######## block 1 ########
## src/rtl/alu_requester.sv

```systemverilog
// alu_requester: issues one command at a time to a combinational ALU, waits SETTLE_CYCLES, then returns a response.
// Ports:
//   clk_i/rst_i                           clock and synchronous active-high reset
//   cmd_valid_i/cmd_ready_o               command handshake
//   cmd_op_i/cmd_a_i/cmd_b_i              opcode (0..12 legal) and operands
//   alu_op_o/alu_a_o/alu_b_o/alu_result_i ALU drive and result
//   rsp_valid_o/rsp_ready_i               response handshake
//   rsp_data_o/rsp_op_o/rsp_err_o         result, echoed opcode, illegal-opcode flag
//   op_count_o/err_count_o                handshake counters, present only when ALU_REQUESTER_STATS_EN is defined
module alu_requester #(
  parameter int SETTLE_CYCLES = 1
) (
  input  logic        clk_i,
  input  logic        rst_i,
  input  logic        cmd_valid_i,
  output logic        cmd_ready_o,
  input  logic [5:0]  cmd_op_i,
  input  logic [31:0] cmd_a_i,
  input  logic [31:0] cmd_b_i,
  output logic [5:0]  alu_op_o,
  output logic [31:0] alu_a_o,
  output logic [31:0] alu_b_o,
  input  logic [31:0] alu_result_i,
  output logic        rsp_valid_o,
  input  logic        rsp_ready_i,
  output logic [31:0] rsp_data_o,
  output logic [5:0]  rsp_op_o,
  output logic        rsp_err_o
`ifdef ALU_REQUESTER_STATS_EN
  ,
  output logic [15:0] op_count_o,
  output logic [15:0] err_count_o
`endif
);
  typedef enum logic [1:0] {IDLE, SETTLE, RESP} state_t;
  state_t state, state_nxt;
  logic [3:0] cnt;
  logic legal, accept, handshake;
  assign legal = cmd_op_i <= 6'd12;
  assign accept = cmd_valid_i && cmd_ready_o;
  assign handshake = rsp_valid_o && rsp_ready_i;
  // The opcode register is held until the next acceptance, so it doubles as the echoed opcode.
  assign rsp_op_o = alu_op_o;
  always_comb begin
    state_nxt = state;
    cmd_ready_o = 1'b0;
    rsp_valid_o = 1'b0;
    case (state)
      IDLE: begin
        cmd_ready_o = !rst_i;
        state_nxt = cmd_valid_i ? (legal ? SETTLE : RESP) : IDLE;
      end
      SETTLE: state_nxt = cnt == 4'd0 ? RESP : SETTLE;
      RESP: begin
        rsp_valid_o = 1'b1;
        state_nxt = rsp_ready_i ? IDLE : RESP;
      end
      default: state_nxt = IDLE;
    endcase
  end
  always_ff @(posedge clk_i) begin
    if (rst_i) begin
      state <= IDLE;
      cnt <= 4'd0;
      alu_op_o <= 6'd0;
      alu_a_o <= 32'd0;
      alu_b_o <= 32'd0;
      rsp_data_o <= 32'd0;
      rsp_err_o <= 1'b0;
    end else begin
      state <= state_nxt;
      if (accept) begin
        alu_op_o <= cmd_op_i;
        alu_a_o <= cmd_a_i;
        alu_b_o <= cmd_b_i;
        cnt <= 4'(SETTLE_CYCLES - 1);
        rsp_data_o <= 32'd0;
        rsp_err_o <= !legal;
      end
      if (state == SETTLE) begin
        cnt <= cnt == 4'd0 ? 4'd0 : cnt - 4'd1;
        if (cnt == 4'd0) begin
          rsp_data_o <= alu_result_i;
          rsp_err_o <= 1'b0;
        end
      end
    end
  end
`ifdef ALU_REQUESTER_STATS_EN
  always_ff @(posedge clk_i) begin
    if (rst_i) begin
      op_count_o <= 16'd0;
      err_count_o <= 16'd0;
    end else if (handshake) begin
      op_count_o <= op_count_o + 16'd1;
      err_count_o <= err_count_o + 16'(rsp_err_o);
    end
  end
`endif
endmodule
```

## config.mk

```make
export PLATFORM = sky130hd
export DESIGN_NAME = alu_requester
export DESIGN_NICKNAME = d
export VERILOG_FILES = /design/src/rtl/alu_requester.sv
export SDC_FILE = /design/constraint.sdc
export NUM_CORES = 1
export LEC_CHECK = 0
export CAP_MARGIN = 20
export CORE_MARGIN = 8
export CORE_UTILIZATION = 42
export CTS_CLUSTER_SIZE = 25
export DETAILED_ROUTE_END_ITERATION = 8
export HOLD_SLACK_MARGIN = 0.02
export PLACE_DENSITY = 0.92
export SYNTH_ARGS = -nofsm -noshare
export SYNTH_HDL_FRONTEND = slang
export SYNTH_SLANG_ARGS = --single-unit
```

## constraint.sdc

```tcl
create_clock -name clk_i -period 2.35 [get_ports clk_i]
set_clock_uncertainty 0.2 [all_clocks]
set_input_delay 0.705 -clock clk_i [delete_from_list [all_inputs] [get_ports clk_i]]
set_output_delay 0.705 -clock clk_i [all_outputs]
set_load 0.03 [all_outputs]
```

Figure 1. Cell outlines without signal wires (block 1).
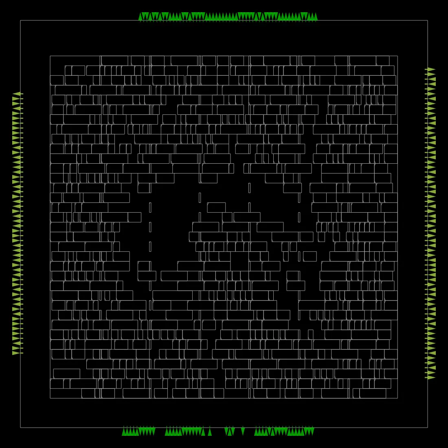
tally of non-filler cells in the final layout: 807
FILL cells: 717
tap cells: 111
FFs & Latches: 109
fin util: 70.3%

Figure 2. Wiring heat map (block 1).
The die is cut into 23 by 23 equal tiles; black is low, pale yellow is high, scaled to the fullest tile. Values are wire area over tile area, all layers added.
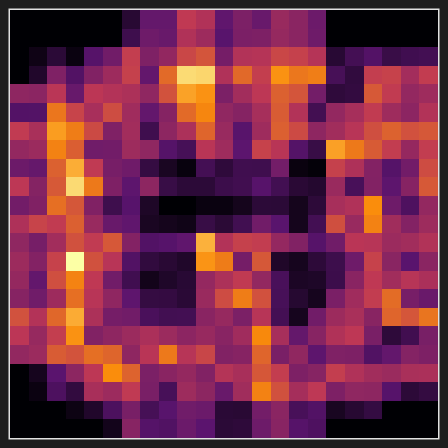
fullest tile: 0.50
densest ninth of the die: top middle
nearly empty tiles: 9.1%
emptiest ninth of the die: middle
tiles over half the peak: 22%
WL final: 13200 um
detailed-route via count: 4113
GR Util All Layers: 19.6%
wire per inst: 16.3 um

==> results.tsv <==
stage	metric	value	unit
layout	ant diodes	0	
detailed_routing	1st-iter DRT viols	234	
global_routing	GR peak layer	met2	
yosys	Post-synth ARST share	0	%
timing	Worst-Margin Slew	0.469	ns
hold_path	HP Class	reg -> reg	
timing	Hold Fails Final Rpt	0	
pwr	P_seq	1.99	mW
placed_design	post-DP HPWL	9760	um
layout	multi-input gate share of total cell area	24.2	%
critical_path	reg2reg end	rsp_data_o[2]$_SDFF_PP0_	
layout	inverters	3	
critical_path	CP Launch Point	alu_b_o[15]$_SDFFE_PP0P_	
yosys	aoi share	14.6	%
detailed_routing	wl on met1	5040	um
run_status	status	finished, final reports clean	
global_routing	first-pass GRT wire length	20400	um
clock_network	total CTS buffers	9	

######## block 2 ########
Figure 3. Metal 1 (block 2).
Supply wires on this layer in gray.
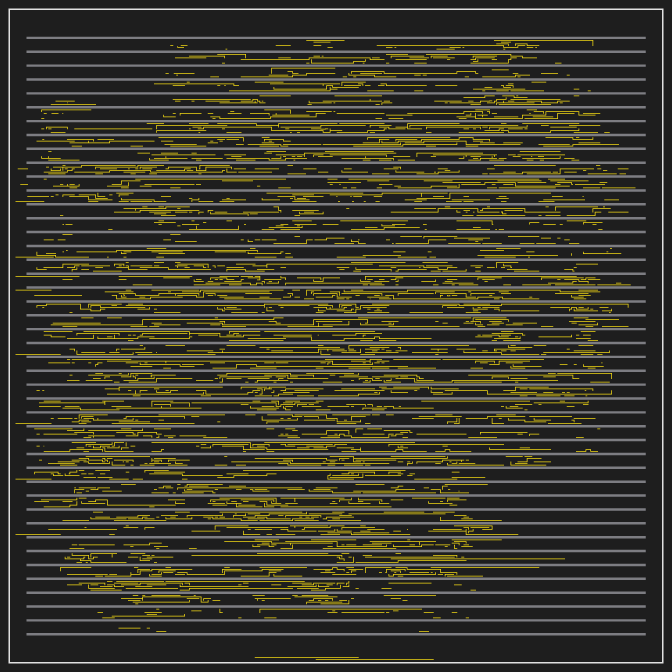
Figure 4. Cell outlines without signal wires (block 2).
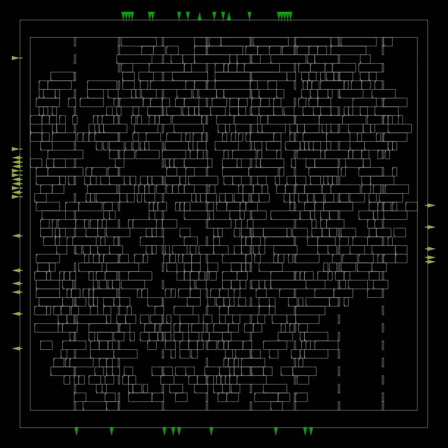
Figure 5. Wiring heat map (block 2).
The die is cut into 26 by 26 equal tiles; black is low, pale yellow is high, scaled to the fullest tile. Values are wire area over tile area, all layers added.
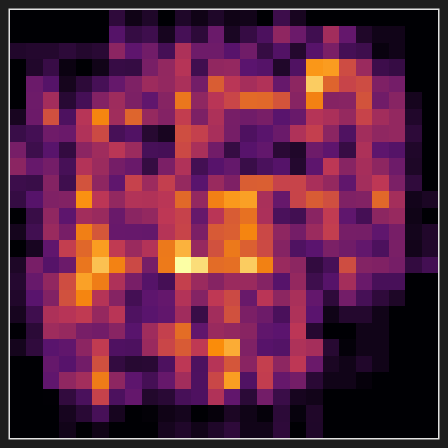
===== src/rtl/mac_alu_pipe.sv =====
// mac_alu_pipe: two-stage unsigned MUL/ADD/MAC/CLR pipeline with sleep handshake; `ACC_RETENTION_EN keeps acc/overflow across sleep
module mac_alu_pipe #(
  parameter int NBITS = 8,
  parameter int ACC_GUARD = 8,
  localparam int OUTW = 2 * NBITS + ACC_GUARD
) (
  input  logic             clk,
  input  logic             rst,
  input  logic             in_valid,
  output logic             in_ready,
  input  logic [NBITS-1:0] A,
  input  logic [NBITS-1:0] B,
  input  logic [1:0]       OP_CODE,
  output logic             out_valid,
  output logic [OUTW-1:0]  O,
  output logic             overflow,
  input  logic             sleep_req,
  output logic             sleep_ack
);
  localparam logic [1:0] MUL = 2'd0, ADD = 2'd1, MAC = 2'd2, CLR = 2'd3;
  typedef enum logic [1:0] {RUN, DRAIN, SLEEP, WAKE} state_e;
  state_e state_q;
  logic s1_q, ov_q, ovf_q, ovf_d, sat, take;
  logic [NBITS-1:0] a_q, b_q;
  logic [1:0] op_q;
  logic [OUTW-1:0] acc_q, acc_d, o_q, o_d, prod, sum_ab, mac;
  logic [OUTW:0] sum;
  assign in_ready = state_q == RUN;
  assign sleep_ack = state_q == SLEEP;
  assign take = in_valid && in_ready;
  assign out_valid = ov_q;
  assign O = o_q;
  assign overflow = ovf_q;
  // Power FSM; DRAIN may sleep once S1 is empty since S2 empties at the same edge
  always_ff @(posedge clk)
    if (rst) state_q <= RUN;
    else
      case (state_q)
        RUN:     state_q <= sleep_req ? DRAIN : RUN;
        DRAIN:   state_q <= !sleep_req ? RUN : !s1_q ? SLEEP : DRAIN;
        SLEEP:   state_q <= sleep_req ? SLEEP : WAKE;
        default: state_q <= RUN;
      endcase
  // S1 operand capture
  always_ff @(posedge clk) begin
    s1_q <= !rst && take;
    if (take) begin
      a_q <= A;
      b_q <= B;
      op_q <= OP_CODE;
    end
  end
  // S2 result and saturating accumulator next-state
  always_comb begin
    prod = OUTW'(a_q) * OUTW'(b_q);
    sum_ab = OUTW'(a_q) + OUTW'(b_q);
    sum = {1'b0, acc_q} + {1'b0, prod};
    sat = sum[OUTW];
    mac = sat ? '1 : sum[OUTW-1:0];
    o_d = op_q == MUL ? prod : op_q == ADD ? sum_ab : op_q == MAC ? mac : '0;
    acc_d = op_q == MAC ? mac : op_q == CLR ? '0 : acc_q;
    ovf_d = op_q == CLR ? 1'b0 : ovf_q | (op_q == MAC && sat);
  end
  // S2 registers; without retention the accumulator state is rebuilt from zero on wake
  always_ff @(posedge clk)
    if (rst) begin
      ov_q <= 1'b0;
      o_q <= '0;
      acc_q <= '0;
      ovf_q <= 1'b0;
    end else begin
      ov_q <= s1_q;
      if (s1_q) begin
        o_q <= o_d;
        acc_q <= acc_d;
        ovf_q <= ovf_d;
      end
`ifndef ACC_RETENTION_EN
      if (state_q == WAKE) begin
        o_q <= '0;
        acc_q <= '0;
        ovf_q <= 1'b0;
      end
`endif
    end
endmodule

===== config.mk =====
export PLATFORM = sky130hd
export DESIGN_NAME = mac_alu_pipe
export DESIGN_NICKNAME = d
export VERILOG_FILES = /design/src/rtl/mac_alu_pipe.sv
export SDC_FILE = /design/constraint.sdc
export NUM_CORES = 1
export LEC_CHECK = 0
export CAP_MARGIN = 5
export CELL_PAD_IN_SITES_DETAIL_PLACEMENT = 0
export CELL_PAD_IN_SITES_GLOBAL_PLACEMENT = 1
export CORE_MARGIN = 3
export CORE_UTILIZATION = 41
export CTS_CLUSTER_SIZE = 28
export DETAILED_ROUTE_END_ITERATION = 8
export PLACE_DENSITY = 0.79
export SYNTH_ARGS = -nofsm -noshare
export SYNTH_HDL_FRONTEND = slang
export SYNTH_SLANG_ARGS = --single-unit
export TNS_END_PERCENT = 100

===== constraint.sdc =====
create_clock -name clk -period 6.3 [get_ports clk]
set_clock_uncertainty 0.1 [all_clocks]
set_input_delay 1.575 -clock clk [delete_from_list [all_inputs] [get_ports clk]]
set_output_delay 1.575 -clock clk [all_outputs]
set_load 0.1 [all_outputs]

==> results.tsv <==
stage	metric	value	unit
run_status	status	finished, final reports clean	
timing	Max-Slew Margin vs Limit	32.5	%
clock_network	total CTS buffers	9	
clock_network	CTS tree	done	
hold_path	Hold Path End	acc_q[3]$_SDFFE_PP0P_	
clock_network	H-tree Lvls	3	
critical_path	R2R cell count	21	
timing	final setup margin	0.151	ns
clock_network	Reg clk slew, reported paths	0.06	ns
pwr	Comb group	1.86	mW
detailed_routing	met3 routed WL	848	um
timing	cycle use final	97.6	%
die	Top Ports	50	
yosys	XOR Share, Synth	3.88	%
critical_path	crit path DAT	6.30	ns
yosys	Syn. warnings	0	
critical_path	CP max FO	8	
yosys	cell area after synthesis	6090	um^2
yosys	top cells, area	dfxtp_1 17%, ha_1 13%, fa_1 12%, edfxtp_1 8.9%, and2_1 5.5%	
## Picture notes: Figure 3
nets with wire on the layer: 873
share of all routed wire: 47%
longest straight run: 44.2 um
main direction: horizontal
met1 usage: 31.3%
WL final: 17600 um
detailed-route via count: 5491

## Picture notes: Figure 4
FILL cells: 1299
site row count: 43
Seq/total area: 20.4%

## Picture notes: Figure 5
nearly empty tiles: 17%
tiles over half the peak: 15%
mean over tiles: 0.17
densest ninth of the die: middle
fullest tile: 0.62
GR Util All Layers: 21.7%
wire per inst: 17.9 um


######## block 3 ########
Figure 6. Placement by cell class (block 3).
Scale bar: 20 um. Fill, decap, tap and diode cells in gray.
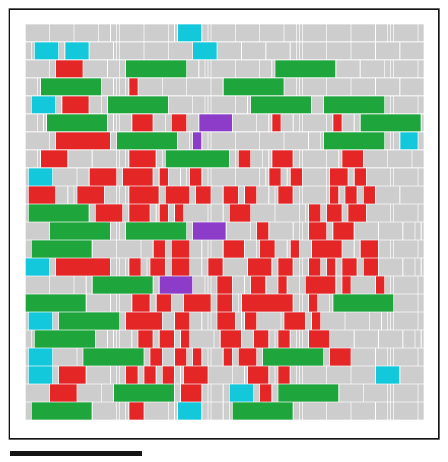
Figure 7. Wiring heat map (block 3).
The die is cut into 13 by 13 equal tiles; black is low, pale yellow is high, scaled to the fullest tile. Values are wire area over tile area, all layers added.
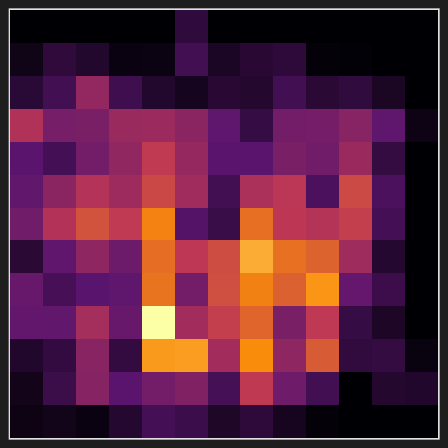
[config.mk]
export PLATFORM = sky130hd
export DESIGN_NAME = uart_tx
export DESIGN_NICKNAME = d
export VERILOG_FILES = /design/src/rtl/uart_tx.sv
export SDC_FILE = /design/constraint.sdc
export NUM_CORES = 1
export LEC_CHECK = 0
export ABC_CLOCK_PERIOD_IN_PS = 4460
export CELL_PAD_IN_SITES_DETAIL_PLACEMENT = 1
export CELL_PAD_IN_SITES_GLOBAL_PLACEMENT = 2
export CORE_MARGIN = 2
export CORE_UTILIZATION = 40
export DETAILED_ROUTE_END_ITERATION = 12
export PLACE_DENSITY = 0.93
export SYNTH_ARGS = -nofsm -noshare
export SYNTH_HDL_FRONTEND = slang
export SYNTH_SLANG_ARGS = --single-unit
[constraint.sdc]
create_clock -name clk -period 4.46 [get_ports clk]
set_input_delay 0.892 -clock clk [delete_from_list [all_inputs] [get_ports clk]]
set_output_delay 0.892 -clock clk [all_outputs]
set_load 0.01 [all_outputs]
[src/rtl/uart_tx.sv]
// UART transmitter draining an upstream FIFO: 8N1 frames, LSB first, back-to-back when data waits.
// Optional even-parity bit between data and stop when macro UART_TX_PARITY_EN is defined.
module uart_tx #(
  parameter int CLKS_PER_BIT = 868
) (
  input  logic       clk,
  input  logic       rst_n,
  input  logic [7:0] fifo_dout,
  input  logic       fifo_empty,
  output logic       fifo_rd_en,
  output logic       tx,
  output logic       busy
);

  localparam int CW = $clog2(CLKS_PER_BIT);
  localparam logic [CW-1:0] RELOAD = CW'(CLKS_PER_BIT - 1);

`ifdef UART_TX_PARITY_EN
  typedef enum logic [2:0] {
    IDLE   = 3'd0,
    START  = 3'd1,
    DATA   = 3'd2,
    PARITY = 3'd3,
    STOP   = 3'd4
  } state_t;
`else
  typedef enum logic [2:0] {
    IDLE  = 3'd0,
    START = 3'd1,
    DATA  = 3'd2,
    STOP  = 3'd4
  } state_t;
`endif

  state_t        state, next_state;
  logic [CW-1:0] cnt, next_cnt;
  logic [2:0]    idx, next_idx;
  logic [7:0]    shreg, next_shreg;
  logic          next_tx, next_busy, next_rd_en;
  logic          bit_end;

  assign bit_end = (cnt == '0);

  always_ff @(posedge clk or negedge rst_n) begin
    if (!rst_n) begin
      state      <= IDLE;
      cnt        <= '0;
      idx        <= 3'd0;
      shreg      <= 8'h00;
      tx         <= 1'b1;
      busy       <= 1'b0;
      fifo_rd_en <= 1'b0;
    end else begin
      state      <= next_state;
      cnt        <= next_cnt;
      idx        <= next_idx;
      shreg      <= next_shreg;
      tx         <= next_tx;
      busy       <= next_busy;
      fifo_rd_en <= next_rd_en;
    end
  end

  // Outputs are computed one edge early so tx/busy/fifo_rd_en come straight from flops.
  always_comb begin
    next_state = state;
    next_cnt   = cnt;
    next_idx   = idx;
    next_shreg = shreg;
    next_tx    = tx;
    next_busy  = busy;
    next_rd_en = 1'b0;

    case (state)
      IDLE: begin
        next_tx   = 1'b1;
        next_busy = 1'b0;
        next_cnt  = '0;
        next_idx  = 3'd0;
        if (!fifo_empty) begin
          next_shreg = fifo_dout;
          next_tx    = 1'b0;
          next_busy  = 1'b1;
          next_rd_en = 1'b1;
          next_cnt   = RELOAD;
          next_state = START;
        end
      end

      START: begin
        if (bit_end) begin
          next_cnt   = RELOAD;
          next_idx   = 3'd0;
          next_tx    = shreg[0];
          next_state = DATA;
        end else begin
          next_cnt = cnt - 1'b1;
        end
      end

      DATA: begin
        if (bit_end) begin
          next_cnt = RELOAD;
          if (idx == 3'd7) begin
`ifdef UART_TX_PARITY_EN
            next_tx    = ^shreg;
            next_state = PARITY;
`else
            next_tx    = 1'b1;
            next_state = STOP;
`endif
          end else begin
            next_idx = idx + 3'd1;
            next_tx  = shreg[next_idx];
          end
        end else begin
          next_cnt = cnt - 1'b1;
        end
      end

`ifdef UART_TX_PARITY_EN
      PARITY: begin
        if (bit_end) begin
          next_cnt   = RELOAD;
          next_tx    = 1'b1;
          next_state = STOP;
        end else begin
          next_cnt = cnt - 1'b1;
        end
      end
`endif

      STOP: begin
        if (bit_end) begin
          // Last stop cycle doubles as the capture point, so queued bytes leave no idle gap.
          if (!fifo_empty) begin
            next_shreg = fifo_dout;
            next_tx    = 1'b0;
            next_busy  = 1'b1;
            next_rd_en = 1'b1;
            next_cnt   = RELOAD;
            next_idx   = 3'd0;
            next_state = START;
          end else begin
            next_tx    = 1'b1;
            next_busy  = 1'b0;
            next_cnt   = '0;
            next_idx   = 3'd0;
            next_state = IDLE;
          end
        end else begin
          next_cnt = cnt - 1'b1;
        end
      end

      default: begin
        next_state = IDLE;
        next_cnt   = '0;
        next_idx   = 3'd0;
        next_tx    = 1'b1;
        next_busy  = 1'b0;
      end
    endcase
  end

endmodule

==> results.tsv <==
stage	metric	value	unit
run_status	status	finished, final reports clean	
yosys	most frequent cell after synthesis	dfrtp_1	
layout	Synth-to-Final Area Change	14.5	%
pwr	logic gate share of total power	40.2	%
placed_design	dpl ws	1.87	ns
pwr	total clock network power	0.138	mW
layout	FFs & Latches	27	
detailed_routing	antenna-violating nets left	0	
layout	cell area after layout	1690	um^2
critical_path	crit path DAT	2.77	ns
clock_network	Setup Fix Bufs, Post-CTS	0	
pwr	switching share of power	37.0	%
job	tool warnings	27	
critical_path	reg2reg setup slack	1.85	ns
layout	most common cell after layout, fill and taps aside	dfrtp_1	
detailed_routing	metal2 WL	1870	um
timing	FMAX	0.383	GHz
yosys	area fraction in mux cells	11.4	%
Notes on Figure 6 above:
[purple] clock drivers and dummy loads | cells: 4
[red] remaining logic cells | cells: 103
[green] registers | cells: 27
[cyan] remaining buffers and delay cells | cells: 14
site row count: 22
Seq/total area: 40.2%
CORE AREA: 3610 um^2

Notes on Figure 7 above:
emptiest ninth of the die: top right
tiles over half the peak: 16%
nearly empty tiles: 17%
mean over tiles: 0.12
fullest tile: 0.46
GR Util All Layers: 18.4%
detailed-route via count: 1100


######## block 4 ########
Figure 8. Metal 1 (block 4).
Supply wires on this layer in gray.
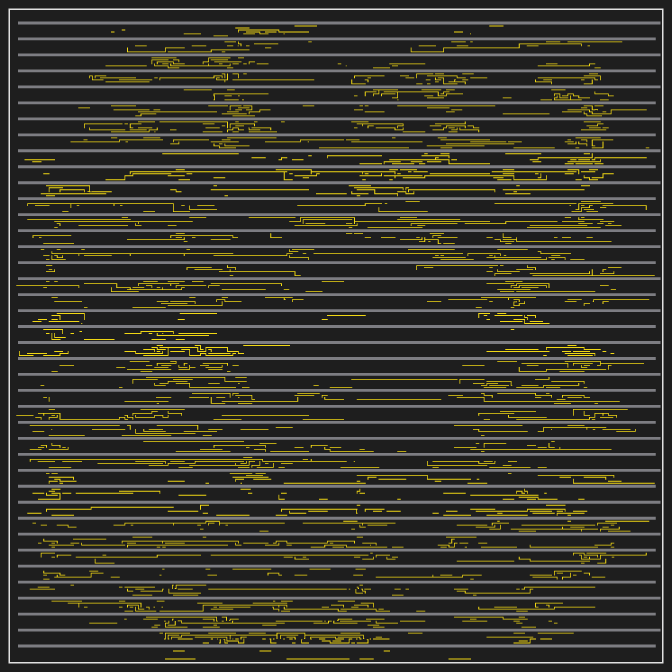
[src/rtl/mips_isa_pkg.sv]
// MIPS ISA constants shared by the control decoder and the instruction encoder:
// mnemonic codes, opcodes, funct codes, field widths and format builders.
package mips_isa_pkg;

   localparam int OP_W    = 6;
   localparam int REG_W   = 5;
   localparam int SHAMT_W = 5;
   localparam int FUNCT_W = 6;
   localparam int IMM_W   = 16;
   localparam int TGT_W   = 26;

   typedef enum logic [4:0] {
      MN_ADD   = 5'd0,
      MN_SUB   = 5'd1,
      MN_AND   = 5'd2,
      MN_OR    = 5'd3,
      MN_SLT   = 5'd4,
      MN_J     = 5'd5,
      MN_JAL   = 5'd6,
      MN_BEQ   = 5'd7,
      MN_BNE   = 5'd8,
      MN_ADDI  = 5'd9,
      MN_ADDIU = 5'd10,
      MN_SLTI  = 5'd11,
      MN_ANDI  = 5'd12,
      MN_ORI   = 5'd13,
      MN_LUI   = 5'd14,
      MN_LW    = 5'd15,
      MN_SW    = 5'd16
   } mnem_e;

   localparam logic [OP_W-1:0] OP_RTYPE = 6'd0;
   localparam logic [OP_W-1:0] OP_J     = 6'd2;
   localparam logic [OP_W-1:0] OP_JAL   = 6'd3;
   localparam logic [OP_W-1:0] OP_BEQ   = 6'd4;
   localparam logic [OP_W-1:0] OP_BNE   = 6'd5;
   localparam logic [OP_W-1:0] OP_ADDI  = 6'd8;
   localparam logic [OP_W-1:0] OP_ADDIU = 6'd9;
   localparam logic [OP_W-1:0] OP_SLTI  = 6'd10;
   localparam logic [OP_W-1:0] OP_ANDI  = 6'd12;
   localparam logic [OP_W-1:0] OP_ORI   = 6'd13;
   localparam logic [OP_W-1:0] OP_LUI   = 6'd15;
   localparam logic [OP_W-1:0] OP_LW    = 6'd35;
   localparam logic [OP_W-1:0] OP_SW    = 6'd43;

   localparam logic [FUNCT_W-1:0] FN_ADD = 6'h20;
   localparam logic [FUNCT_W-1:0] FN_SUB = 6'h22;
   localparam logic [FUNCT_W-1:0] FN_AND = 6'h24;
   localparam logic [FUNCT_W-1:0] FN_OR  = 6'h25;
   localparam logic [FUNCT_W-1:0] FN_SLT = 6'h2A;

   typedef enum logic [1:0] {
      ST_IDLE  = 2'd0,
      ST_WRITE = 2'd1,
      ST_FULL  = 2'd2
   } state_e;

   function automatic logic [31:0] r_format(input logic [FUNCT_W-1:0] funct,
                                            input logic [REG_W-1:0] rs,
                                            input logic [REG_W-1:0] rt,
                                            input logic [REG_W-1:0] rd,
                                            input logic [SHAMT_W-1:0] shamt);
      return {OP_RTYPE, rs, rt, rd, shamt, funct};
   endfunction

   function automatic logic [31:0] i_format(input logic [OP_W-1:0] op,
                                            input logic [REG_W-1:0] rs,
                                            input logic [REG_W-1:0] rt,
                                            input logic [IMM_W-1:0] imm);
      return {op, rs, rt, imm};
   endfunction

   function automatic logic [31:0] j_format(input logic [OP_W-1:0] op,
                                            input logic [TGT_W-1:0] target);
      return {op, target};
   endfunction

endpackage

[src/rtl/instr_word_encoder.sv]
// Combinational assembler: mnemonic plus operand fields to a 32-bit MIPS word.
// Codes outside the mnemonic table raise illegal and produce a zero word.
module instr_word_encoder
   import mips_isa_pkg::*;
(
   input  logic [4:0]       mnem,
   input  logic [REG_W-1:0] rs,
   input  logic [REG_W-1:0] rt,
   input  logic [REG_W-1:0] rd,
   input  logic [4:0]       shamt,
   input  logic [15:0]      imm16,
   input  logic [25:0]      target26,
   output logic [31:0]      word,
   output logic             illegal
);

   always_comb begin
      word    = '0;
      illegal = 1'b0;
      case (mnem)
         MN_ADD:   word = r_format(FN_ADD, rs, rt, rd, shamt);
         MN_SUB:   word = r_format(FN_SUB, rs, rt, rd, shamt);
         MN_AND:   word = r_format(FN_AND, rs, rt, rd, shamt);
         MN_OR:    word = r_format(FN_OR,  rs, rt, rd, shamt);
         MN_SLT:   word = r_format(FN_SLT, rs, rt, rd, shamt);
         MN_J:     word = j_format(OP_J,   target26);
         MN_JAL:   word = j_format(OP_JAL, target26);
         MN_BEQ:   word = i_format(OP_BEQ,   rs, rt, imm16);
         MN_BNE:   word = i_format(OP_BNE,   rs, rt, imm16);
         MN_ADDI:  word = i_format(OP_ADDI,  rs, rt, imm16);
         MN_ADDIU: word = i_format(OP_ADDIU, rs, rt, imm16);
         MN_SLTI:  word = i_format(OP_SLTI,  rs, rt, imm16);
         MN_ANDI:  word = i_format(OP_ANDI,  rs, rt, imm16);
         MN_ORI:   word = i_format(OP_ORI,   rs, rt, imm16);
         // LUI has no source register, so the rs slot is always zero
         MN_LUI:   word = i_format(OP_LUI, '0, rt, imm16);
         MN_LW:    word = i_format(OP_LW,    rs, rt, imm16);
         MN_SW:    word = i_format(OP_SW,    rs, rt, imm16);
         default:  illegal = 1'b1;
      endcase
   end

endmodule

[src/rtl/instr_encoder_loader.sv]
// Program loader: accepts encoded-instruction requests over valid/ready and
// writes each word to instruction memory at sequential word addresses.
module instr_encoder_loader
   import mips_isa_pkg::*;
#(
   parameter logic [31:0] BASE_ADDR = 32'h0000_0000,
   parameter int          DEPTH     = 256,
   parameter int          CNT_W     = 9
)(
   input  logic             clock,
   input  logic             reset,
   input  logic             clear,
   input  logic             in_valid,
   output logic             in_ready,
   input  logic [4:0]       mnem,
   input  logic [4:0]       rs,
   input  logic [4:0]       rt,
   input  logic [4:0]       rd,
   input  logic [4:0]       shamt,
   input  logic [15:0]      imm16,
   input  logic [25:0]      target26,
   output logic             mem_we,
   output logic [31:0]      mem_addr,
   output logic [31:0]      mem_wdata,
   output logic [CNT_W-1:0] word_count,
   output logic             full,
   output logic             err,
   output logic [7:0]       err_count
);

   localparam logic [CNT_W-1:0] LAST = CNT_W'(DEPTH - 1);

   state_e      state;
   state_e      state_next;
   logic [31:0] enc_word;
   logic        enc_illegal;
   logic        take;

   instr_word_encoder u_encoder (
      .mnem     (mnem),
      .rs       (rs),
      .rt       (rt),
      .rd       (rd),
      .shamt    (shamt),
      .imm16    (imm16),
      .target26 (target26),
      .word     (enc_word),
      .illegal  (enc_illegal)
   );

   // clear drops any handshake offered in the same cycle
   assign take = in_valid && in_ready && !clear;

   always_ff @(posedge clock) begin
      if (reset) state <= ST_IDLE;
      else       state <= state_next;
   end

   always_comb begin
      state_next = state;
      if (clear) begin
         state_next = ST_IDLE;
      end else begin
         case (state)
            ST_IDLE:  if (take && !enc_illegal) state_next = ST_WRITE;
            ST_WRITE: state_next = (word_count == LAST) ? ST_FULL : ST_IDLE;
            ST_FULL:  state_next = ST_FULL;
            default:  state_next = ST_IDLE;
         endcase
      end
   end

   always_comb begin
      in_ready = (state == ST_IDLE) && !reset;
      mem_we   = (state == ST_WRITE) && !clear && !reset;
      full     = (state == ST_FULL);
   end

   // The address only advances on a completed write, so FULL parks it one past the last word
   always_ff @(posedge clock) begin
      if (reset) begin
         mem_addr   <= BASE_ADDR;
         mem_wdata  <= '0;
         word_count <= '0;
         err        <= 1'b0;
         err_count  <= '0;
      end else begin
         err <= take && enc_illegal;
         if (take && enc_illegal && (err_count != 8'hFF)) err_count <= err_count + 8'd1;
         if (take && !enc_illegal) mem_wdata <= enc_word;
         if (clear) begin
            mem_addr   <= BASE_ADDR;
            word_count <= '0;
         end else if (state == ST_WRITE) begin
            mem_addr   <= mem_addr + 32'd4;
            word_count <= word_count + CNT_W'(1);
         end
      end
   end

endmodule
[config.mk]
export PLATFORM = sky130hd
export DESIGN_NAME = instr_encoder_loader
export DESIGN_NICKNAME = d
export VERILOG_FILES = /design/src/rtl/mips_isa_pkg.sv /design/src/rtl/instr_word_encoder.sv /design/src/rtl/instr_encoder_loader.sv
export SDC_FILE = /design/constraint.sdc
export NUM_CORES = 1
export LEC_CHECK = 0
export CAP_MARGIN = 10
export CORE_UTILIZATION = 35
export DETAILED_ROUTE_END_ITERATION = 7
export DONT_BUFFER_PORTS = 1
export GPL_TIMING_DRIVEN = 0
export PLACE_DENSITY = 0.46
export SYNTH_ARGS = -nofsm -noshare
export SYNTH_HDL_FRONTEND = slang
export SYNTH_HIERARCHICAL = 1
export SYNTH_SLANG_ARGS = --single-unit
[constraint.sdc]
create_clock -name clock -period 5.4 [get_ports clock]
set_input_delay 1.35 -clock clock [delete_from_list [all_inputs] [get_ports clock]]
set_output_delay 1.35 -clock clock [all_outputs]
set_load 0.05 [all_outputs]
==> results.tsv <==
stage	metric	value	unit
critical_path	CP peak stage delay	0.73	ns
detailed_routing	# DRC	14	
layout	comb_multi_in	378	
detailed_routing	met3 routed WL	923	um
timing	FMAX	0.220	GHz
critical_path	WP data required	4.05	ns
critical_path	Max stage delay cell, worst path	nor2_1	
layout	most common cell after layout, fill and taps aside	nand2_1	
yosys	Post-synth EDFFs	0	
global_routing	GR Util All Layers	18.4	%
global_routing	largest net degree at the start of global routing	14	
yosys	cell area after synthesis	4160	um^2
die	Die Y	111	um
detailed_routing	wire per inst	16.4	um
yosys	Max-area cell share	39.5	%
layout	FFs & Latches	82	
yosys	Post-Synth Adder-Cell Area	1.44	%
timing	final setup margin	0.859	ns
layout	ant diodes	0	
run_status	failing checks	design-rule violations	
timing	RSZ-0062 raised after global routing	no	
pwr	NetSw	0.330	mW
layout	fin util	40.6	%
run_status	status	finished with violations	
timing	skew final	0.00546	ns
yosys	aoi share	20.6	%
layout	multi-input gate share of total cell area	47.8	%
pwr	total power	1.41	mW
About Figure 8:
longest straight run: 39.6 um
wire length on this layer: 4590 um
nets with wire on the layer: 554
met1 usage: 20.8%
WL final: 11100 um
detailed-route via count: 3708


######## block 5 ########
Figure 9. Placement by cell class (block 5).
Scale bar: 10 um. Fill, decap, tap and diode cells in gray.
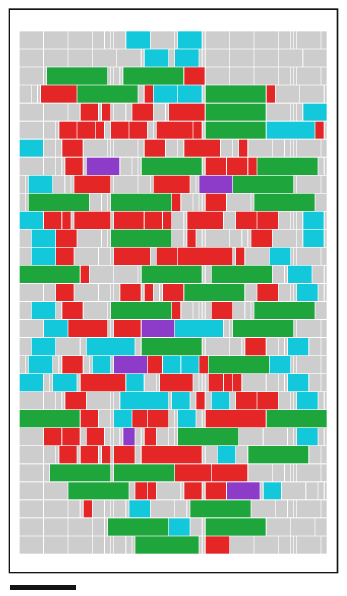
Figure 10. Wiring by layer (block 5).
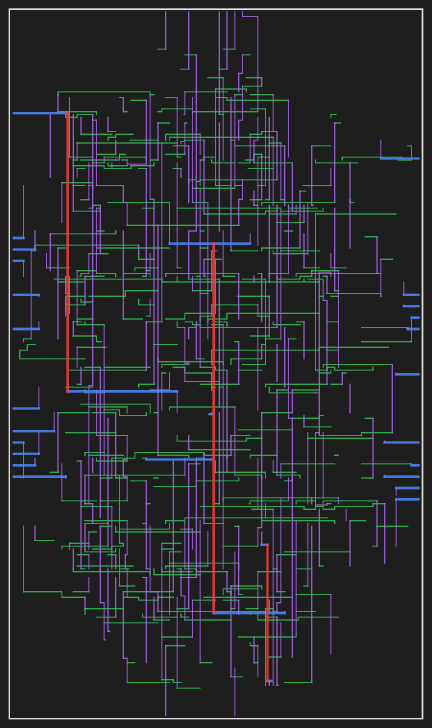
==> config.mk <==
export PLATFORM = sky130hd
export DESIGN_NAME = serial_adder
export DESIGN_NICKNAME = d
export VERILOG_FILES = /design/src/rtl/serial_adder_pkg.sv /design/src/rtl/serial_adder_cell.sv /design/src/rtl/serial_adder.sv
export SDC_FILE = /design/constraint.sdc
export NUM_CORES = 1
export LEC_CHECK = 0
export CAP_MARGIN = 30
export CORE_ASPECT_RATIO = 1.75
export CORE_UTILIZATION = 42
export CTS_CLUSTER_SIZE = 14
export DETAILED_ROUTE_END_ITERATION = 16
export PLACE_DENSITY = 0.67
export SLEW_MARGIN = 10
export SYNTH_ARGS = -nofsm -noshare
export SYNTH_HDL_FRONTEND = slang
export SYNTH_SLANG_ARGS = --single-unit
==> constraint.sdc <==
create_clock -name clk -period 1.4 [get_ports clk]
set_clock_uncertainty 0.05 [all_clocks]
set_input_delay 0.28 -clock clk [delete_from_list [all_inputs] [get_ports clk]]
set_output_delay 0.28 -clock clk [all_outputs]
set_load 0.01 [all_outputs]
==> src/rtl/serial_adder_pkg.sv <==
// -----------------------------------------------------------------------------
// serial_adder_pkg
// Shared definitions for the bit-serial adder: FSM state encoding, the default
// operand width and the majority function used by the full-adder cell.
// No ports.
// -----------------------------------------------------------------------------
package serial_adder_pkg;

    localparam int SA_WIDTH_DEFAULT = 8;

    // 2'd3 is unused; the FSM recovers from it by returning to S_IDLE.
    typedef enum logic [1:0] {
        S_IDLE  = 2'd0,
        S_SHIFT = 2'd1,
        S_DONE  = 2'd2
    } sa_state_e;

    // Carry-out of a 1-bit full adder: true when at least two inputs are set.
    function automatic logic maj3(input logic x, input logic y, input logic z);
        return (x & y) | (x & z) | (y & z);
    endfunction

endpackage : serial_adder_pkg

==> src/rtl/serial_adder_cell.sv <==
// -----------------------------------------------------------------------------
// full_adder_cell
// Combinational 1-bit full adder; the single arithmetic element that the
// serial adder steps its operands through.
// Ports:
//   x_i, y_i  operand bits
//   ci_i      carry in
//   s_o       sum bit     = x ^ y ^ ci
//   co_o      carry out   = majority(x, y, ci)
// -----------------------------------------------------------------------------
module full_adder_cell
    import serial_adder_pkg::*;
(
    input  logic x_i,
    input  logic y_i,
    input  logic ci_i,
    output logic s_o,
    output logic co_o
);

    assign s_o  = x_i ^ y_i ^ ci_i;
    assign co_o = maj3(x_i, y_i, ci_i);

endmodule : full_adder_cell

==> src/rtl/serial_adder.sv <==
// -----------------------------------------------------------------------------
// serial_adder
// Bit-serial WIDTH-bit adder. Operands are captured on start (IDLE only) and
// fed LSB-first through one full_adder_cell, one bit per clock, with the carry
// held in a flip-flop between bit-steps. The result is presented with a
// one-cycle done pulse and held until the next accepted start.
//
// Optional feature: define SERIAL_ADDER_OVF_EN to add the ovf_o output
// (two's-complement overflow, registered with the final bit-step).
//
// Ports:
//   clk      clock, rising edge
//   rst      asynchronous active-high reset
//   start_i  request, sampled only in IDLE
//   a_i      operand x, captured with start
//   b_i      operand y, captured with start
//   cin_i    carry-in, captured with start
//   busy_o   high in SHIFT and DONE
//   done_o   one-cycle pulse, sum_o/cout_o valid
//   sum_o    result, held until next accepted start
//   cout_o   final carry, held with sum_o
//   ovf_o    (SERIAL_ADDER_OVF_EN only) signed overflow, held with sum_o
// -----------------------------------------------------------------------------
module serial_adder
    import serial_adder_pkg::*;
#(
    parameter int WIDTH = SA_WIDTH_DEFAULT
) (
    input  logic             clk,
    input  logic             rst,
    input  logic             start_i,
    input  logic [WIDTH-1:0] a_i,
    input  logic [WIDTH-1:0] b_i,
    input  logic             cin_i,
    output logic             busy_o,
    output logic             done_o,
    output logic [WIDTH-1:0] sum_o,
    output logic             cout_o
`ifdef SERIAL_ADDER_OVF_EN
    ,
    output logic             ovf_o
`endif
);

    localparam int             CW       = $clog2(WIDTH);
    localparam logic [CW-1:0]  CNT_LAST = CW'(WIDTH - 1);

    sa_state_e        state_q;
    logic [CW-1:0]    cnt_q;
    logic [WIDTH-1:0] ra_q;
    logic [WIDTH-1:0] rb_q;
    logic [WIDTH-1:0] sum_q;
    logic             carry_q;
    logic             cout_q;
    logic             busy_q;
    logic             done_q;

    logic             cell_sum_d;
    logic             cell_co_d;
    logic             last_step_d;

    full_adder_cell u_cell (
        .x_i  (ra_q[0]),
        .y_i  (rb_q[0]),
        .ci_i (carry_q),
        .s_o  (cell_sum_d),
        .co_o (cell_co_d)
    );

    assign last_step_d = (state_q == S_SHIFT) && (cnt_q == CNT_LAST);

    // FSM, bit counter, operand/result shift registers and registered outputs.
    always_ff @(posedge clk or posedge rst) begin
        if (rst) begin
            state_q <= S_IDLE;
            cnt_q   <= {CW{1'b0}};
            ra_q    <= {WIDTH{1'b0}};
            rb_q    <= {WIDTH{1'b0}};
            sum_q   <= {WIDTH{1'b0}};
            carry_q <= 1'b0;
            cout_q  <= 1'b0;
            busy_q  <= 1'b0;
            done_q  <= 1'b0;
        end else begin
            case (state_q)
                S_IDLE: begin
                    done_q <= 1'b0;
                    if (start_i) begin
                        ra_q    <= a_i;
                        rb_q    <= b_i;
                        carry_q <= cin_i;
                        cnt_q   <= {CW{1'b0}};
                        sum_q   <= {WIDTH{1'b0}};
                        cout_q  <= 1'b0;
                        busy_q  <= 1'b1;
                        state_q <= S_SHIFT;
                    end else begin
                        busy_q  <= 1'b0;
                        state_q <= S_IDLE;
                    end
                end
                S_SHIFT: begin
                    // Result enters at the MSB so after WIDTH steps bit 0 is the LSB sum.
                    ra_q    <= {1'b0, ra_q[WIDTH-1:1]};
                    rb_q    <= {1'b0, rb_q[WIDTH-1:1]};
                    sum_q   <= {cell_sum_d, sum_q[WIDTH-1:1]};
                    carry_q <= cell_co_d;
                    if (last_step_d) begin
                        cnt_q   <= {CW{1'b0}};
                        cout_q  <= cell_co_d;
                        done_q  <= 1'b1;
                        state_q <= S_DONE;
                    end else begin
                        cnt_q   <= cnt_q + CW'(1'b1);
                        state_q <= S_SHIFT;
                    end
                end
                S_DONE: begin
                    done_q  <= 1'b0;
                    busy_q  <= 1'b0;
                    state_q <= S_IDLE;
                end
                default: begin
                    done_q  <= 1'b0;
                    busy_q  <= 1'b0;
                    state_q <= S_IDLE;
                end
            endcase
        end
    end

`ifdef SERIAL_ADDER_OVF_EN
    logic ovf_q;

    // Overflow: carry into the MSB (carry FF on the last step) XOR carry out of it.
    always_ff @(posedge clk or posedge rst) begin
        if (rst) begin
            ovf_q <= 1'b0;
        end else if ((state_q == S_IDLE) && start_i) begin
            ovf_q <= 1'b0;
        end else if (last_step_d) begin
            ovf_q <= carry_q ^ cell_co_d;
        end else begin
            ovf_q <= ovf_q;
        end
    end

    assign ovf_o = ovf_q;
`else
    // Overflow reporting not built in this configuration.
`endif

    assign busy_o = busy_q;
    assign done_o = done_q;
    assign sum_o  = sum_q;
    assign cout_o = cout_q;

endmodule : serial_adder

==> results.tsv <==
stage	metric	value	unit
layout	Top Layout Cells	32 x dfrtp_1, 19 x clkdlybuf4s50_1, 17 x inv_1, 11 x dlygate4sd2_1, 10 x buf_4	
layout	Signal buffers	44	
yosys	syn avg cell area	12.1	um^2
yosys	top cells, area	dfrtp_1 50%, nor4b_1 6.4%, a22o_1 4.3%, inv_1 4.1%, nor3b_1 3.7%	
timing	setup_tns	0	ns
timing	Final Max Slew Viols	0	
critical_path	CP max FO	18	
die	chip width	49.3	um
detailed_routing	metal2 WL	1770	um
yosys	Max-area cell share	50.2	%
detailed_routing	antenna-violating nets left	0	
run_status	status	finished, final reports clean	
pwr	maximum VDD drop	0.948	mV
die	starting density of the core	44.9	%
yosys	Seq share, synth	50.2	%
placed_design	post-placement cell area	2010	um^2
layout	comb_multi_in	72	
pwr	Pwr top	combinational cells	
detailed_routing	1st-iter DRT viols	19	
clock_network	Setup Fix Bufs, Post-CTS	0	
die	tap cells	46	
pwr	total clock network power	0.652	mW
global_routing	GR peak layer	met2	
## Picture notes: Figure 9
[cyan] remaining buffers and delay cells | cells: 44
[purple] clock drivers and dummy loads | cells: 6
[red] remaining logic cells | cells: 90
[green] registers | cells: 33
Seq/total area: 37.9%
cell area after layout: 2180 um^2
CORE AREA: 3660 um^2
fin util: 59.5%
site row count: 29

## Picture notes: Figure 10
[green] M1 | wire length: 1350 um
[red] M4 | wire length: 93.8 um
[purple] M2 | wire length: 1770 um
[blue] M3 | wire length: 105 um
GR Util All Layers: 18.1%
wire per inst: 15.2 um


######## block 6 ########
===== src/rtl/reg_file_scoreboard_if.sv =====
// Shared widths for the register file plus the decode/writeback bus it serves.
// Master is the pipeline (decode + writeback); slave is reg_file_scoreboard.
package constants_pkg;
  localparam int WIDTH          = 32;
  localparam int REG_ADDR_WIDTH = 5;
  localparam int REG_COUNT      = 32;
endpackage

interface reg_file_scoreboard_if;
  import constants_pkg::*;

  logic                      issue_valid;
  logic [REG_ADDR_WIDTH-1:0] issue_rd_address;
  logic                      rs_used;
  logic                      rt_used;
  logic [REG_ADDR_WIDTH-1:0] rs_address;
  logic [REG_ADDR_WIDTH-1:0] rt_address;
  logic [WIDTH-1:0]          rs_data;
  logic [WIDTH-1:0]          rt_data;
  logic                      rs_busy;
  logic                      rt_busy;
  logic                      hazard;
  logic                      issue_accepted;
  logic                      rd_wb;
  logic [REG_ADDR_WIDTH-1:0] rd_address_wb;
  logic [WIDTH-1:0]          rd_data_wb;

  modport master (
    output issue_valid, issue_rd_address, rs_used, rt_used, rs_address, rt_address,
    output rd_wb, rd_address_wb, rd_data_wb,
    input  rs_data, rt_data, rs_busy, rt_busy, hazard, issue_accepted
  );

  modport slave (
    input  issue_valid, issue_rd_address, rs_used, rt_used, rs_address, rt_address,
    input  rd_wb, rd_address_wb, rd_data_wb,
    output rs_data, rt_data, rs_busy, rt_busy, hazard, issue_accepted
  );
endinterface


===== src/rtl/reg_file_scoreboard.sv =====
// Register file with per-register pending-write counters; r0 reads as zero.
// Latency: reads/hazard combinational, writes and counters land on the edge.
// Backpressure: hazard stalls decode, which re-presents; optional REG_FILE_BYPASS_EN forwards writeback.
module reg_file_scoreboard
  import constants_pkg::*;
#(
  parameter int PEND_WIDTH = 2
) (
  input  logic                 clk,
  input  logic                 rst,
  reg_file_scoreboard_if.slave bus,
  output logic [WIDTH-1:0]     reg_file [0:REG_COUNT-2],
  output logic                 sb_error
);

  localparam logic [PEND_WIDTH-1:0] PEND_MAX = '1;
  localparam logic [PEND_WIDTH-1:0] PEND_ONE = PEND_WIDTH'(1);

  // Entry 0 of both arrays is never written, so it stays zero after reset.
  logic [WIDTH-1:0]      regs [0:REG_COUNT-1];
  logic [PEND_WIDTH-1:0] cnt  [0:REG_COUNT-1];

  logic inc_en, dec_en, same_reg, ovf, unf;

  function automatic logic [WIDTH-1:0] read_reg(input logic [REG_ADDR_WIDTH-1:0] a,
                                                input logic [WIDTH-1:0]          stored);
    logic [WIDTH-1:0] v;
    v = '0;
    if (a != '0) begin
      v = stored;
`ifdef REG_FILE_BYPASS_EN
      if (bus.rd_wb && bus.rd_address_wb == a) v = bus.rd_data_wb;
`endif
    end
    return v;
  endfunction

  function automatic logic busy_of(input logic [REG_ADDR_WIDTH-1:0] a,
                                   input logic [PEND_WIDTH-1:0]     c);
    logic b;
    b = (a != '0) && (c != '0);
`ifdef REG_FILE_BYPASS_EN
    // The last outstanding write completing this cycle no longer blocks.
    if (bus.rd_wb && bus.rd_address_wb == a && c == PEND_ONE) b = 1'b0;
`endif
    return b;
  endfunction

  always_comb begin
    bus.rs_data        = read_reg(bus.rs_address, regs[bus.rs_address]);
    bus.rt_data        = read_reg(bus.rt_address, regs[bus.rt_address]);
    bus.rs_busy        = busy_of(bus.rs_address, cnt[bus.rs_address]);
    bus.rt_busy        = busy_of(bus.rt_address, cnt[bus.rt_address]);
    bus.hazard         = (bus.rs_used & bus.rs_busy) | (bus.rt_used & bus.rt_busy);
    bus.issue_accepted = bus.issue_valid & ~bus.hazard & ~rst;
  end

  always_comb begin
    for (int i = 0; i < REG_COUNT - 1; i++) reg_file[i] = regs[i+1];
  end

  // Increment and decrement of the same register cancel without error checks.
  always_comb begin
    inc_en   = bus.issue_accepted && (bus.issue_rd_address != '0);
    dec_en   = bus.rd_wb && (bus.rd_address_wb != '0);
    same_reg = inc_en && dec_en && (bus.issue_rd_address == bus.rd_address_wb);
    ovf      = inc_en && !same_reg && (cnt[bus.issue_rd_address] == PEND_MAX);
    unf      = dec_en && !same_reg && (cnt[bus.rd_address_wb] == '0);
  end

  always_ff @(posedge clk) begin
    if (rst) begin
      for (int i = 0; i < REG_COUNT; i++) begin
        regs[i] <= '0;
        cnt[i]  <= '0;
      end
      sb_error <= 1'b0;
    end else begin
      if (dec_en) regs[bus.rd_address_wb] <= bus.rd_data_wb;
      if (inc_en && !same_reg && !ovf)
        cnt[bus.issue_rd_address] <= cnt[bus.issue_rd_address] + PEND_ONE;
      if (dec_en && !same_reg && !unf)
        cnt[bus.rd_address_wb] <= cnt[bus.rd_address_wb] - PEND_ONE;
      sb_error <= sb_error | ovf | unf;
    end
  end

endmodule


===== src/flat_wrapper.sv =====
// flat-port wrapper written by rule: the top's interface ports become plain ports
module reg_file_scoreboard_flat import constants_pkg::*;
#(
  parameter int PEND_WIDTH = 2
)
  (clk, rst, reg_file, sb_error, bus_issue_valid, bus_issue_rd_address, bus_rs_used, bus_rt_used, bus_rs_address, bus_rt_address, bus_rd_wb, bus_rd_address_wb, bus_rd_data_wb, bus_rs_data, bus_rt_data, bus_rs_busy, bus_rt_busy, bus_hazard, bus_issue_accepted);
  reg_file_scoreboard_if bus_i ();
  input  logic clk;
  input  logic rst;
  output logic [WIDTH-1:0] reg_file[0:REG_COUNT-2];
  output logic sb_error;
  input wire logic [$bits(bus_i.issue_valid)-1:0] bus_issue_valid;
  input wire logic [$bits(bus_i.issue_rd_address)-1:0] bus_issue_rd_address;
  input wire logic [$bits(bus_i.rs_used)-1:0] bus_rs_used;
  input wire logic [$bits(bus_i.rt_used)-1:0] bus_rt_used;
  input wire logic [$bits(bus_i.rs_address)-1:0] bus_rs_address;
  input wire logic [$bits(bus_i.rt_address)-1:0] bus_rt_address;
  input wire logic [$bits(bus_i.rd_wb)-1:0] bus_rd_wb;
  input wire logic [$bits(bus_i.rd_address_wb)-1:0] bus_rd_address_wb;
  input wire logic [$bits(bus_i.rd_data_wb)-1:0] bus_rd_data_wb;
  output wire logic [$bits(bus_i.rs_data)-1:0] bus_rs_data;
  output wire logic [$bits(bus_i.rt_data)-1:0] bus_rt_data;
  output wire logic [$bits(bus_i.rs_busy)-1:0] bus_rs_busy;
  output wire logic [$bits(bus_i.rt_busy)-1:0] bus_rt_busy;
  output wire logic [$bits(bus_i.hazard)-1:0] bus_hazard;
  output wire logic [$bits(bus_i.issue_accepted)-1:0] bus_issue_accepted;
  assign bus_i.issue_valid = bus_issue_valid;
  assign bus_i.issue_rd_address = bus_issue_rd_address;
  assign bus_i.rs_used = bus_rs_used;
  assign bus_i.rt_used = bus_rt_used;
  assign bus_i.rs_address = bus_rs_address;
  assign bus_i.rt_address = bus_rt_address;
  assign bus_i.rd_wb = bus_rd_wb;
  assign bus_i.rd_address_wb = bus_rd_address_wb;
  assign bus_i.rd_data_wb = bus_rd_data_wb;
  assign bus_rs_data = bus_i.rs_data;
  assign bus_rt_data = bus_i.rt_data;
  assign bus_rs_busy = bus_i.rs_busy;
  assign bus_rt_busy = bus_i.rt_busy;
  assign bus_hazard = bus_i.hazard;
  assign bus_issue_accepted = bus_i.issue_accepted;
  reg_file_scoreboard #(.PEND_WIDTH(PEND_WIDTH)) u_core (.clk(clk), .rst(rst), .bus(bus_i), .reg_file(reg_file), .sb_error(sb_error));
endmodule

===== config.mk =====
export PLATFORM = sky130hd
export DESIGN_NAME = reg_file_scoreboard_flat
export DESIGN_NICKNAME = d
export VERILOG_FILES = /design/src/rtl/reg_file_scoreboard_if.sv /design/src/rtl/reg_file_scoreboard.sv /design/src/flat_wrapper.sv
export SDC_FILE = /design/constraint.sdc
export NUM_CORES = 2
export LEC_CHECK = 0
export ABC_AREA = 1
export CAP_MARGIN = 20
export CELL_PAD_IN_SITES_DETAIL_PLACEMENT = 2
export CELL_PAD_IN_SITES_GLOBAL_PLACEMENT = 2
export CORE_AREA = 5 5 436 438
export DETAILED_ROUTE_END_ITERATION = 10
export DIE_AREA = 0 0 441 443
export GPL_TIMING_DRIVEN = 1
export HOLD_SLACK_MARGIN = 0.15
export PLACE_DENSITY = 0.8
export SETUP_SLACK_MARGIN = 0.2
export SLEW_MARGIN = 5
export SYNTH_ARGS = -nofsm -noshare
export SYNTH_HDL_FRONTEND = slang
export SYNTH_SLANG_ARGS = --single-unit

===== constraint.sdc =====
create_clock -name clk -period 4.4 [get_ports clk]
set_input_delay 0.44 -clock clk [delete_from_list [all_inputs] [get_ports clk]]
set_output_delay 0.44 -clock clk [all_outputs]
set_load 0.005 [all_outputs]

Figure 11. Metal 1 (block 6).
Supply wires on this layer in gray.
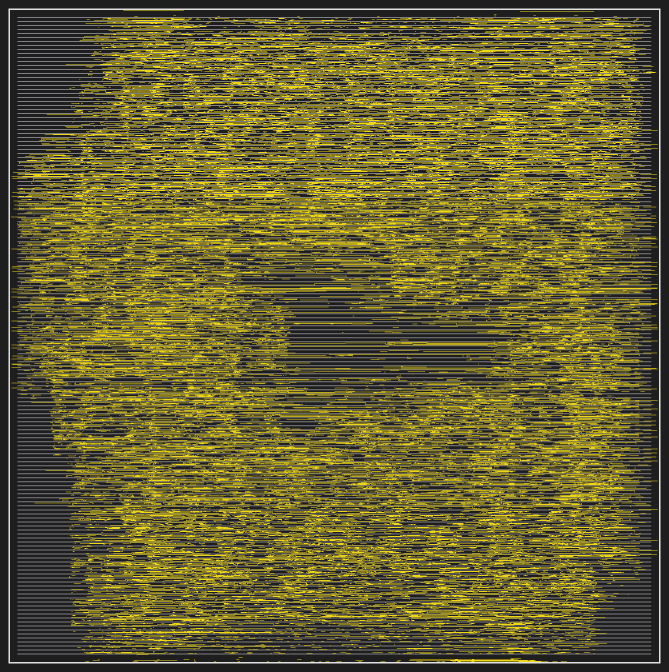
share of all routed wire: 34%
nets with wire on the layer: 7183
longest straight run: 130 um
WL final: 438000 um
met1 usage: 50.1%
detailed-route via count: 67800

Figure 12. Wiring by layer (block 6).
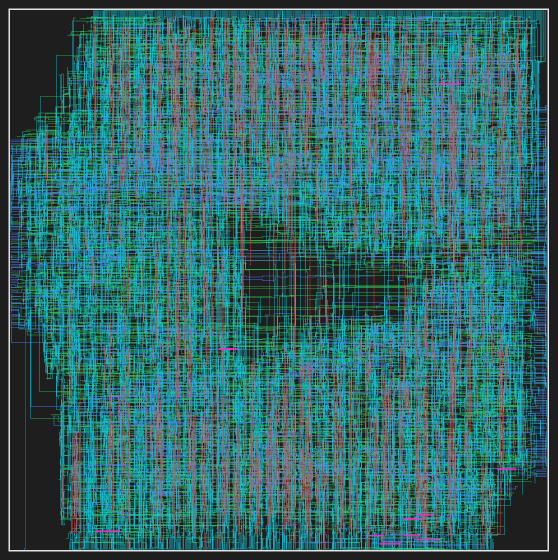
[magenta] M5 | wire length: 142 um
[green] M1 | wire length: 149 mm
[blue] M3 | wire length: 52.3 mm
[cyan] M2 | wire length: 190 mm
[red] M4 | wire length: 46.2 mm
GR Util All Layers: 43.1%
wire per inst: 42.7 um

==> results.tsv <==
stage	metric	value	unit
die	chip width	441	um
hold_path	HP Class	in -> reg	
critical_path	Critical Path Sink	bus_rs_data[3]	
yosys	XOR Share, Synth	0.0148	%
yosys	yosys stat area	59000	um^2
layout	Final clock-cell share	5.69	%
global_routing	largest net degree at the start of global routing	137	
pwr	Comb group	5.75	mW
die	Die Y	443	um
yosys	Post-synth EDFFs	1088	
critical_path	crit path DAT	3.81	ns
critical_path	CP max FO	51	
yosys	# Cells Yosys	6730	
layout	Synth-to-Final Area Change	34.2	%
run_status	status	finished, final reports clean	
pwr	Seq pwr share	42.4	%
detailed_routing	DR vias/cell	6.62	
pwr	Pint	20.9	mW
critical_path	kind of critical path	in -> out	

######## block 7 ########
===== src/rtl/snoop_bus_controller.sv =====
// rtl/snoop_bus_controller.sv - snoop bus arbiter and memory controller for N_CPU cache nodes
//
// Serialises read-miss / write-miss / invalidate requests with round-robin
// arbitration, writes back evicted victims, broadcasts each request on the
// snoop bus, takes flush data from a Modified owner and returns fill data.
// Main memory (2**ADDR_W words of DATA_W) lives in this block.
//
// Ports:
//   clock, reset_n                     clock, asynchronous active-low reset
//   req_read_miss/write_miss/invalidate per-CPU level requests, held until resp_valid
//   req_address                        per-CPU request address, CPU i at [i*ADDR_W +: ADDR_W]
//   req_wb_valid/wb_address/wb_data    per-CPU Modified victim to write back
//   grant                              one-hot current bus owner
//   snoop_valid/op/address/src         one-cycle snoop broadcast
//   snoop_hit_modified/snoop_data      snooper flush response, cycle after snoop_valid
//   resp_valid/resp_data               one-cycle completion to the requester
//   busy                               controller not idle
//
// Optional: define BUS_STATS_EN to add saturating 8-bit counters
//   stat_read_miss, stat_write_miss, stat_invalidate, stat_flush.
module snoop_bus_controller #(
   parameter int N_CPU   = 2,
   parameter int ADDR_W  = 3,
   parameter int DATA_W  = 4,
   parameter int MEM_LAT = 2
) (
   input  logic                      clock,
   input  logic                      reset_n,
   input  logic [N_CPU-1:0]          req_read_miss,
   input  logic [N_CPU-1:0]          req_write_miss,
   input  logic [N_CPU-1:0]          req_invalidate,
   input  logic [N_CPU*ADDR_W-1:0]   req_address,
   input  logic [N_CPU-1:0]          req_wb_valid,
   input  logic [N_CPU*ADDR_W-1:0]   req_wb_address,
   input  logic [N_CPU*DATA_W-1:0]   req_wb_data,
   output logic [N_CPU-1:0]          grant,
   output logic                      snoop_valid,
   output logic [1:0]                snoop_op,
   output logic [ADDR_W-1:0]         snoop_address,
   output logic [1:0]                snoop_src,
   input  logic [N_CPU-1:0]          snoop_hit_modified,
   input  logic [N_CPU*DATA_W-1:0]   snoop_data,
   output logic [N_CPU-1:0]          resp_valid,
   output logic [DATA_W-1:0]         resp_data,
   output logic                      busy
`ifdef BUS_STATS_EN
   ,
   output logic [7:0]                stat_read_miss,
   output logic [7:0]                stat_write_miss,
   output logic [7:0]                stat_invalidate,
   output logic [7:0]                stat_flush
`endif
);

   localparam int         DEPTH  = 2**ADDR_W;
   localparam logic [1:0] OP_NONE = 2'b00;
   localparam logic [1:0] OP_RD   = 2'b01;
   localparam logic [1:0] OP_WR   = 2'b10;
   localparam logic [1:0] OP_INV  = 2'b11;

   typedef enum logic [2:0] {S_IDLE, S_WB, S_SNOOP, S_COLLECT, S_MEM, S_RESP} state_t;

   state_t              state_q;
   logic [1:0]          rr_q, src_q, op_q;
   logic [ADDR_W-1:0]   addr_q, wb_addr_q;
   logic [DATA_W-1:0]   wb_data_q;
   logic                wb_valid_q;
   logic [7:0]          cnt_q;
   logic [DATA_W-1:0]   mem_q [DEPTH];

   logic [N_CPU-1:0]    grant_q, resp_valid_q;
   logic                snoop_valid_q, busy_q;
   logic [1:0]          snoop_op_q, snoop_src_q;
   logic [ADDR_W-1:0]   snoop_addr_q;
   logic [DATA_W-1:0]   resp_data_q;

   logic [N_CPU-1:0]    req_vec;
   logic                pick_found_d, lo_found_d;
   logic [1:0]          pick_idx_d, lo_idx_d, pick_op_d;
   logic [ADDR_W-1:0]   pick_addr_d, pick_wb_addr_d;
   logic [DATA_W-1:0]   pick_wb_data_d;
   logic                pick_wb_valid_d;
   logic                hit_found_d;
   logic [DATA_W-1:0]   hit_data_d;

   assign req_vec = req_read_miss | req_write_miss | req_invalidate;

   // Round robin: first requester at or after rr_q, else wrap to the lowest requester.
   always_comb begin
      pick_found_d = 1'b0;
      pick_idx_d   = '0;
      lo_found_d   = 1'b0;
      lo_idx_d     = '0;
      for (int i = 0; i < N_CPU; i++) begin
         if (req_vec[i]) begin
            if (!lo_found_d) begin
               lo_found_d = 1'b1;
               lo_idx_d   = 2'(i);
            end
            if (!pick_found_d && i >= int'(rr_q)) begin
               pick_found_d = 1'b1;
               pick_idx_d   = 2'(i);
            end
         end
      end
      if (!pick_found_d) begin
         pick_found_d = lo_found_d;
         pick_idx_d   = lo_idx_d;
      end
   end

   // Fields of the winning CPU; write miss outranks invalidate outranks read miss.
   always_comb begin
      pick_op_d       = OP_NONE;
      pick_addr_d     = '0;
      pick_wb_addr_d  = '0;
      pick_wb_data_d  = '0;
      pick_wb_valid_d = 1'b0;
      for (int i = 0; i < N_CPU; i++) begin
         if (2'(i) == pick_idx_d) begin
            pick_op_d       = req_write_miss[i] ? OP_WR :
                              req_invalidate[i] ? OP_INV : OP_RD;
            pick_addr_d     = req_address[i*ADDR_W +: ADDR_W];
            pick_wb_addr_d  = req_wb_address[i*ADDR_W +: ADDR_W];
            pick_wb_data_d  = req_wb_data[i*DATA_W +: DATA_W];
            pick_wb_valid_d = req_wb_valid[i];
         end
      end
   end

   // Lowest-index Modified owner other than the requester supplies the flush.
   always_comb begin
      hit_found_d = 1'b0;
      hit_data_d  = '0;
      for (int i = 0; i < N_CPU; i++) begin
         if (!hit_found_d && snoop_hit_modified[i] && 2'(i) != src_q) begin
            hit_found_d = 1'b1;
            hit_data_d  = snoop_data[i*DATA_W +: DATA_W];
         end
      end
   end

   always_ff @(posedge clock or negedge reset_n) begin
      if (!reset_n) begin
         state_q       <= S_IDLE;
         rr_q          <= '0;
         src_q         <= '0;
         op_q          <= OP_NONE;
         addr_q        <= '0;
         wb_addr_q     <= '0;
         wb_data_q     <= '0;
         wb_valid_q    <= 1'b0;
         cnt_q         <= '0;
         grant_q       <= '0;
         snoop_valid_q <= 1'b0;
         snoop_op_q    <= OP_NONE;
         snoop_addr_q  <= '0;
         snoop_src_q   <= '0;
         resp_valid_q  <= '0;
         resp_data_q   <= '0;
         busy_q        <= 1'b0;
         for (int i = 0; i < DEPTH; i++) mem_q[i] <= '0;
`ifdef BUS_STATS_EN
         stat_read_miss  <= '0;
         stat_write_miss <= '0;
         stat_invalidate <= '0;
         stat_flush      <= '0;
`endif
      end else begin
         case (state_q)
            S_IDLE: begin
               if (pick_found_d) begin
                  src_q      <= pick_idx_d;
                  op_q       <= pick_op_d;
                  addr_q     <= pick_addr_d;
                  wb_addr_q  <= pick_wb_addr_d;
                  wb_data_q  <= pick_wb_data_d;
                  wb_valid_q <= pick_wb_valid_d;
                  grant_q    <= N_CPU'(1) << pick_idx_d;
                  busy_q     <= 1'b1;
                  state_q    <= S_WB;
               end
            end
            S_WB: begin
               // Victim lands before the snoop so a same-address fill sees it.
               if (wb_valid_q) mem_q[wb_addr_q] <= wb_data_q;
               snoop_valid_q <= 1'b1;
               snoop_op_q    <= op_q;
               snoop_addr_q  <= addr_q;
               snoop_src_q   <= src_q;
               state_q       <= S_SNOOP;
            end
            S_SNOOP: begin
               snoop_valid_q <= 1'b0;
               snoop_op_q    <= OP_NONE;
               snoop_addr_q  <= '0;
               snoop_src_q   <= '0;
               state_q       <= S_COLLECT;
            end
            S_COLLECT: begin
               if (hit_found_d) begin
                  mem_q[addr_q] <= hit_data_d;
`ifdef BUS_STATS_EN
                  if (stat_flush != 8'hFF) stat_flush <= stat_flush + 8'd1;
`endif
               end
               if (op_q == OP_INV || hit_found_d) begin
                  resp_valid_q <= N_CPU'(1) << src_q;
                  resp_data_q  <= (op_q == OP_INV) ? '0 : hit_data_d;
                  state_q      <= S_RESP;
               end else begin
                  cnt_q   <= '0;
                  state_q <= S_MEM;
               end
            end
            S_MEM: begin
               if (cnt_q == 8'(MEM_LAT-1)) begin
                  resp_valid_q <= N_CPU'(1) << src_q;
                  resp_data_q  <= mem_q[addr_q];
                  state_q      <= S_RESP;
               end else begin
                  cnt_q <= cnt_q + 8'd1;
               end
            end
            S_RESP: begin
               resp_valid_q <= '0;
               resp_data_q  <= '0;
               grant_q      <= '0;
               busy_q       <= 1'b0;
               rr_q         <= (int'(src_q) == N_CPU-1) ? 2'd0 : src_q + 2'd1;
               state_q      <= S_IDLE;
`ifdef BUS_STATS_EN
               case (op_q)
                  OP_RD:   if (stat_read_miss  != 8'hFF) stat_read_miss  <= stat_read_miss  + 8'd1;
                  OP_WR:   if (stat_write_miss != 8'hFF) stat_write_miss <= stat_write_miss + 8'd1;
                  OP_INV:  if (stat_invalidate != 8'hFF) stat_invalidate <= stat_invalidate + 8'd1;
                  default: ;
               endcase
`endif
            end
            default: state_q <= S_IDLE;
         endcase
      end
   end

   assign grant         = grant_q;
   assign snoop_valid   = snoop_valid_q;
   assign snoop_op      = snoop_op_q;
   assign snoop_address = snoop_addr_q;
   assign snoop_src     = snoop_src_q;
   assign resp_valid    = resp_valid_q;
   assign resp_data     = resp_data_q;
   assign busy          = busy_q;

endmodule


===== config.mk =====
export PLATFORM = sky130hd
export DESIGN_NAME = snoop_bus_controller
export DESIGN_NICKNAME = d
export VERILOG_FILES = /design/src/rtl/snoop_bus_controller.sv
export SDC_FILE = /design/constraint.sdc
export NUM_CORES = 1
export LEC_CHECK = 0
export CORE_ASPECT_RATIO = 1.75
export CORE_MARGIN = 2
export CORE_UTILIZATION = 50
export CTS_CLUSTER_SIZE = 28
export DETAILED_ROUTE_END_ITERATION = 8
export MAX_ROUTING_LAYER = met4
export PLACE_DENSITY = 0.76
export SKIP_LAST_GASP = 1
export SYNTH_ARGS = -nofsm -noshare
export SYNTH_HDL_FRONTEND = slang
export SYNTH_SLANG_ARGS = --single-unit
export TNS_END_PERCENT = 50

===== constraint.sdc =====
create_clock -name clock -period 2.8 [get_ports clock]
set_input_delay 0.7 -clock clock [delete_from_list [all_inputs] [get_ports clock]]
set_output_delay 0.7 -clock clock [all_outputs]
set_load 0.05 [all_outputs]

Figure 13. Metal 1 (block 7).
Supply wires on this layer in gray.
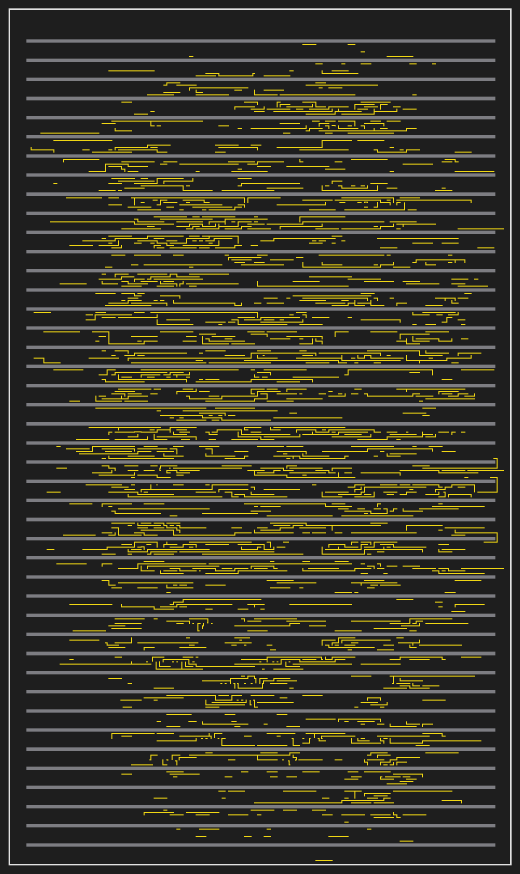
share of all routed wire: 35%
main direction: horizontal
nets with wire on the layer: 448
wire length on this layer: 3870 um
detailed-route via count: 3437
WL final: 11000 um
met1 usage: 29.2%

Figure 14. Cell outlines without signal wires (block 7).
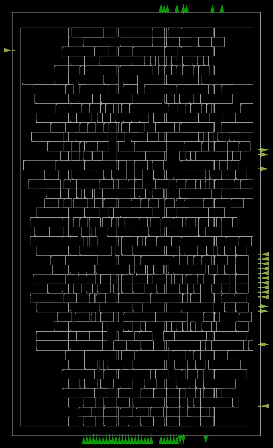
CORE AREA: 7620 um^2
FFs & Latches: 74
tap cells: 88
tally of non-filler cells in the final layout: 536

==> results.tsv <==
stage	metric	value	unit
timing	Max-Slew Margin vs Limit	54.0	%
clock_network	H-tree Lvls	3	
layout	Biggest Area Class	logic gates	
global_routing	largest net degree at the start of global routing	54	
job	max cap viols	0	
pwr	total clock network power	1.04	mW
critical_path	CP max FO	11	
die	starting density of the core	51.7	%
layout	Final clock-cell share	5.40	%
critical_path	Worst setup SP type	register	
detailed_routing	1st-iter DRT viols	338	
critical_path	kind of critical path	reg -> reg	
yosys	most frequent cell after synthesis	dfrtp_1	
layout	Synth-to-Final Area Change	24.7	%
placed_design	input/output buffers	55	
run_status	status	finished, final reports clean	
detailed_routing	DR top layer	met4	
timing	Final Max Slew Viols	0	
layout	largest registers	mem_q (32), cnt_q (8)	
critical_path	CP Capture Type	register	
die	Top Ports	57	
pwr	Pwr top	combinational cells	
pwr	maximum VDD drop	0.448	mV
detailed_routing	DRT Pass-1 Iters	6	
critical_path	CP peak stage delay	0.48	ns
critical_path	Bufs and invs on worst path	1	
critical_path	CP top delay family	AND-OR/OR-AND gates	
timing	Worst-Margin Slew	0.687	ns

######## block 8 ########
[config.mk]
export PLATFORM = sky130hd
export DESIGN_NAME = load_down_timer
export DESIGN_NICKNAME = d
export VERILOG_FILES = /design/src/rtl/load_down_timer_pkg.sv /design/src/rtl/load_down_timer_core.sv /design/src/rtl/load_down_timer.sv
export SDC_FILE = /design/constraint.sdc
export NUM_CORES = 1
export LEC_CHECK = 0
export ABC_AREA = 1
export CAP_MARGIN = 20
export CORE_MARGIN = 2
export CORE_UTILIZATION = 53
export CTS_BUF_LIST = sky130_fd_sc_hd__clkbuf_8 sky130_fd_sc_hd__clkbuf_16
export DETAILED_ROUTE_END_ITERATION = 8
export GPL_TIMING_DRIVEN = 0
export HOLD_SLACK_MARGIN = 0.02
export MAX_ROUTING_LAYER = met4
export PLACE_DENSITY = 0.82
export SLEW_MARGIN = 30
export SYNTH_ARGS = -nofsm -noshare
export SYNTH_HDL_FRONTEND = slang
export SYNTH_HIERARCHICAL = 1
export SYNTH_SLANG_ARGS = --single-unit
[constraint.sdc]
create_clock -name clk -period 2.9 [get_ports clk]
set_input_delay 0.58 -clock clk [delete_from_list [all_inputs] [get_ports clk]]
set_output_delay 0.58 -clock clk [all_outputs]
set_load 0.01 [all_outputs]
[src/rtl/load_down_timer_pkg.sv]
// load_down_timer_pkg: shared state encoding and default width for the down timer.
package load_down_timer_pkg;
  localparam int WIDTH_DEF = 4;
  typedef enum logic [1:0] {IDLE, RUN, PAUSE, DONE} tmr_state_e;
endpackage

[src/rtl/load_down_timer_core.sv]
// down_cnt_core: preset and count registers with load/reload/decrement/hold and zero/one flags.
module down_cnt_core
  import load_down_timer_pkg::*;
#(
  parameter int WIDTH = WIDTH_DEF
) (
  input  logic             clk,
  input  logic             rst,
  input  logic             load_i,
  input  logic [WIDTH-1:0] data_i,
  input  logic             reload_i,
  input  logic             dec_i,
  output logic [WIDTH-1:0] q_o,
  output logic             zero_o,
  output logic             one_o,
  output logic             preset_zero_o
);
  logic [WIDTH-1:0] q_q, q_d, preset_q, preset_d;
  assign zero_o        = q_q == '0;
  assign one_o         = q_q == WIDTH'(1);
  assign preset_zero_o = preset_q == '0;
  assign q_o           = q_q;
  // Decrement saturates at zero so the count never wraps.
  always_comb begin
    preset_d = load_i ? data_i : preset_q;
    q_d      = load_i ? data_i :
               reload_i ? preset_q :
               (dec_i && !zero_o) ? q_q - WIDTH'(1) : q_q;
  end
  always_ff @(posedge clk) begin
    if (rst) begin
      q_q      <= '0;
      preset_q <= '0;
    end else begin
      q_q      <= q_d;
      preset_q <= preset_d;
    end
  end
endmodule

[src/rtl/load_down_timer.sv]
// load_down_timer: loadable down-counting timer with pause, terminal-count pulse and done flag.
// Define LOAD_DOWN_TIMER_AUTORELOAD_EN to reload the preset on terminal count instead of stopping.
module load_down_timer
  import load_down_timer_pkg::*;
#(
  parameter int WIDTH = WIDTH_DEF
) (
  input  logic             clk,
  input  logic             rst,
  input  logic             load,
  input  logic [WIDTH-1:0] data,
  input  logic             start,
  input  logic             pause,
  output logic [WIDTH-1:0] q,
  output logic             tc,
  output logic             busy,
  output logic             done
);
  tmr_state_e state_q, state_d;
  logic tc_q, tc_d, reload, dec, zero, one, preset_zero;
  down_cnt_core #(.WIDTH(WIDTH)) u_core (
    .clk          (clk),
    .rst          (rst),
    .load_i       (load),
    .data_i       (data),
    .reload_i     (reload),
    .dec_i        (dec),
    .q_o          (q),
    .zero_o       (zero),
    .one_o        (one),
    .preset_zero_o(preset_zero)
  );
  always_comb begin
    state_d = state_q;
    tc_d    = 1'b0;
    reload  = 1'b0;
    dec     = 1'b0;
    if (load) state_d = IDLE;
    else begin
      unique case (state_q)
        IDLE: if (start) begin
          state_d = zero ? DONE : RUN;
          tc_d    = zero;
        end
        RUN: if (pause) state_d = PAUSE;
        else if (zero) state_d = DONE;
        else if (one) begin
          tc_d = 1'b1;
`ifdef LOAD_DOWN_TIMER_AUTORELOAD_EN
          reload = 1'b1;
`else
          dec     = 1'b1;
          state_d = DONE;
`endif
        end else dec = 1'b1;
        PAUSE: if (!pause) state_d = RUN;
        DONE: if (start) begin
          reload  = 1'b1;
          state_d = preset_zero ? DONE : RUN;
          tc_d    = preset_zero;
        end
        default: state_d = IDLE;
      endcase
    end
  end
  always_ff @(posedge clk) begin
    if (rst) begin
      state_q <= IDLE;
      tc_q    <= 1'b0;
    end else begin
      state_q <= state_d;
      tc_q    <= tc_d;
    end
  end
  assign tc   = tc_q;
  assign busy = state_q == RUN || state_q == PAUSE;
  assign done = state_q == DONE;
endmodule

Figure 15. Wiring by layer (block 8).
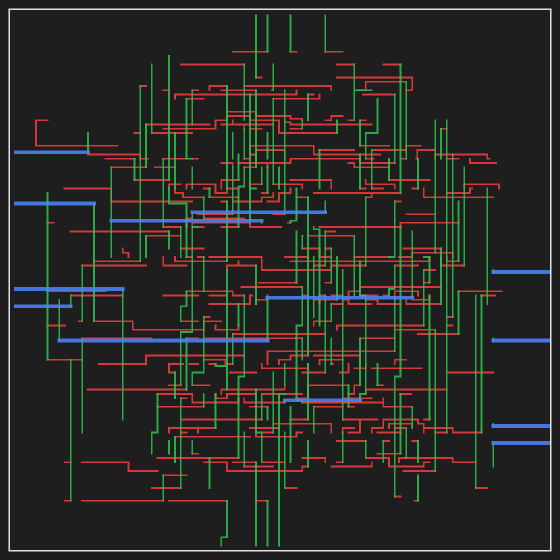
[red] M1 | wire length: 762 um
[green] M2 | wire length: 733 um
[blue] M3 | wire length: 98.9 um
wire per inst: 10.1 um
GR Util All Layers: 20.1%
WL final: 1590 um

Figure 16. Wiring heat map (block 8).
The die is cut into 9 by 9 equal tiles; black is low, pale yellow is high, scaled to the fullest tile. Values are wire area over tile area, all layers added.
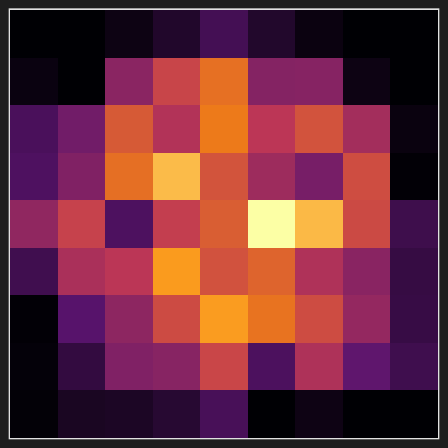
nearly empty tiles: 16%
mean over tiles: 0.14
tiles over half the peak: 28%
densest ninth of the die: middle
detailed-route via count: 770

Figure 17. Metal 1 (block 8).
Supply wires on this layer in gray.
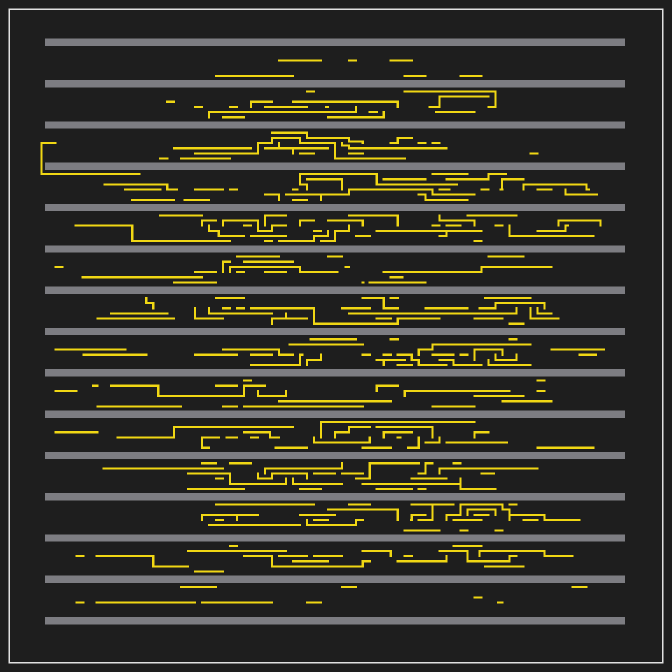
wire length on this layer: 762 um
nets with wire on the layer: 136
main direction: horizontal
longest straight run: 11.0 um
share of all routed wire: 48%
met1 usage: 25.6%

==> results.tsv <==
stage	metric	value	unit
run_status	status	finished, final reports clean	
critical_path	R2R cell count	8	
pwr	logic gate share of total power	29.3	%
yosys	Post-synth EDFFs	0	
pwr	Pwr top	sequential cells	
yosys	AND/OR/NAND/NOR Cells, Area Fraction	35.4	%
yosys	area fraction in mux cells	0	%
critical_path	Worst setup SP type	register	
critical_path	CP max FO	5	
hold_path	HP Start	u_core/preset_q[0]$_SDFFE_PP0P_	
critical_path	Crit path depth	3	
yosys	# Cells Yosys	122	
critical_path	WP data required	2.32	ns
global_routing	met2 Use GR	30.6	%
pwr	P_seq	0.174	mW
clock_network	Hold-fix buffers, CTS	0	
layout	comb_multi_in	89	
layout	FFs & Latches	11	
pwr	clock network fraction of total power	32.8	%
layout	FF+latch area	220	um^2
critical_path	Critical Path Sink	busy	
timing	fin crit period	2.19	ns
timing	skew final	0.00114	ns
job	tool warnings	33	
detailed_routing	1st-iter DRT viols	17	
critical_path	crit path DAT	1.61	ns

######## block 9 ########
Figure 18. Wiring heat map (block 9).
The die is cut into 15 by 15 equal tiles; black is low, pale yellow is high, scaled to the fullest tile. Values are wire area over tile area, all layers added.
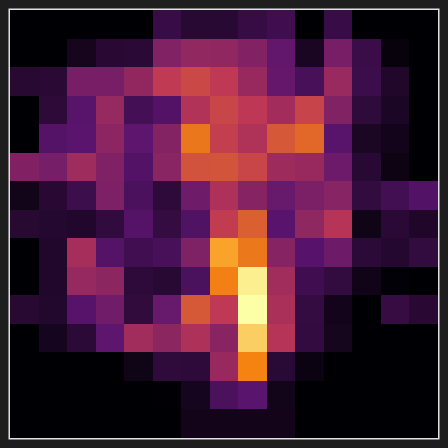
`config.mk`:
```
export PLATFORM = sky130hd
export DESIGN_NAME = dspi_link
export DESIGN_NICKNAME = d
export VERILOG_FILES = /design/src/rtl/dspi_link.sv
export SDC_FILE = /design/constraint.sdc
export NUM_CORES = 1
export LEC_CHECK = 0
export CORE_MARGIN = 5
export CORE_UTILIZATION = 47
export DETAILED_ROUTE_END_ITERATION = 10
export PLACE_DENSITY = 0.75
export SYNTH_ARGS = -nofsm -noshare
export SYNTH_HDL_FRONTEND = slang
export SYNTH_SLANG_ARGS = --single-unit
```
`constraint.sdc`:
```
create_clock -name CLK -period 2.1 [get_ports CLK]
set_clock_uncertainty 0.2 [all_clocks]
set_input_delay 0.21 -clock CLK [delete_from_list [all_inputs] [get_ports CLK]]
set_output_delay 0.21 -clock CLK [all_outputs]
set_load 0.05 [all_outputs]
```
`src/rtl/dspi_link.sv`:
```
// dspi_link: dual-SPI (2-bit, mode 0) slave link layer.
//
// Brings the pad SS/SCLK/QD_READ into the CLK domain, deserialises incoming
// bit-pairs into bytes and serialises outgoing bytes onto the pads. The memory
// logic behind it sees only byte-level strobes, never SCLK edges.
//
// Ports:
//   CLK, RST_N        system clock, asynchronous active-low reset
//   SS, SCLK          pad chip select (active low) and serial clock, async
//   QD_READ[1:0]      pad input pair, bit 1 is the higher bit of the pair
//   QD_WRITE[1:0]     pad output pair
//   QD_WRITE_ENABLE   pad output enables (both bits identical)
//   RX_DATA/VALID     received byte and its one-cycle strobe
//   RX_FIRST          marks the first byte of a frame
//   TX_EN             level; switch to transmit at the next byte boundary
//   TX_DATA           byte to transmit, sampled the cycle after TX_REQ
//   TX_REQ            one-cycle request for the next TX_DATA
//   BUSY              a frame is in progress
//   FRAME_ERR         sticky: SS rose mid-byte; cleared on the next SS fall
//
// Build option: define DSPI_DUMMY_SLOT_EN to insert a tri-stated turnaround
// byte slot after entering transmit.
//
// state   | meaning
// IDLE    | waiting for an SS fall
// RX      | shifting bit-pairs in on SCLK rise
// TX      | shifting bit-pairs out on SCLK fall

module dspi_link #(
  parameter int SCLK_DIV_MIN = 8
) (
  input  logic       CLK,
  input  logic       RST_N,
  input  logic       SS,
  input  logic       SCLK,
  input  logic [1:0] QD_READ,
  output logic [1:0] QD_WRITE,
  output logic [1:0] QD_WRITE_ENABLE,
  output logic [7:0] RX_DATA,
  output logic       RX_VALID,
  output logic       RX_FIRST,
  input  logic       TX_EN,
  input  logic [7:0] TX_DATA,
  output logic       TX_REQ,
  output logic       BUSY,
  output logic       FRAME_ERR
);

  localparam logic [1:0] ST_IDLE = 2'd0;
  localparam logic [1:0] ST_RX   = 2'd1;
  localparam logic [1:0] ST_TX   = 2'd2;

  // Minimum CLK cycles between successive SCLK strobes.
  localparam logic [7:0] GAP_MIN = 8'(SCLK_DIV_MIN / 2 - 1);

  // Synchronisers: [0] first flop, [1] second, [2] edge-detect history.
  logic [2:0] ss_sync_q, sck_sync_q;
  logic [1:0] qd_s1_q, qd_s2_q;
  logic       ss_fall_q, ss_rise_q, sck_rise_q, sck_fall_q;
  // Masks SS edges while the chain refills after reset, so an SS already
  // low at release does not look like a fresh fall.
  logic [1:0] settle_q;

  logic [1:0] state_q, state_d;
  logic [1:0] cnt_q, cnt_d;
  logic [7:0] sr_q, sr_d;
  logic       first_q, first_d;
  logic [7:0] rx_data_q, rx_data_d;
  logic       rx_valid_q, rx_valid_d;
  logic       rx_first_q, rx_first_d;
  logic       tx_req_q, tx_req_d;
  logic       load_q, load_d;
  logic [1:0] qd_write_q, qd_write_d;
  logic       oe_q, oe_d;
  logic       frame_err_q, frame_err_d;
  logic [7:0] gap_q, gap_d;
  logic [7:0] rx_byte;
  logic       drive_ok;

`ifdef DSPI_DUMMY_SLOT_EN
  logic dummy_q, dummy_d;
  assign drive_ok = ~dummy_q;
`else
  assign drive_ok = 1'b1;
`endif

  assign rx_byte = {sr_q[5:0], qd_s2_q};

  always_comb begin
    state_d     = state_q;
    cnt_d       = cnt_q;
    sr_d        = sr_q;
    first_d     = first_q;
    rx_data_d   = rx_data_q;
    rx_valid_d  = 1'b0;
    rx_first_d  = 1'b0;
    tx_req_d    = 1'b0;
    load_d      = tx_req_q;
    qd_write_d  = qd_write_q;
    oe_d        = oe_q;
    frame_err_d = frame_err_q;
`ifdef DSPI_DUMMY_SLOT_EN
    dummy_d     = dummy_q;
`endif
    gap_d = (sck_rise_q || sck_fall_q) ? 8'd0 :
            (gap_q != 8'hff) ? gap_q + 8'd1 : gap_q;

    case (state_q)
      ST_IDLE: begin
        if (ss_fall_q) begin
          state_d     = ST_RX;
          cnt_d       = 2'd0;
          first_d     = 1'b1;
          frame_err_d = 1'b0;
        end
      end
      ST_RX: begin
        if (ss_rise_q) begin
          state_d = ST_IDLE;
          if (cnt_q != 2'd0) frame_err_d = 1'b1;
        end else if (sck_rise_q) begin
          sr_d  = rx_byte;
          cnt_d = cnt_q + 2'd1;
          if (cnt_q == 2'd3) begin
            rx_data_d  = rx_byte;
            rx_valid_d = 1'b1;
            rx_first_d = first_q;
            first_d    = 1'b0;
            if (TX_EN) begin
              state_d = ST_TX;
`ifdef DSPI_DUMMY_SLOT_EN
              dummy_d = 1'b1;
`else
              tx_req_d = 1'b1;
`endif
            end
          end
        end
      end
      ST_TX: begin
        if (ss_rise_q) begin
          state_d    = ST_IDLE;
          oe_d       = 1'b0;
          qd_write_d = 2'b00;
          if (cnt_q != 2'd0) frame_err_d = 1'b1;
        end else begin
          if (load_q) sr_d = TX_DATA;
          if (sck_fall_q && drive_ok) begin
            qd_write_d = sr_q[7:6];
            sr_d       = {sr_q[5:0], 2'b00};
            oe_d       = 1'b1;
          end
          if (sck_rise_q) begin
            cnt_d = cnt_q + 2'd1;
            if (cnt_q == 2'd3) begin
              tx_req_d = 1'b1;
`ifdef DSPI_DUMMY_SLOT_EN
              dummy_d  = 1'b0;
`endif
            end
          end
        end
      end
      default: state_d = ST_IDLE;
    endcase
  end

  always_ff @(posedge CLK or negedge RST_N) begin
    if (!RST_N) begin
      ss_sync_q   <= 3'b111;
      sck_sync_q  <= 3'b000;
      qd_s1_q     <= 2'b00;
      qd_s2_q     <= 2'b00;
      ss_fall_q   <= 1'b0;
      ss_rise_q   <= 1'b0;
      sck_rise_q  <= 1'b0;
      sck_fall_q  <= 1'b0;
      settle_q    <= 2'd3;
      state_q     <= ST_IDLE;
      cnt_q       <= 2'd0;
      sr_q        <= 8'h00;
      first_q     <= 1'b0;
      rx_data_q   <= 8'h00;
      rx_valid_q  <= 1'b0;
      rx_first_q  <= 1'b0;
      tx_req_q    <= 1'b0;
      load_q      <= 1'b0;
      qd_write_q  <= 2'b00;
      oe_q        <= 1'b0;
      frame_err_q <= 1'b0;
      gap_q       <= 8'd0;
`ifdef DSPI_DUMMY_SLOT_EN
      dummy_q     <= 1'b0;
`endif
    end else begin
      ss_sync_q   <= {ss_sync_q[1:0], SS};
      sck_sync_q  <= {sck_sync_q[1:0], SCLK};
      qd_s1_q     <= QD_READ;
      qd_s2_q     <= qd_s1_q;
      ss_fall_q   <= (settle_q == 2'd0) &&  ss_sync_q[2] && !ss_sync_q[1];
      ss_rise_q   <= (settle_q == 2'd0) && !ss_sync_q[2] &&  ss_sync_q[1];
      sck_rise_q  <= !sck_sync_q[2] &&  sck_sync_q[1];
      sck_fall_q  <=  sck_sync_q[2] && !sck_sync_q[1];
      settle_q    <= (settle_q != 2'd0) ? settle_q - 2'd1 : settle_q;
      state_q     <= state_d;
      cnt_q       <= cnt_d;
      sr_q        <= sr_d;
      first_q     <= first_d;
      rx_data_q   <= rx_data_d;
      rx_valid_q  <= rx_valid_d;
      rx_first_q  <= rx_first_d;
      tx_req_q    <= tx_req_d;
      load_q      <= load_d;
      qd_write_q  <= qd_write_d;
      oe_q        <= oe_d;
      frame_err_q <= frame_err_d;
      gap_q       <= gap_d;
`ifdef DSPI_DUMMY_SLOT_EN
      dummy_q     <= dummy_d;
`endif
    end
  end

  // SCLK faster than CLK/SCLK_DIV_MIN leaves no time for QD_WRITE to settle.
  a_sclk_rate: assert property (@(posedge CLK) disable iff (!RST_N)
    ((sck_rise_q || sck_fall_q) && state_q != ST_IDLE) |-> (gap_q >= GAP_MIN));

  assign QD_WRITE        = qd_write_q;
  assign QD_WRITE_ENABLE = {2{oe_q}};
  assign RX_DATA         = rx_data_q;
  assign RX_VALID        = rx_valid_q;
  assign RX_FIRST        = rx_first_q;
  assign TX_REQ          = tx_req_q;
  assign BUSY            = (state_q != ST_IDLE);
  assign FRAME_ERR       = frame_err_q;

endmodule

```
==> results.tsv <==
stage	metric	value	unit
layout	clkbuf count	5	
hold_path	HP Start	SS	
layout	FILL cells	292	
layout	combinational gate area	671	um^2
pwr	total power	3.17	mW
run_status	status	finished, final reports clean	
pwr	total clock network power	0.650	mW
detailed_routing	antenna-violating nets left	0	
layout	Final nets	225	
global_routing	largest net degree at the start of global routing	46	
pwr	Comb group	1.35	mW
global_routing	initial antenna violation count	0	
timing	RSZ-0062 raised after global routing	no	
layout	FF+latch area	1130	um^2
layout	most common cell after layout, fill and taps aside	dfrtp_1	
layout	fraction of layout cells with a size suffix above 1	17.6	%
critical_path	CP peak stage delay	0.44	ns
critical_path	CP Launch Point	state_q[1]$_DFFE_PN0P_	
hold_path	worst hold path cell count	1	
Notes on Figure 18 above:
nearly empty tiles: 25%
mean over tiles: 0.11
fullest tile: 0.53
densest ninth of the die: middle
tiles over half the peak: 11%
wire per inst: 14.8 um
WL final: 3770 um
detailed-route via count: 1330
GR Util All Layers: 15.2%


######## block 10 ########
Figure 19. Metal 1 (block 10).
Supply wires on this layer in gray.
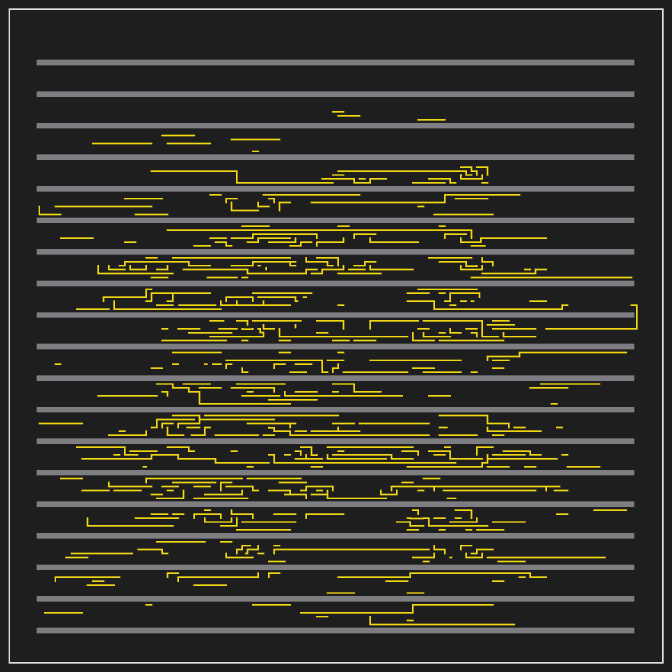
## config.mk

```make
export PLATFORM = sky130hd
export DESIGN_NAME = snake_dir_ctrl
export DESIGN_NICKNAME = d
export VERILOG_FILES = /design/src/rtl/snake_dir_ctrl.sv
export SDC_FILE = /design/constraint.sdc
export NUM_CORES = 1
export LEC_CHECK = 0
export ABC_AREA = 1
export ABC_CLOCK_PERIOD_IN_PS = 2400
export CORE_MARGIN = 2
export CORE_UTILIZATION = 43
export DETAILED_ROUTE_END_ITERATION = 8
export PLACE_DENSITY = 0.73
export SLEW_MARGIN = 30
export SYNTH_ARGS = -nofsm -noshare
export SYNTH_HDL_FRONTEND = slang
export SYNTH_SLANG_ARGS = --single-unit
```

## constraint.sdc

```tcl
create_clock -name clk_i -period 2.4 [get_ports clk_i]
set_input_delay 0.72 -clock clk_i [delete_from_list [all_inputs] [get_ports clk_i]]
set_output_delay 0.72 -clock clk_i [all_outputs]
set_load 0.02 [all_outputs]
```

## src/rtl/snake_dir_ctrl.sv

```systemverilog
// snake_dir_ctrl: turns debounced direction buttons into a small queue of
// accepted headings and releases one of them into dir_o on each game tick.
module snake_dir_ctrl #(
    parameter int         QDEPTH   = 2,
    parameter logic [1:0] INIT_DIR = 2'd3
) (
    input  logic       clk_i,
    input  logic       reset_n,
    input  logic       btn_up_i,
    input  logic       btn_down_i,
    input  logic       btn_left_i,
    input  logic       btn_right_i,
    input  logic       tick_i,
    input  logic       game_run_i,
    output logic [1:0] dir_o,
    output logic       dir_valid_o,
    output logic [1:0] q_count_o,
    output logic       drop_o
);

    typedef enum logic {IDLE, RUN} state_e;

    state_e     state_q, state_d;
    logic [3:0] btnHist_q;
    logic [3:0] btnNow;
    logic [3:0] press;
    logic [1:0] dir_q, dir_d;
    logic       dirValid_q, dirValid_d;
    logic       drop_q, drop_d;
    logic [1:0] count_q, count_d;
    logic [1:0] head_q, head_d;
    logic [1:0] tail_q, tail_d;
    logic [1:0] mem_q [4];
    logic [1:0] cand;
    logic [1:0] refDir;
    logic       anyPress, multiPress, candOk, push, pop;

    function automatic logic [1:0] ptrInc(input logic [1:0] p);
        return (p == 2'(QDEPTH - 1)) ? 2'd0 : p + 2'd1;
    endfunction

    function automatic logic [1:0] ptrDec(input logic [1:0] p);
        return (p == 2'd0) ? 2'(QDEPTH - 1) : p - 2'd1;
    endfunction

    // Buttons are active-low: a press is last-cycle high, this-cycle low.
    assign btnNow = {btn_up_i, btn_down_i, btn_left_i, btn_right_i};
    assign press  = btnHist_q & ~btnNow;

    always_comb begin
        cand = 2'd3;
        if (press[3])      cand = 2'd0;
        else if (press[2]) cand = 2'd1;
        else if (press[1]) cand = 2'd2;
        anyPress   = |press;
        multiPress = (press & (press - 4'd1)) != 4'd0;
        refDir     = (count_q != 2'd0) ? mem_q[ptrDec(tail_q)] : dir_q;
    end

    always_comb begin
        state_d    = state_q;
        dir_d      = dir_q;
        dirValid_d = 1'b0;
        drop_d     = 1'b0;
        count_d    = count_q;
        head_d     = head_q;
        tail_d     = tail_q;
        push       = 1'b0;
        pop        = 1'b0;
        candOk     = 1'b0;
        case (state_q)
            IDLE: begin
                if (game_run_i) begin
                    state_d = RUN;
                    dir_d   = INIT_DIR;
                    count_d = 2'd0;
                    head_d  = 2'd0;
                    tail_d  = 2'd0;
                end
            end
            RUN: begin
                if (!game_run_i) begin
                    state_d = IDLE;
                    count_d = 2'd0;
                    head_d  = 2'd0;
                    tail_d  = 2'd0;
                end else begin
                    pop    = tick_i && (count_q != 2'd0);
                    // A full queue still takes a press when a tick frees a slot.
                    candOk = anyPress && (cand != refDir) && (cand != (refDir ^ 2'b01))
                             && ((count_q < 2'(QDEPTH)) || pop);
                    push       = candOk;
                    dirValid_d = tick_i;
                    drop_d     = multiPress || (anyPress && !candOk);
                    if (pop) begin
                        dir_d  = mem_q[head_q];
                        head_d = ptrInc(head_q);
                    end
                    if (push) tail_d = ptrInc(tail_q);
                    if (push && !pop)      count_d = count_q + 2'd1;
                    else if (pop && !push) count_d = count_q - 2'd1;
                end
            end
            default: state_d = IDLE;
        endcase
    end

    always_ff @(posedge clk_i or negedge reset_n) begin
        if (!reset_n) begin
            state_q    <= IDLE;
            btnHist_q  <= 4'b1111;
            dir_q      <= INIT_DIR;
            dirValid_q <= 1'b0;
            drop_q     <= 1'b0;
            count_q    <= 2'd0;
            head_q     <= 2'd0;
            tail_q     <= 2'd0;
        end else begin
            state_q    <= state_d;
            btnHist_q  <= btnNow;
            dir_q      <= dir_d;
            dirValid_q <= dirValid_d;
            drop_q     <= drop_d;
            count_q    <= count_d;
            head_q     <= head_d;
            tail_q     <= tail_d;
        end
    end

    always_ff @(posedge clk_i or negedge reset_n) begin
        if (!reset_n) begin
            for (int i = 0; i < 4; i++) mem_q[i] <= 2'd0;
        end else if (push) begin
            mem_q[tail_q] <= cand;
        end
    end

    assign dir_o       = dir_q;
    assign dir_valid_o = dirValid_q;
    assign q_count_o   = count_q;
    assign drop_o      = drop_q;

endmodule

```

==> results.tsv <==
stage	metric	value	unit
critical_path	kind of critical path	in -> reg	
pwr	logic gate share of total power	47.5	%
run_status	status	finished, final reports clean	
global_routing	vias in the first global route	961	
critical_path	worst-path cell chain	clkdlybuf4s50_1 > inv_1 > nand2_2 > nand2_4 > inv_2 > nand2_1 > nand3_2 > nand2_2 > nor2_4 > ha_4 > xnor2_1 > or2_2 > a32o_1	
yosys	Netlist cell types	26	
die	site row count	18	
job	tool warnings	26	
yosys	top cells by count	39 x nand2_1, 17 x dfrtp_1, 16 x nor2_1	
critical_path	Critical Path Sink	q_count_o[1]$_DFFE_PN0P_	
die	Die Y	56.2	um
timing	Hold Fails Final Rpt	0	
die	chip width	56.2	um
global_routing	largest net degree at the start of global routing	24	
timing	hold slack	0.491	ns
die	tap cells	30	
layout	fin util	56.8	%
detailed_routing	DR top layer	met4	
placed_design	Placed Cells	190	
detailed_routing	1st-iter DRT viols	21	
pwr	Comb group	0.654	mW
timing	cycle use final	95.5	%
## Picture notes: Figure 19
main direction: horizontal
nets with wire on the layer: 157
wire length on this layer: 1130 um
longest straight run: 26.2 um
WL final: 2460 um
detailed-route via count: 1034
met1 usage: 23.9%


######## block 11 ########
Figure 20. Wiring by layer (block 11).
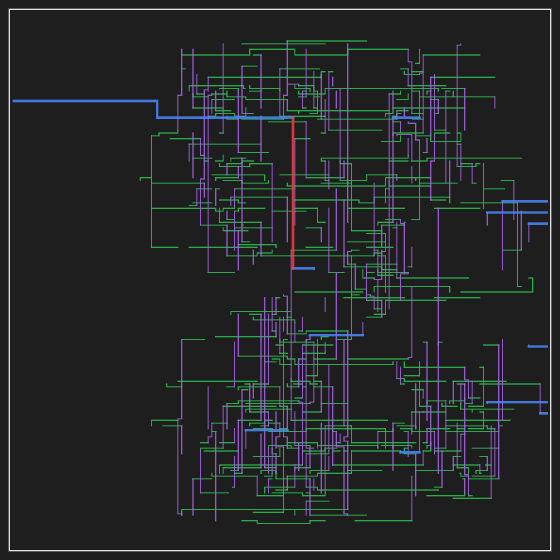
===== src/rtl/sfp_led_status.sv =====
`timescale 1ns/1ps
// SFP front-panel LED driver: link LED (solid/slow blink) and activity LED (blink with enforced off-gap).
// Optional error fast-blink override on the link LED is built only when SFP_LED_ERR_EN is defined.
module sfp_led_status #(
  parameter int SFP_COUNT      = 1,
  parameter int CLK_HZ         = 100_000_000,
  parameter int ACT_ON_MS      = 50,
  parameter int ACT_OFF_MS     = 50,
  parameter int SLOW_HALF_MS   = 500,
  parameter int FAST_HALF_MS   = 100,
  parameter int ERR_HOLD_MS    = 1000,
  parameter int LED_ACTIVE_LOW = 0
) (
  input  logic                 sysclk_100m,
  input  logic                 sys_reset,
  input  logic [SFP_COUNT-1:0] link_up,
  input  logic [SFP_COUNT-1:0] rx_act,
  input  logic [SFP_COUNT-1:0] tx_act,
  input  logic [SFP_COUNT-1:0] err_pulse,
  output logic [1:0]           sleds
);

  function automatic int cnt_w(input int n);
    if (n <= 1) return 1;
    return $clog2(n);
  endfunction

  localparam int DIV     = CLK_HZ / 1000;
  localparam int PRE_W   = cnt_w(DIV);
  localparam int SLOW_W  = cnt_w(SLOW_HALF_MS);
  localparam int FAST_W  = cnt_w(FAST_HALF_MS);
  localparam int ACT_MAX = (ACT_ON_MS > ACT_OFF_MS) ? ACT_ON_MS : ACT_OFF_MS;
  localparam int ACT_W   = cnt_w(ACT_MAX);

  localparam logic [PRE_W-1:0]  PRE_LAST  = PRE_W'(DIV - 1);
  localparam logic [SLOW_W-1:0] SLOW_LAST = SLOW_W'(SLOW_HALF_MS - 1);
  localparam logic [FAST_W-1:0] FAST_LAST = FAST_W'(FAST_HALF_MS - 1);
  localparam logic [ACT_W-1:0]  ON_LAST   = ACT_W'(ACT_ON_MS - 1);
  localparam logic [ACT_W-1:0]  OFF_LAST  = ACT_W'(ACT_OFF_MS - 1);

  typedef enum logic [1:0] {S_IDLE, S_ON, S_GAP} state_t;

  logic [SFP_COUNT-1:0] r_link_s1, r_link_s2;
  logic [PRE_W-1:0]     r_presc;
  logic [SLOW_W-1:0]    r_slow_cnt;
  logic [FAST_W-1:0]    r_fast_cnt;
  logic                 r_slow_phase, r_fast_phase;
  state_t               r_state, w_state_nxt;
  logic [ACT_W-1:0]     r_act_cnt, w_act_cnt_nxt;
  logic                 r_pending, w_pending_nxt;
  logic                 w_ms_tick, w_act, w_link_base, w_link_led;
  logic [1:0]           w_led;

  // link_up is asynchronous; only the second flop feeds the LED logic
  always_ff @(posedge sysclk_100m or posedge sys_reset) begin
    if (sys_reset) begin
      r_link_s1 <= '0;
      r_link_s2 <= '0;
    end else begin
      r_link_s1 <= link_up;
      r_link_s2 <= r_link_s1;
    end
  end

  assign w_ms_tick = (r_presc == PRE_LAST);

  always_ff @(posedge sysclk_100m or posedge sys_reset) begin
    if (sys_reset) begin
      r_presc      <= '0;
      r_slow_cnt   <= '0;
      r_fast_cnt   <= '0;
      r_slow_phase <= 1'b0;
      r_fast_phase <= 1'b0;
    end else begin
      r_presc <= w_ms_tick ? '0 : r_presc + 1'b1;
      if (w_ms_tick) begin
        if (r_slow_cnt == SLOW_LAST) begin
          r_slow_cnt   <= '0;
          r_slow_phase <= ~r_slow_phase;
        end else begin
          r_slow_cnt <= r_slow_cnt + 1'b1;
        end
        if (r_fast_cnt == FAST_LAST) begin
          r_fast_cnt   <= '0;
          r_fast_phase <= ~r_fast_phase;
        end else begin
          r_fast_cnt <= r_fast_cnt + 1'b1;
        end
      end
    end
  end

  assign w_link_base = (&r_link_s2) ? 1'b1 : ((|r_link_s2) ? r_slow_phase : 1'b0);

`ifdef SFP_LED_ERR_EN
  localparam int ERR_W = cnt_w(ERR_HOLD_MS + 1);
  localparam logic [ERR_W-1:0] ERR_LOAD = ERR_W'(ERR_HOLD_MS);

  logic [ERR_W-1:0] r_err_hold;

  // a new error pulse reloads the hold even when a tick lands in the same cycle
  always_ff @(posedge sysclk_100m or posedge sys_reset) begin
    if (sys_reset) begin
      r_err_hold <= '0;
    end else if (|err_pulse) begin
      r_err_hold <= ERR_LOAD;
    end else if (w_ms_tick && (r_err_hold != '0)) begin
      r_err_hold <= r_err_hold - 1'b1;
    end
  end

  assign w_link_led = (r_err_hold != '0) ? r_fast_phase : w_link_base;
`else
  logic w_unused_err;
  assign w_unused_err = ^{err_pulse, r_fast_phase};
  assign w_link_led   = w_link_base;
`endif

  assign w_act = |(rx_act | tx_act);

  always_ff @(posedge sysclk_100m or posedge sys_reset) begin
    if (sys_reset) begin
      r_state   <= S_IDLE;
      r_act_cnt <= '0;
      r_pending <= 1'b0;
    end else begin
      r_state   <= w_state_nxt;
      r_act_cnt <= w_act_cnt_nxt;
      r_pending <= w_pending_nxt;
    end
  end

  // Events during ON/GAP are remembered so busy traffic blinks instead of lighting solid
  always_comb begin
    w_state_nxt   = r_state;
    w_act_cnt_nxt = r_act_cnt;
    w_pending_nxt = r_pending;
    case (r_state)
      S_IDLE: begin
        if (w_act) begin
          w_state_nxt   = S_ON;
          w_act_cnt_nxt = '0;
          w_pending_nxt = 1'b0;
        end
      end
      S_ON: begin
        if (w_act) w_pending_nxt = 1'b1;
        if (w_ms_tick) begin
          if (r_act_cnt == ON_LAST) begin
            w_state_nxt   = S_GAP;
            w_act_cnt_nxt = '0;
          end else begin
            w_act_cnt_nxt = r_act_cnt + 1'b1;
          end
        end
      end
      S_GAP: begin
        if (w_act) w_pending_nxt = 1'b1;
        if (w_ms_tick) begin
          if (r_act_cnt == OFF_LAST) begin
            w_act_cnt_nxt = '0;
            if (r_pending || w_act) begin
              w_state_nxt   = S_ON;
              w_pending_nxt = 1'b0;
            end else begin
              w_state_nxt = S_IDLE;
            end
          end else begin
            w_act_cnt_nxt = r_act_cnt + 1'b1;
          end
        end
      end
      default: begin
        w_state_nxt   = S_IDLE;
        w_act_cnt_nxt = '0;
        w_pending_nxt = 1'b0;
      end
    endcase
  end

  assign w_led = {(r_state == S_ON), w_link_led};
  assign sleds = (LED_ACTIVE_LOW != 0) ? ~w_led : w_led;

endmodule


===== config.mk =====
export PLATFORM = sky130hd
export DESIGN_NAME = sfp_led_status
export DESIGN_NICKNAME = d
export VERILOG_FILES = /design/src/rtl/sfp_led_status.sv
export SDC_FILE = /design/constraint.sdc
export NUM_CORES = 1
export LEC_CHECK = 0
export CORE_MARGIN = 2
export CORE_UTILIZATION = 38
export DETAILED_ROUTE_END_ITERATION = 10
export GPL_ROUTABILITY_DRIVEN = 0
export SYNTH_ARGS = -nofsm -noshare
export SYNTH_HDL_FRONTEND = slang
export SYNTH_SLANG_ARGS = --single-unit

===== constraint.sdc =====
create_clock -name sysclk_100m -period 6.4 [get_ports sysclk_100m]
set_clock_uncertainty 0.15 [all_clocks]
set_input_delay 0.96 -clock sysclk_100m [delete_from_list [all_inputs] [get_ports sysclk_100m]]
set_output_delay 0.96 -clock sysclk_100m [all_outputs]
set_load 0.02 [all_outputs]

==> results.tsv <==
stage	metric	value	unit
timing	setup_tns	0	ns
yosys	AND/OR/NAND/NOR Cells, Area Fraction	21.8	%
critical_path	CP max FO	9	
die	tap cells	48	
yosys	Seq share, synth	48.2	%
timing	Worst-Margin Slew	1.07	ns
layout	Top Layout Cells	28 x dfrtp_1, 13 x nor2_1, 9 x nand2_1, 9 x xor2_1	
pwr	switching share of power	26.6	%
critical_path	Max stage delay cell, worst path	nor3b_1	
layout	Final nets	163	
yosys	syn avg cell area	10.2	um^2
yosys	Netlist cell types	37	
clock_network	Reg clk slew, reported paths	0.10	ns
timing	RSZ-0062 raised after global routing	no	
layout	largest registers	r_presc (17), r_act_cnt (6), r_state (2)	
clock_network	clk latency late pin	0.27	ns
pwr	Pwr Density	255	nW/um^2
yosys	Post-synth EDFFs	0	
critical_path	worst-path cell chain	clkdlybuf4s50_1 > nor3b_1 > nor3_1 > a31oi_1 > mux2_2	
run_status	status	finished, final reports clean	
layout	multi-input gate share of total cell area	43.2	%
timing	cycle use final	45.2	%
yosys	Syn. warnings	0	
About Figure 20:
[blue] M3 | wire length: 80.7 um
[green] M1 | wire length: 1280 um
[red] M4 | wire length: 18.4 um
[purple] M2 | wire length: 1240 um
WL final: 2620 um
GR Util All Layers: 13.7%
wire per inst: 13.3 um
detailed-route via count: 1081


######## block 12 ########
`src/rtl/control_sequencer.sv`:
```
// control_sequencer -- microcoded control FSM for a small accumulator CPU.
//
// Each instruction is fetched in F0..F2, decoded in DEC and run in zero to
// three execute states (E0..E2). Every control output is decoded
// combinationally from the state register and the opcode latched in DEC.
// The only exception is the JZ branch, which also looks at Z.
//
// Ports:
//   clk          system clock, rising edge active
//   rst          asynchronous, active-low reset
//   instruction  5-bit opcode from IR, valid in DEC
//   Z            zero flag (used only by JZ)
//   ir_sclr, mar_sclr            synchronous clears of IR / MAR
//   enaf                         flag-register update enable
//   selop[2:0]                   ALU operation
//   shamt[1:0]                   shift amount, tied to zero
//   bank_wr_en                   register-bank write enable
//   busB_addr[2:0], busC_addr[2:0]  bank read / write addresses
//   ir_en, mar_en, mdr_en        IR / MAR / MDR load enables
//   wr_rdn                       memory write (1) / read (0)
//   mdr_alu_n                    busC source: MDR (1) / ALU (0)
//   state_m[3:0]                 current state, for monitoring
//   halted                       high while in HALT
//
// Build option: define CTRL_SEQ_BRANCH_EN to add JZ DPTR (opcode 00101).
// Without it, 00101 behaves as a NOP.

module control_sequencer (
  input  logic       clk,
  input  logic       rst,
  input  logic [4:0] instruction,
  input  logic       Z,
  output logic       ir_sclr,
  output logic       mar_sclr,
  output logic       enaf,
  output logic [2:0] selop,
  output logic [1:0] shamt,
  output logic       bank_wr_en,
  output logic [2:0] busB_addr,
  output logic [2:0] busC_addr,
  output logic       ir_en,
  output logic       mar_en,
  output logic       mdr_en,
  output logic       wr_rdn,
  output logic       mdr_alu_n,
  output logic [3:0] state_m,
  output logic       halted
);

  // Register-bank addresses
  localparam logic [2:0] REG_PC   = 3'b000;
  localparam logic [2:0] REG_DPTR = 3'b010;
  localparam logic [2:0] REG_A    = 3'b011;
  localparam logic [2:0] REG_ACC  = 3'b111;

  // ALU operations
  localparam logic [2:0] ALU_PASS_B = 3'b000;
  localparam logic [2:0] ALU_INC_B  = 3'b001;
  localparam logic [2:0] ALU_ADD    = 3'b010;

  // Opcodes
  localparam logic [4:0] OP_LD_ACC  = 5'b00001;  // MOV ACC,[DPTR]
  localparam logic [4:0] OP_ST_ACC  = 5'b00010;  // MOV [DPTR],ACC
  localparam logic [4:0] OP_MOV_A   = 5'b00011;  // MOV ACC,A
  localparam logic [4:0] OP_ADD_A   = 5'b00100;  // ADD ACC,A
  localparam logic [4:0] OP_JZ      = 5'b00101;  // JZ DPTR
  localparam logic [4:0] OP_HALT    = 5'b11111;

  typedef enum logic [3:0] {
    S_INIT = 4'd0,
    S_F0   = 4'd1,
    S_F1   = 4'd2,
    S_F2   = 4'd3,
    S_DEC  = 4'd4,
    S_E0   = 4'd5,
    S_E1   = 4'd6,
    S_E2   = 4'd7,
    S_HALT = 4'd8
  } state_t;

  state_t     state_reg, state_next;
  logic [4:0] op_reg;

  // Opcodes that need at least one execute state. Everything else is a NOP.
  function automatic logic has_exec(input logic [4:0] op);
    logic r;
    r = (op == OP_LD_ACC) || (op == OP_ST_ACC) ||
        (op == OP_MOV_A)  || (op == OP_ADD_A);
`ifdef CTRL_SEQ_BRANCH_EN
    r = r || (op == OP_JZ);
`endif
    return r;
  endfunction

  always_ff @(posedge clk or negedge rst) begin
    if (!rst) begin
      state_reg <= S_INIT;
      op_reg    <= 5'b00000;
    end else begin
      state_reg <= state_next;
      if (state_reg == S_DEC) op_reg <= instruction;
    end
  end

  // Next-state logic. DEC branches on the live IR value, because op_reg
  // only holds that opcode from E0 onwards.
  always_comb begin
    state_next = S_INIT;
    case (state_reg)
      S_INIT: state_next = S_F0;
      S_F0:   state_next = S_F1;
      S_F1:   state_next = S_F2;
      S_F2:   state_next = S_DEC;
      S_DEC: begin
        if (instruction == OP_HALT)     state_next = S_HALT;
        else if (has_exec(instruction)) state_next = S_E0;
        else                            state_next = S_F0;
      end
      S_E0: begin
        if (op_reg == OP_LD_ACC || op_reg == OP_ST_ACC) state_next = S_E1;
        else                                            state_next = S_F0;
      end
      S_E1:   state_next = S_E2;
      S_E2:   state_next = S_F0;
      S_HALT: state_next = S_HALT;
      default: state_next = S_INIT;
    endcase
  end

  // Output decode
  always_comb begin
    ir_sclr    = 1'b0;
    mar_sclr   = 1'b0;
    enaf       = 1'b0;
    selop      = ALU_PASS_B;
    bank_wr_en = 1'b0;
    busB_addr  = REG_PC;
    busC_addr  = REG_PC;
    ir_en      = 1'b0;
    mar_en     = 1'b0;
    mdr_en     = 1'b0;
    wr_rdn     = 1'b0;
    mdr_alu_n  = 1'b0;
    case (state_reg)
      S_INIT: begin
        ir_sclr  = 1'b1;
        mar_sclr = 1'b1;
      end
      S_F0: mar_en = 1'b1;                      // MAR <= PC
      S_F1: mdr_en = 1'b1;                      // MDR <= mem[MAR]
      S_F2: begin                               // IR <= MDR, PC <= PC + 1
        ir_en      = 1'b1;
        selop      = ALU_INC_B;
        bank_wr_en = 1'b1;
      end
      S_E0: begin
        case (op_reg)
          OP_LD_ACC, OP_ST_ACC: begin
            busB_addr = REG_DPTR;
            mar_en    = 1'b1;
          end
          OP_MOV_A: begin
            busB_addr  = REG_A;
            busC_addr  = REG_ACC;
            bank_wr_en = 1'b1;
          end
          OP_ADD_A: begin
            busB_addr  = REG_ACC;
            selop      = ALU_ADD;
            enaf       = 1'b1;
            busC_addr  = REG_ACC;
            bank_wr_en = 1'b1;
          end
`ifdef CTRL_SEQ_BRANCH_EN
          OP_JZ: begin
            // Branch taken: PC <= DPTR. Not taken: this is an idle cycle.
            if (Z) begin
              busB_addr  = REG_DPTR;
              busC_addr  = REG_PC;
              bank_wr_en = 1'b1;
            end
          end
`endif
          default: ;
        endcase
      end
      S_E1: begin
        mdr_en = 1'b1;
        if (op_reg == OP_ST_ACC) busB_addr = REG_ACC;  // MDR <= ACC via ALU
      end
      S_E2: begin
        if (op_reg == OP_LD_ACC) begin
          mdr_alu_n  = 1'b1;
          busC_addr  = REG_ACC;
          bank_wr_en = 1'b1;
        end else begin
          wr_rdn = 1'b1;
        end
      end
      default: ;
    endcase
  end

`ifndef CTRL_SEQ_BRANCH_EN
  // Z only matters for JZ.
  logic unused_z;
  assign unused_z = Z;
`endif

  assign shamt   = 2'b00;
  assign state_m = state_reg;
  assign halted  = (state_reg == S_HALT);

endmodule

```
`config.mk`:
```
export PLATFORM = sky130hd
export DESIGN_NAME = control_sequencer
export DESIGN_NICKNAME = d
export VERILOG_FILES = /design/src/rtl/control_sequencer.sv
export SDC_FILE = /design/constraint.sdc
export NUM_CORES = 1
export LEC_CHECK = 0
export CORE_MARGIN = 3
export CORE_UTILIZATION = 41
export DETAILED_ROUTE_END_ITERATION = 8
export HOLD_SLACK_MARGIN = 0.03
export PLACE_DENSITY = 0.9
export SLEW_MARGIN = 20
export SYNTH_ARGS = -nofsm -noshare
export SYNTH_HDL_FRONTEND = slang
export SYNTH_SLANG_ARGS = --single-unit
```
`constraint.sdc`:
```
create_clock -name clk -period 2.3 [get_ports clk]
set_clock_uncertainty 0.15 [all_clocks]
set_input_delay 0.46 -clock clk [delete_from_list [all_inputs] [get_ports clk]]
set_output_delay 0.46 -clock clk [all_outputs]
set_load 0.05 [all_outputs]
```
Figure 21. Cell outlines without signal wires (block 12).
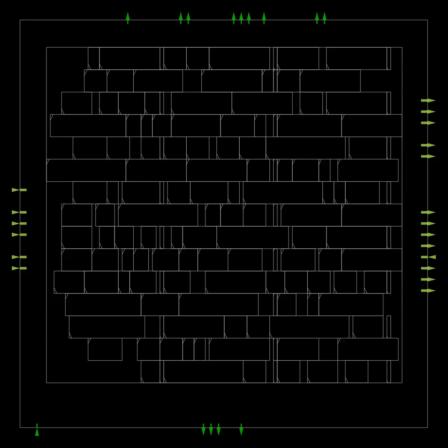
Seq/total area: 15.9%
site row count: 15

==> results.tsv <==
stage	metric	value	unit
run_status	failing checks	negative setup slack	
yosys	synthesized instance count	85	
timing	final setup margin	-0.118	ns
clock_network	total CTS buffers	3	
die	starting density of the core	44.1	%
yosys	Dominant Register Cell	dfrtp_1	
die	Die Size	2460	um^2
timing	endpoints failing setup	10	
clock_network	Hold-fix buffers, CTS	0	
detailed_routing	wl on met1	893	um
layout	cell area after layout	1470	um^2
pwr	clock network fraction of total power	6.4	%
layout	fin util	83.0	%
yosys	AND/OR/NAND/NOR Cells, Area Fraction	31.0	%
layout	FF+latch area	233	um^2
layout	combinational gate area	556	um^2
critical_path	reg2reg end	op_reg[1]$_DFFE_PN0P_	
detailed_routing	met3 routed WL	125	um
die	tap cells	25	
critical_path	CP max FO	6	
run_status	status	finished with violations	
layout	tally of non-filler cells in the final layout	148	
detailed_routing	1st-iter DRT viols	8	
yosys	Max-area cell share	28.9	%

######## block 13 ########
File: src/rtl/scratch_pad_ctrl.sv
// Valid/ready front-end for a 1RW synchronous SRAM with a 2-entry read-response FIFO.
// Optional accepted-request counters are enabled by defining SCRATCH_PAD_CTRL_PERF_EN.
module scratch_pad_ctrl #(
    parameter int  DWidth = 8,
    parameter int  Depth  = 1024,
    localparam int Index  = $clog2(Depth)
) (
    input  logic              clk_i,
    input  logic              rst_ni,
    input  logic              req_valid_i,
    output logic              req_ready_o,
    input  logic              req_we_i,
    input  logic [Index-1:0]  req_addr_i,
    input  logic [DWidth-1:0] req_wdata_i,
    output logic              rsp_valid_o,
    input  logic              rsp_ready_i,
    output logic [DWidth-1:0] rsp_data_o,
    output logic              sram_csb_o,
    output logic              sram_web_o,
    output logic              sram_oeb_o,
    output logic [Index-1:0]  sram_addr_o,
    output logic [DWidth-1:0] sram_data_o,
    input  logic [DWidth-1:0] sram_data_i,
    output logic              busy_o
`ifdef SCRATCH_PAD_CTRL_PERF_EN
    ,
    output logic [31:0]       rd_cnt_o,
    output logic [31:0]       wr_cnt_o
`endif
);

    logic              inflight;
    logic [1:0]        count;
    logic              rd_ptr;
    logic              wr_ptr;
    logic [DWidth-1:0] fifo_mem [2];
    logic [Index-1:0]  addr_q;
    logic [DWidth-1:0] data_q;
    logic              accept;
    logic              pop;
    logic              push;

    // Reset masks acceptance so no SRAM access is started while rst_ni is low.
    assign accept = req_valid_i && req_ready_o && rst_ni;
    assign pop    = rsp_valid_o && rsp_ready_i;
    assign push   = inflight;

    // One credit per outstanding read (in flight or buffered); a same-cycle pop frees one.
    assign req_ready_o = ({1'b0, count} + {2'b00, inflight}) < (3'd2 + {2'b00, pop});

    assign rsp_valid_o = (count != 2'd0);
    assign rsp_data_o  = fifo_mem[rd_ptr];
    assign busy_o      = inflight | (count != 2'd0);

    assign sram_csb_o  = ~accept;
    assign sram_web_o  = ~(accept && req_we_i);
    assign sram_oeb_o  = ~inflight;
    assign sram_addr_o = accept ? req_addr_i  : addr_q;
    assign sram_data_o = accept ? req_wdata_i : data_q;

    always_ff @(posedge clk_i or negedge rst_ni) begin
        if (!rst_ni) begin
            inflight    <= 1'b0;
            count       <= 2'd0;
            rd_ptr      <= 1'b0;
            wr_ptr      <= 1'b0;
            fifo_mem[0] <= '0;
            fifo_mem[1] <= '0;
            addr_q      <= '0;
            data_q      <= '0;
        end else begin
            inflight <= accept && !req_we_i;
            if (accept) begin
                addr_q <= req_addr_i;
                data_q <= req_wdata_i;
            end
            // Read data is valid on the pins exactly one cycle after issue.
            if (push) begin
                fifo_mem[wr_ptr] <= sram_data_i;
                wr_ptr           <= ~wr_ptr;
            end
            if (pop) begin
                rd_ptr <= ~rd_ptr;
            end
            count <= count + {1'b0, push} - {1'b0, pop};
        end
    end

`ifdef SCRATCH_PAD_CTRL_PERF_EN
    always_ff @(posedge clk_i or negedge rst_ni) begin
        if (!rst_ni) begin
            rd_cnt_o <= '0;
            wr_cnt_o <= '0;
        end else if (accept) begin
            if (req_we_i) begin
                if (wr_cnt_o != 32'hFFFF_FFFF) wr_cnt_o <= wr_cnt_o + 32'd1;
            end else begin
                if (rd_cnt_o != 32'hFFFF_FFFF) rd_cnt_o <= rd_cnt_o + 32'd1;
            end
        end
    end
`endif

endmodule

File: config.mk
export PLATFORM = sky130hd
export DESIGN_NAME = scratch_pad_ctrl
export DESIGN_NICKNAME = d
export VERILOG_FILES = /design/src/rtl/scratch_pad_ctrl.sv
export SDC_FILE = /design/constraint.sdc
export NUM_CORES = 1
export LEC_CHECK = 0
export CAP_MARGIN = 15
export CORE_UTILIZATION = 45
export DETAILED_ROUTE_END_ITERATION = 16
export HOLD_SLACK_MARGIN = 0.15
export PLACE_DENSITY = 0.91
export RECOVER_POWER = 100
export SETUP_SLACK_MARGIN = 0.1
export SYNTH_ARGS = -nofsm -noshare
export SYNTH_HDL_FRONTEND = slang
export SYNTH_SLANG_ARGS = --single-unit
File: constraint.sdc
create_clock -name clk_i -period 2.76 [get_ports clk_i]
set_input_delay 0.552 -clock clk_i [delete_from_list [all_inputs] [get_ports clk_i]]
set_output_delay 0.552 -clock clk_i [all_outputs]
set_load 0.02 [all_outputs]
Figure 22. Metal 1 (block 13).
Supply wires on this layer in gray.
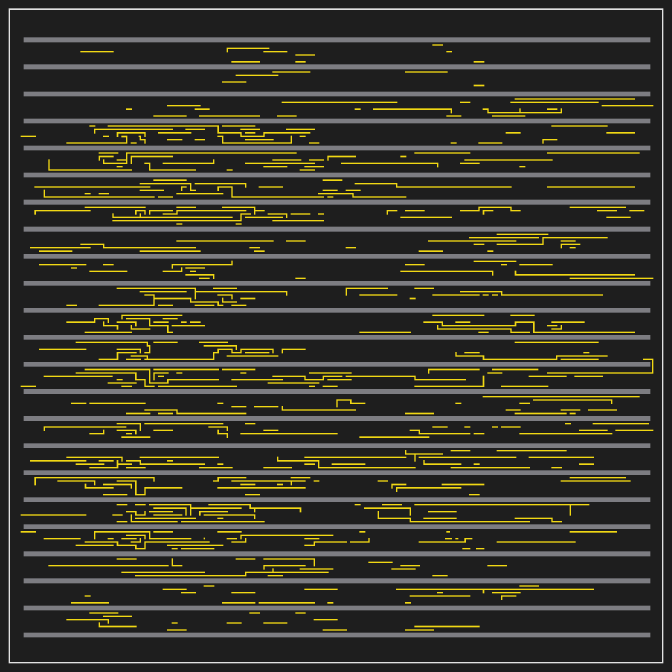
wire length on this layer: 1790 um
share of all routed wire: 44%
detailed-route via count: 1484
met1 usage: 26.1%

==> results.tsv <==
stage	metric	value	unit
layout	most common cell after layout, fill and taps aside	dfrtp_1	
yosys	synthesized instance count	153	
hold_path	Hold Path End	fifo_mem[9]$_DFFE_PN0P_	
timing	fin crit period	2.61	ns
yosys	yosys stat area	1820	um^2
pwr	maximum VDD drop	0.502	mV
critical_path	CP Capture Type	primary output	
clock_network	clk root buf	clkbuf_8	
global_routing	GR Util All Layers	20.7	%
layout	Seq/total area	37.9	%
yosys	Syn. warnings	0	
run_status	status	finished, final reports clean	
detailed_routing	met3 routed WL	301	um
clock_network	CTS tree	done	
layout	ant diodes	0	
yosys	syn avg cell area	11.9	um^2
critical_path	worst-path cell chain	clkdlybuf4s50_1 > o21ai_2 > o21a_1 > or4b_1 > clkdlybuf4s15_2	
yosys	XOR Share, Synth	1.93	%
yosys	Post-synth ARST share	100	%
placed_design	gpl congestion	0.744	
global_routing	vias in the first global route	1421	
layout	max reg flops	16	
pwr	P_leak	1.09	nW


## Gallery

Metal 1.
Supply wires on this layer in gray.
panel A
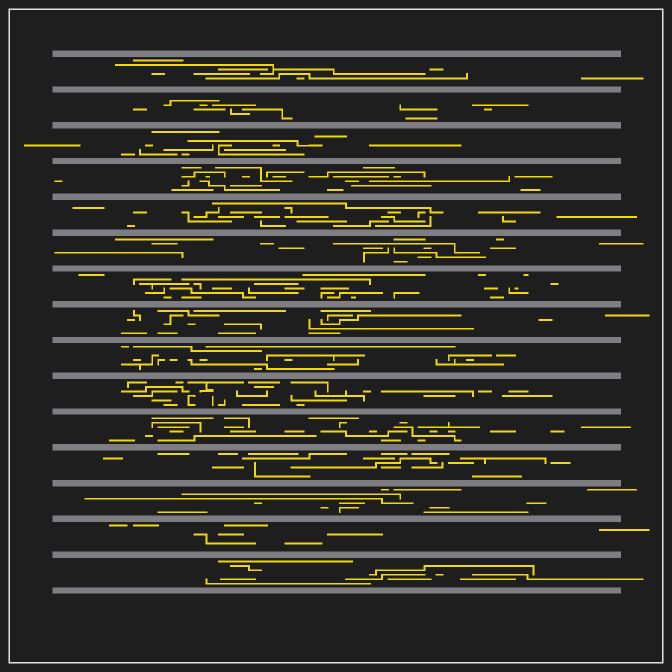
panel B
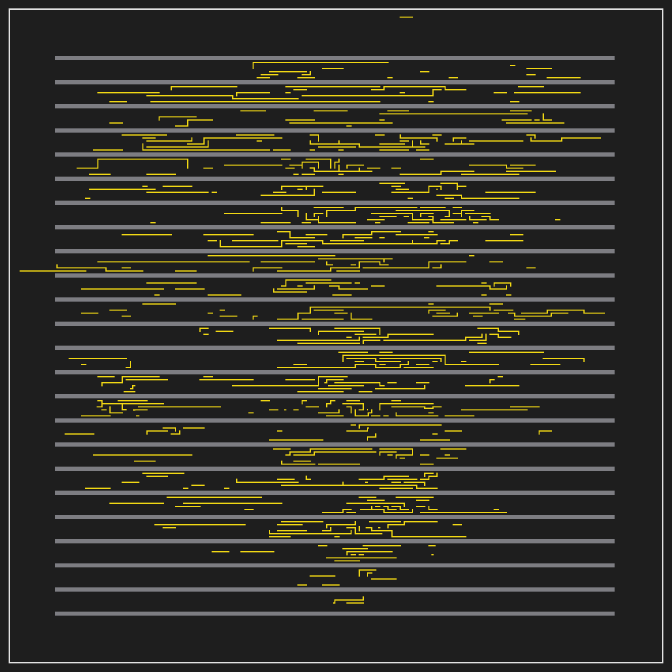
panel C
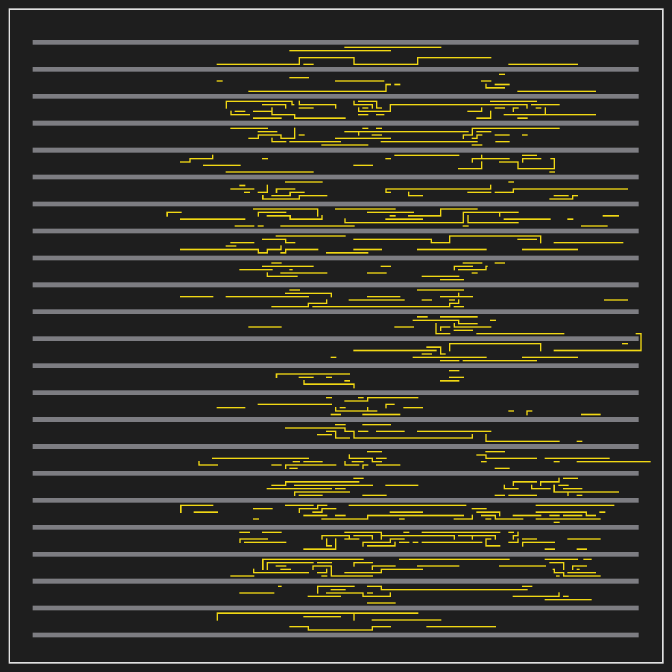
panel D
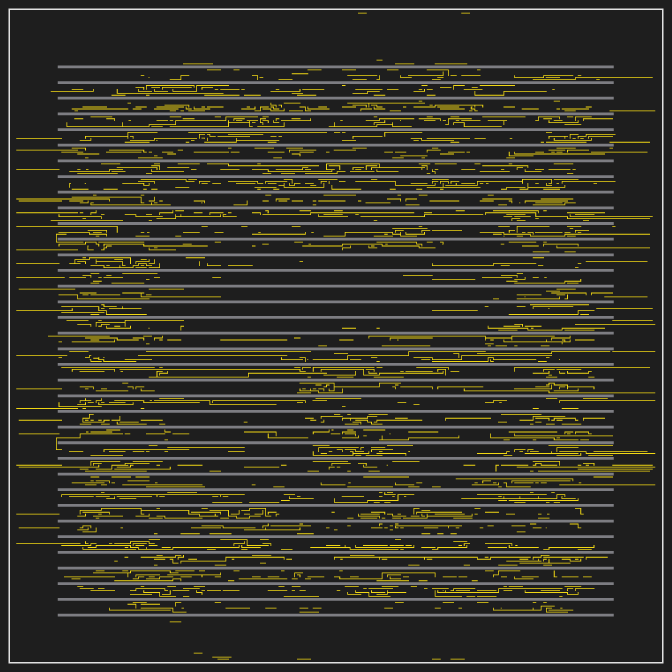
panel E
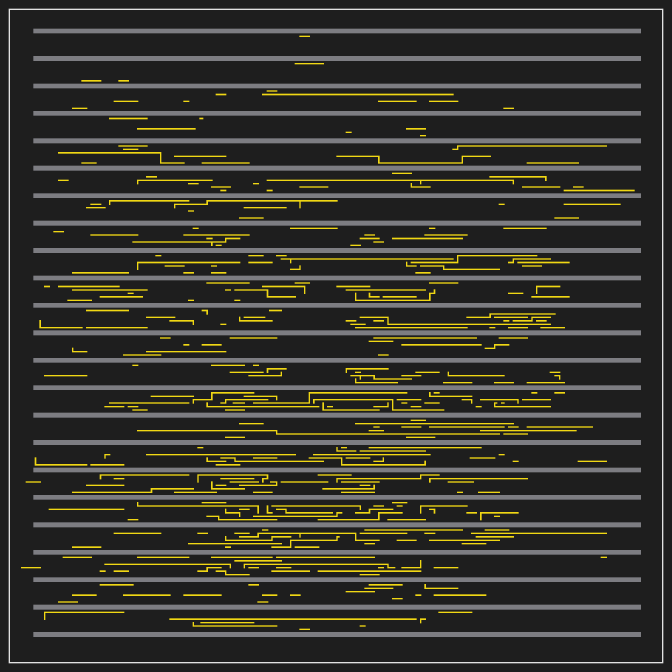
panel F
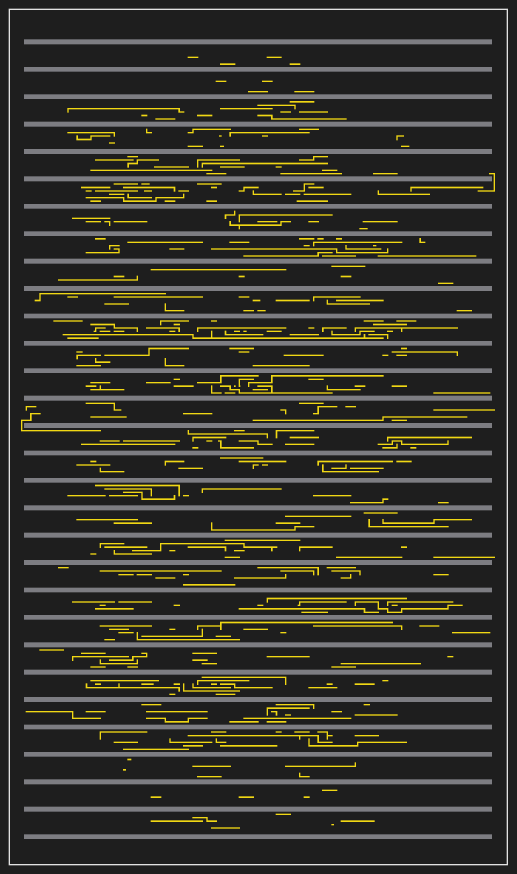
Panel B comes from block 9.
Panel E comes from block 3.
Panel D comes from block 1.
Panel C comes from block 11.
Panel A comes from block 12.
Panel F comes from block 5.


==> gallery <==
Wiring heat map.
Plate I
The die is cut into 14 by 24 equal tiles; black is low, pale yellow is high, scaled to the fullest tile. Values are wire area over tile area, all layers added.
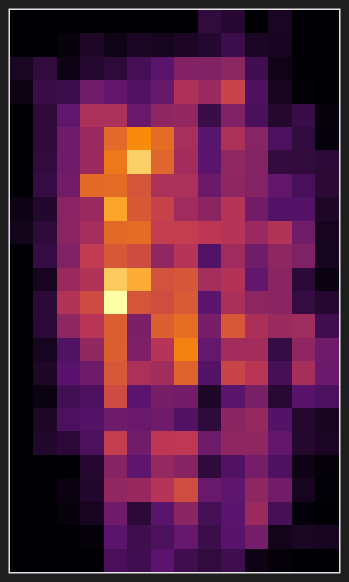
Plate II
The die is cut into 22 by 22 equal tiles; black is low, pale yellow is high, scaled to the fullest tile. Values are wire area over tile area, all layers added.
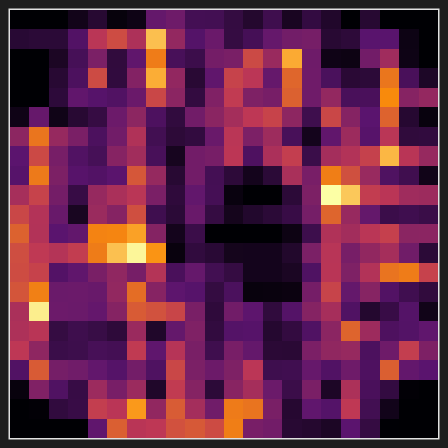
Plate III
The die is cut into 10 by 17 equal tiles; black is low, pale yellow is high, scaled to the fullest tile. Values are wire area over tile area, all layers added.
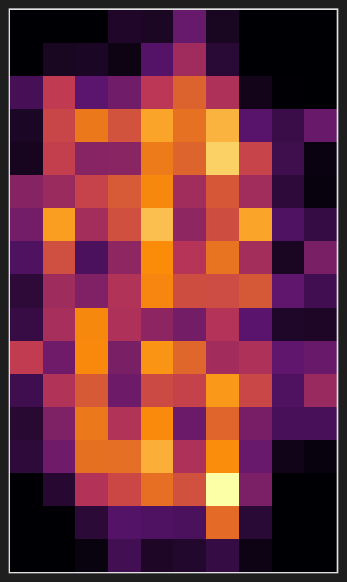
Plate IV
The die is cut into 13 by 13 equal tiles; black is low, pale yellow is high, scaled to the fullest tile. Values are wire area over tile area, all layers added.
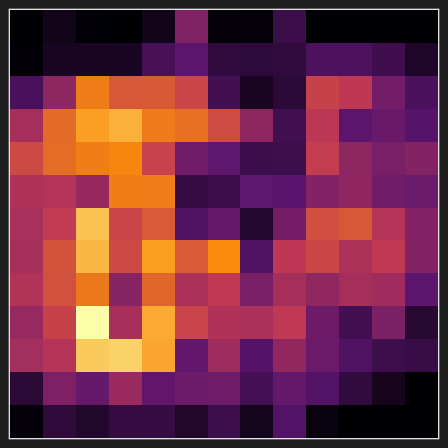
Plate V
The die is cut into 13 by 13 equal tiles; black is low, pale yellow is high, scaled to the fullest tile. Values are wire area over tile area, all layers added.
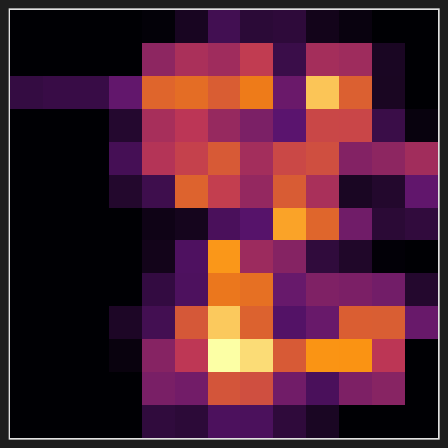
Plate VI
The die is cut into 22 by 22 equal tiles; black is low, pale yellow is high, scaled to the fullest tile. Values are wire area over tile area, all layers added.
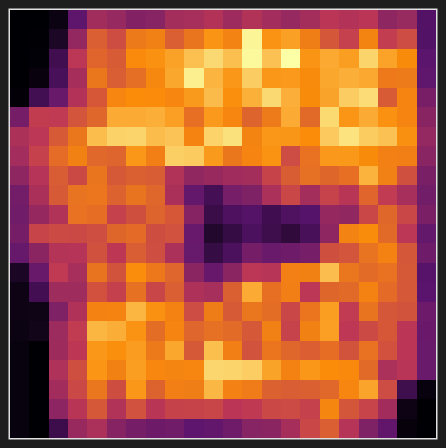
block 13 -> Plate IV
block 7 -> Plate I
block 6 -> Plate VI
block 5 -> Plate III
block 4 -> Plate II
block 11 -> Plate V

Power figures rest on the tool's default switching activity, not on a simulated workload.
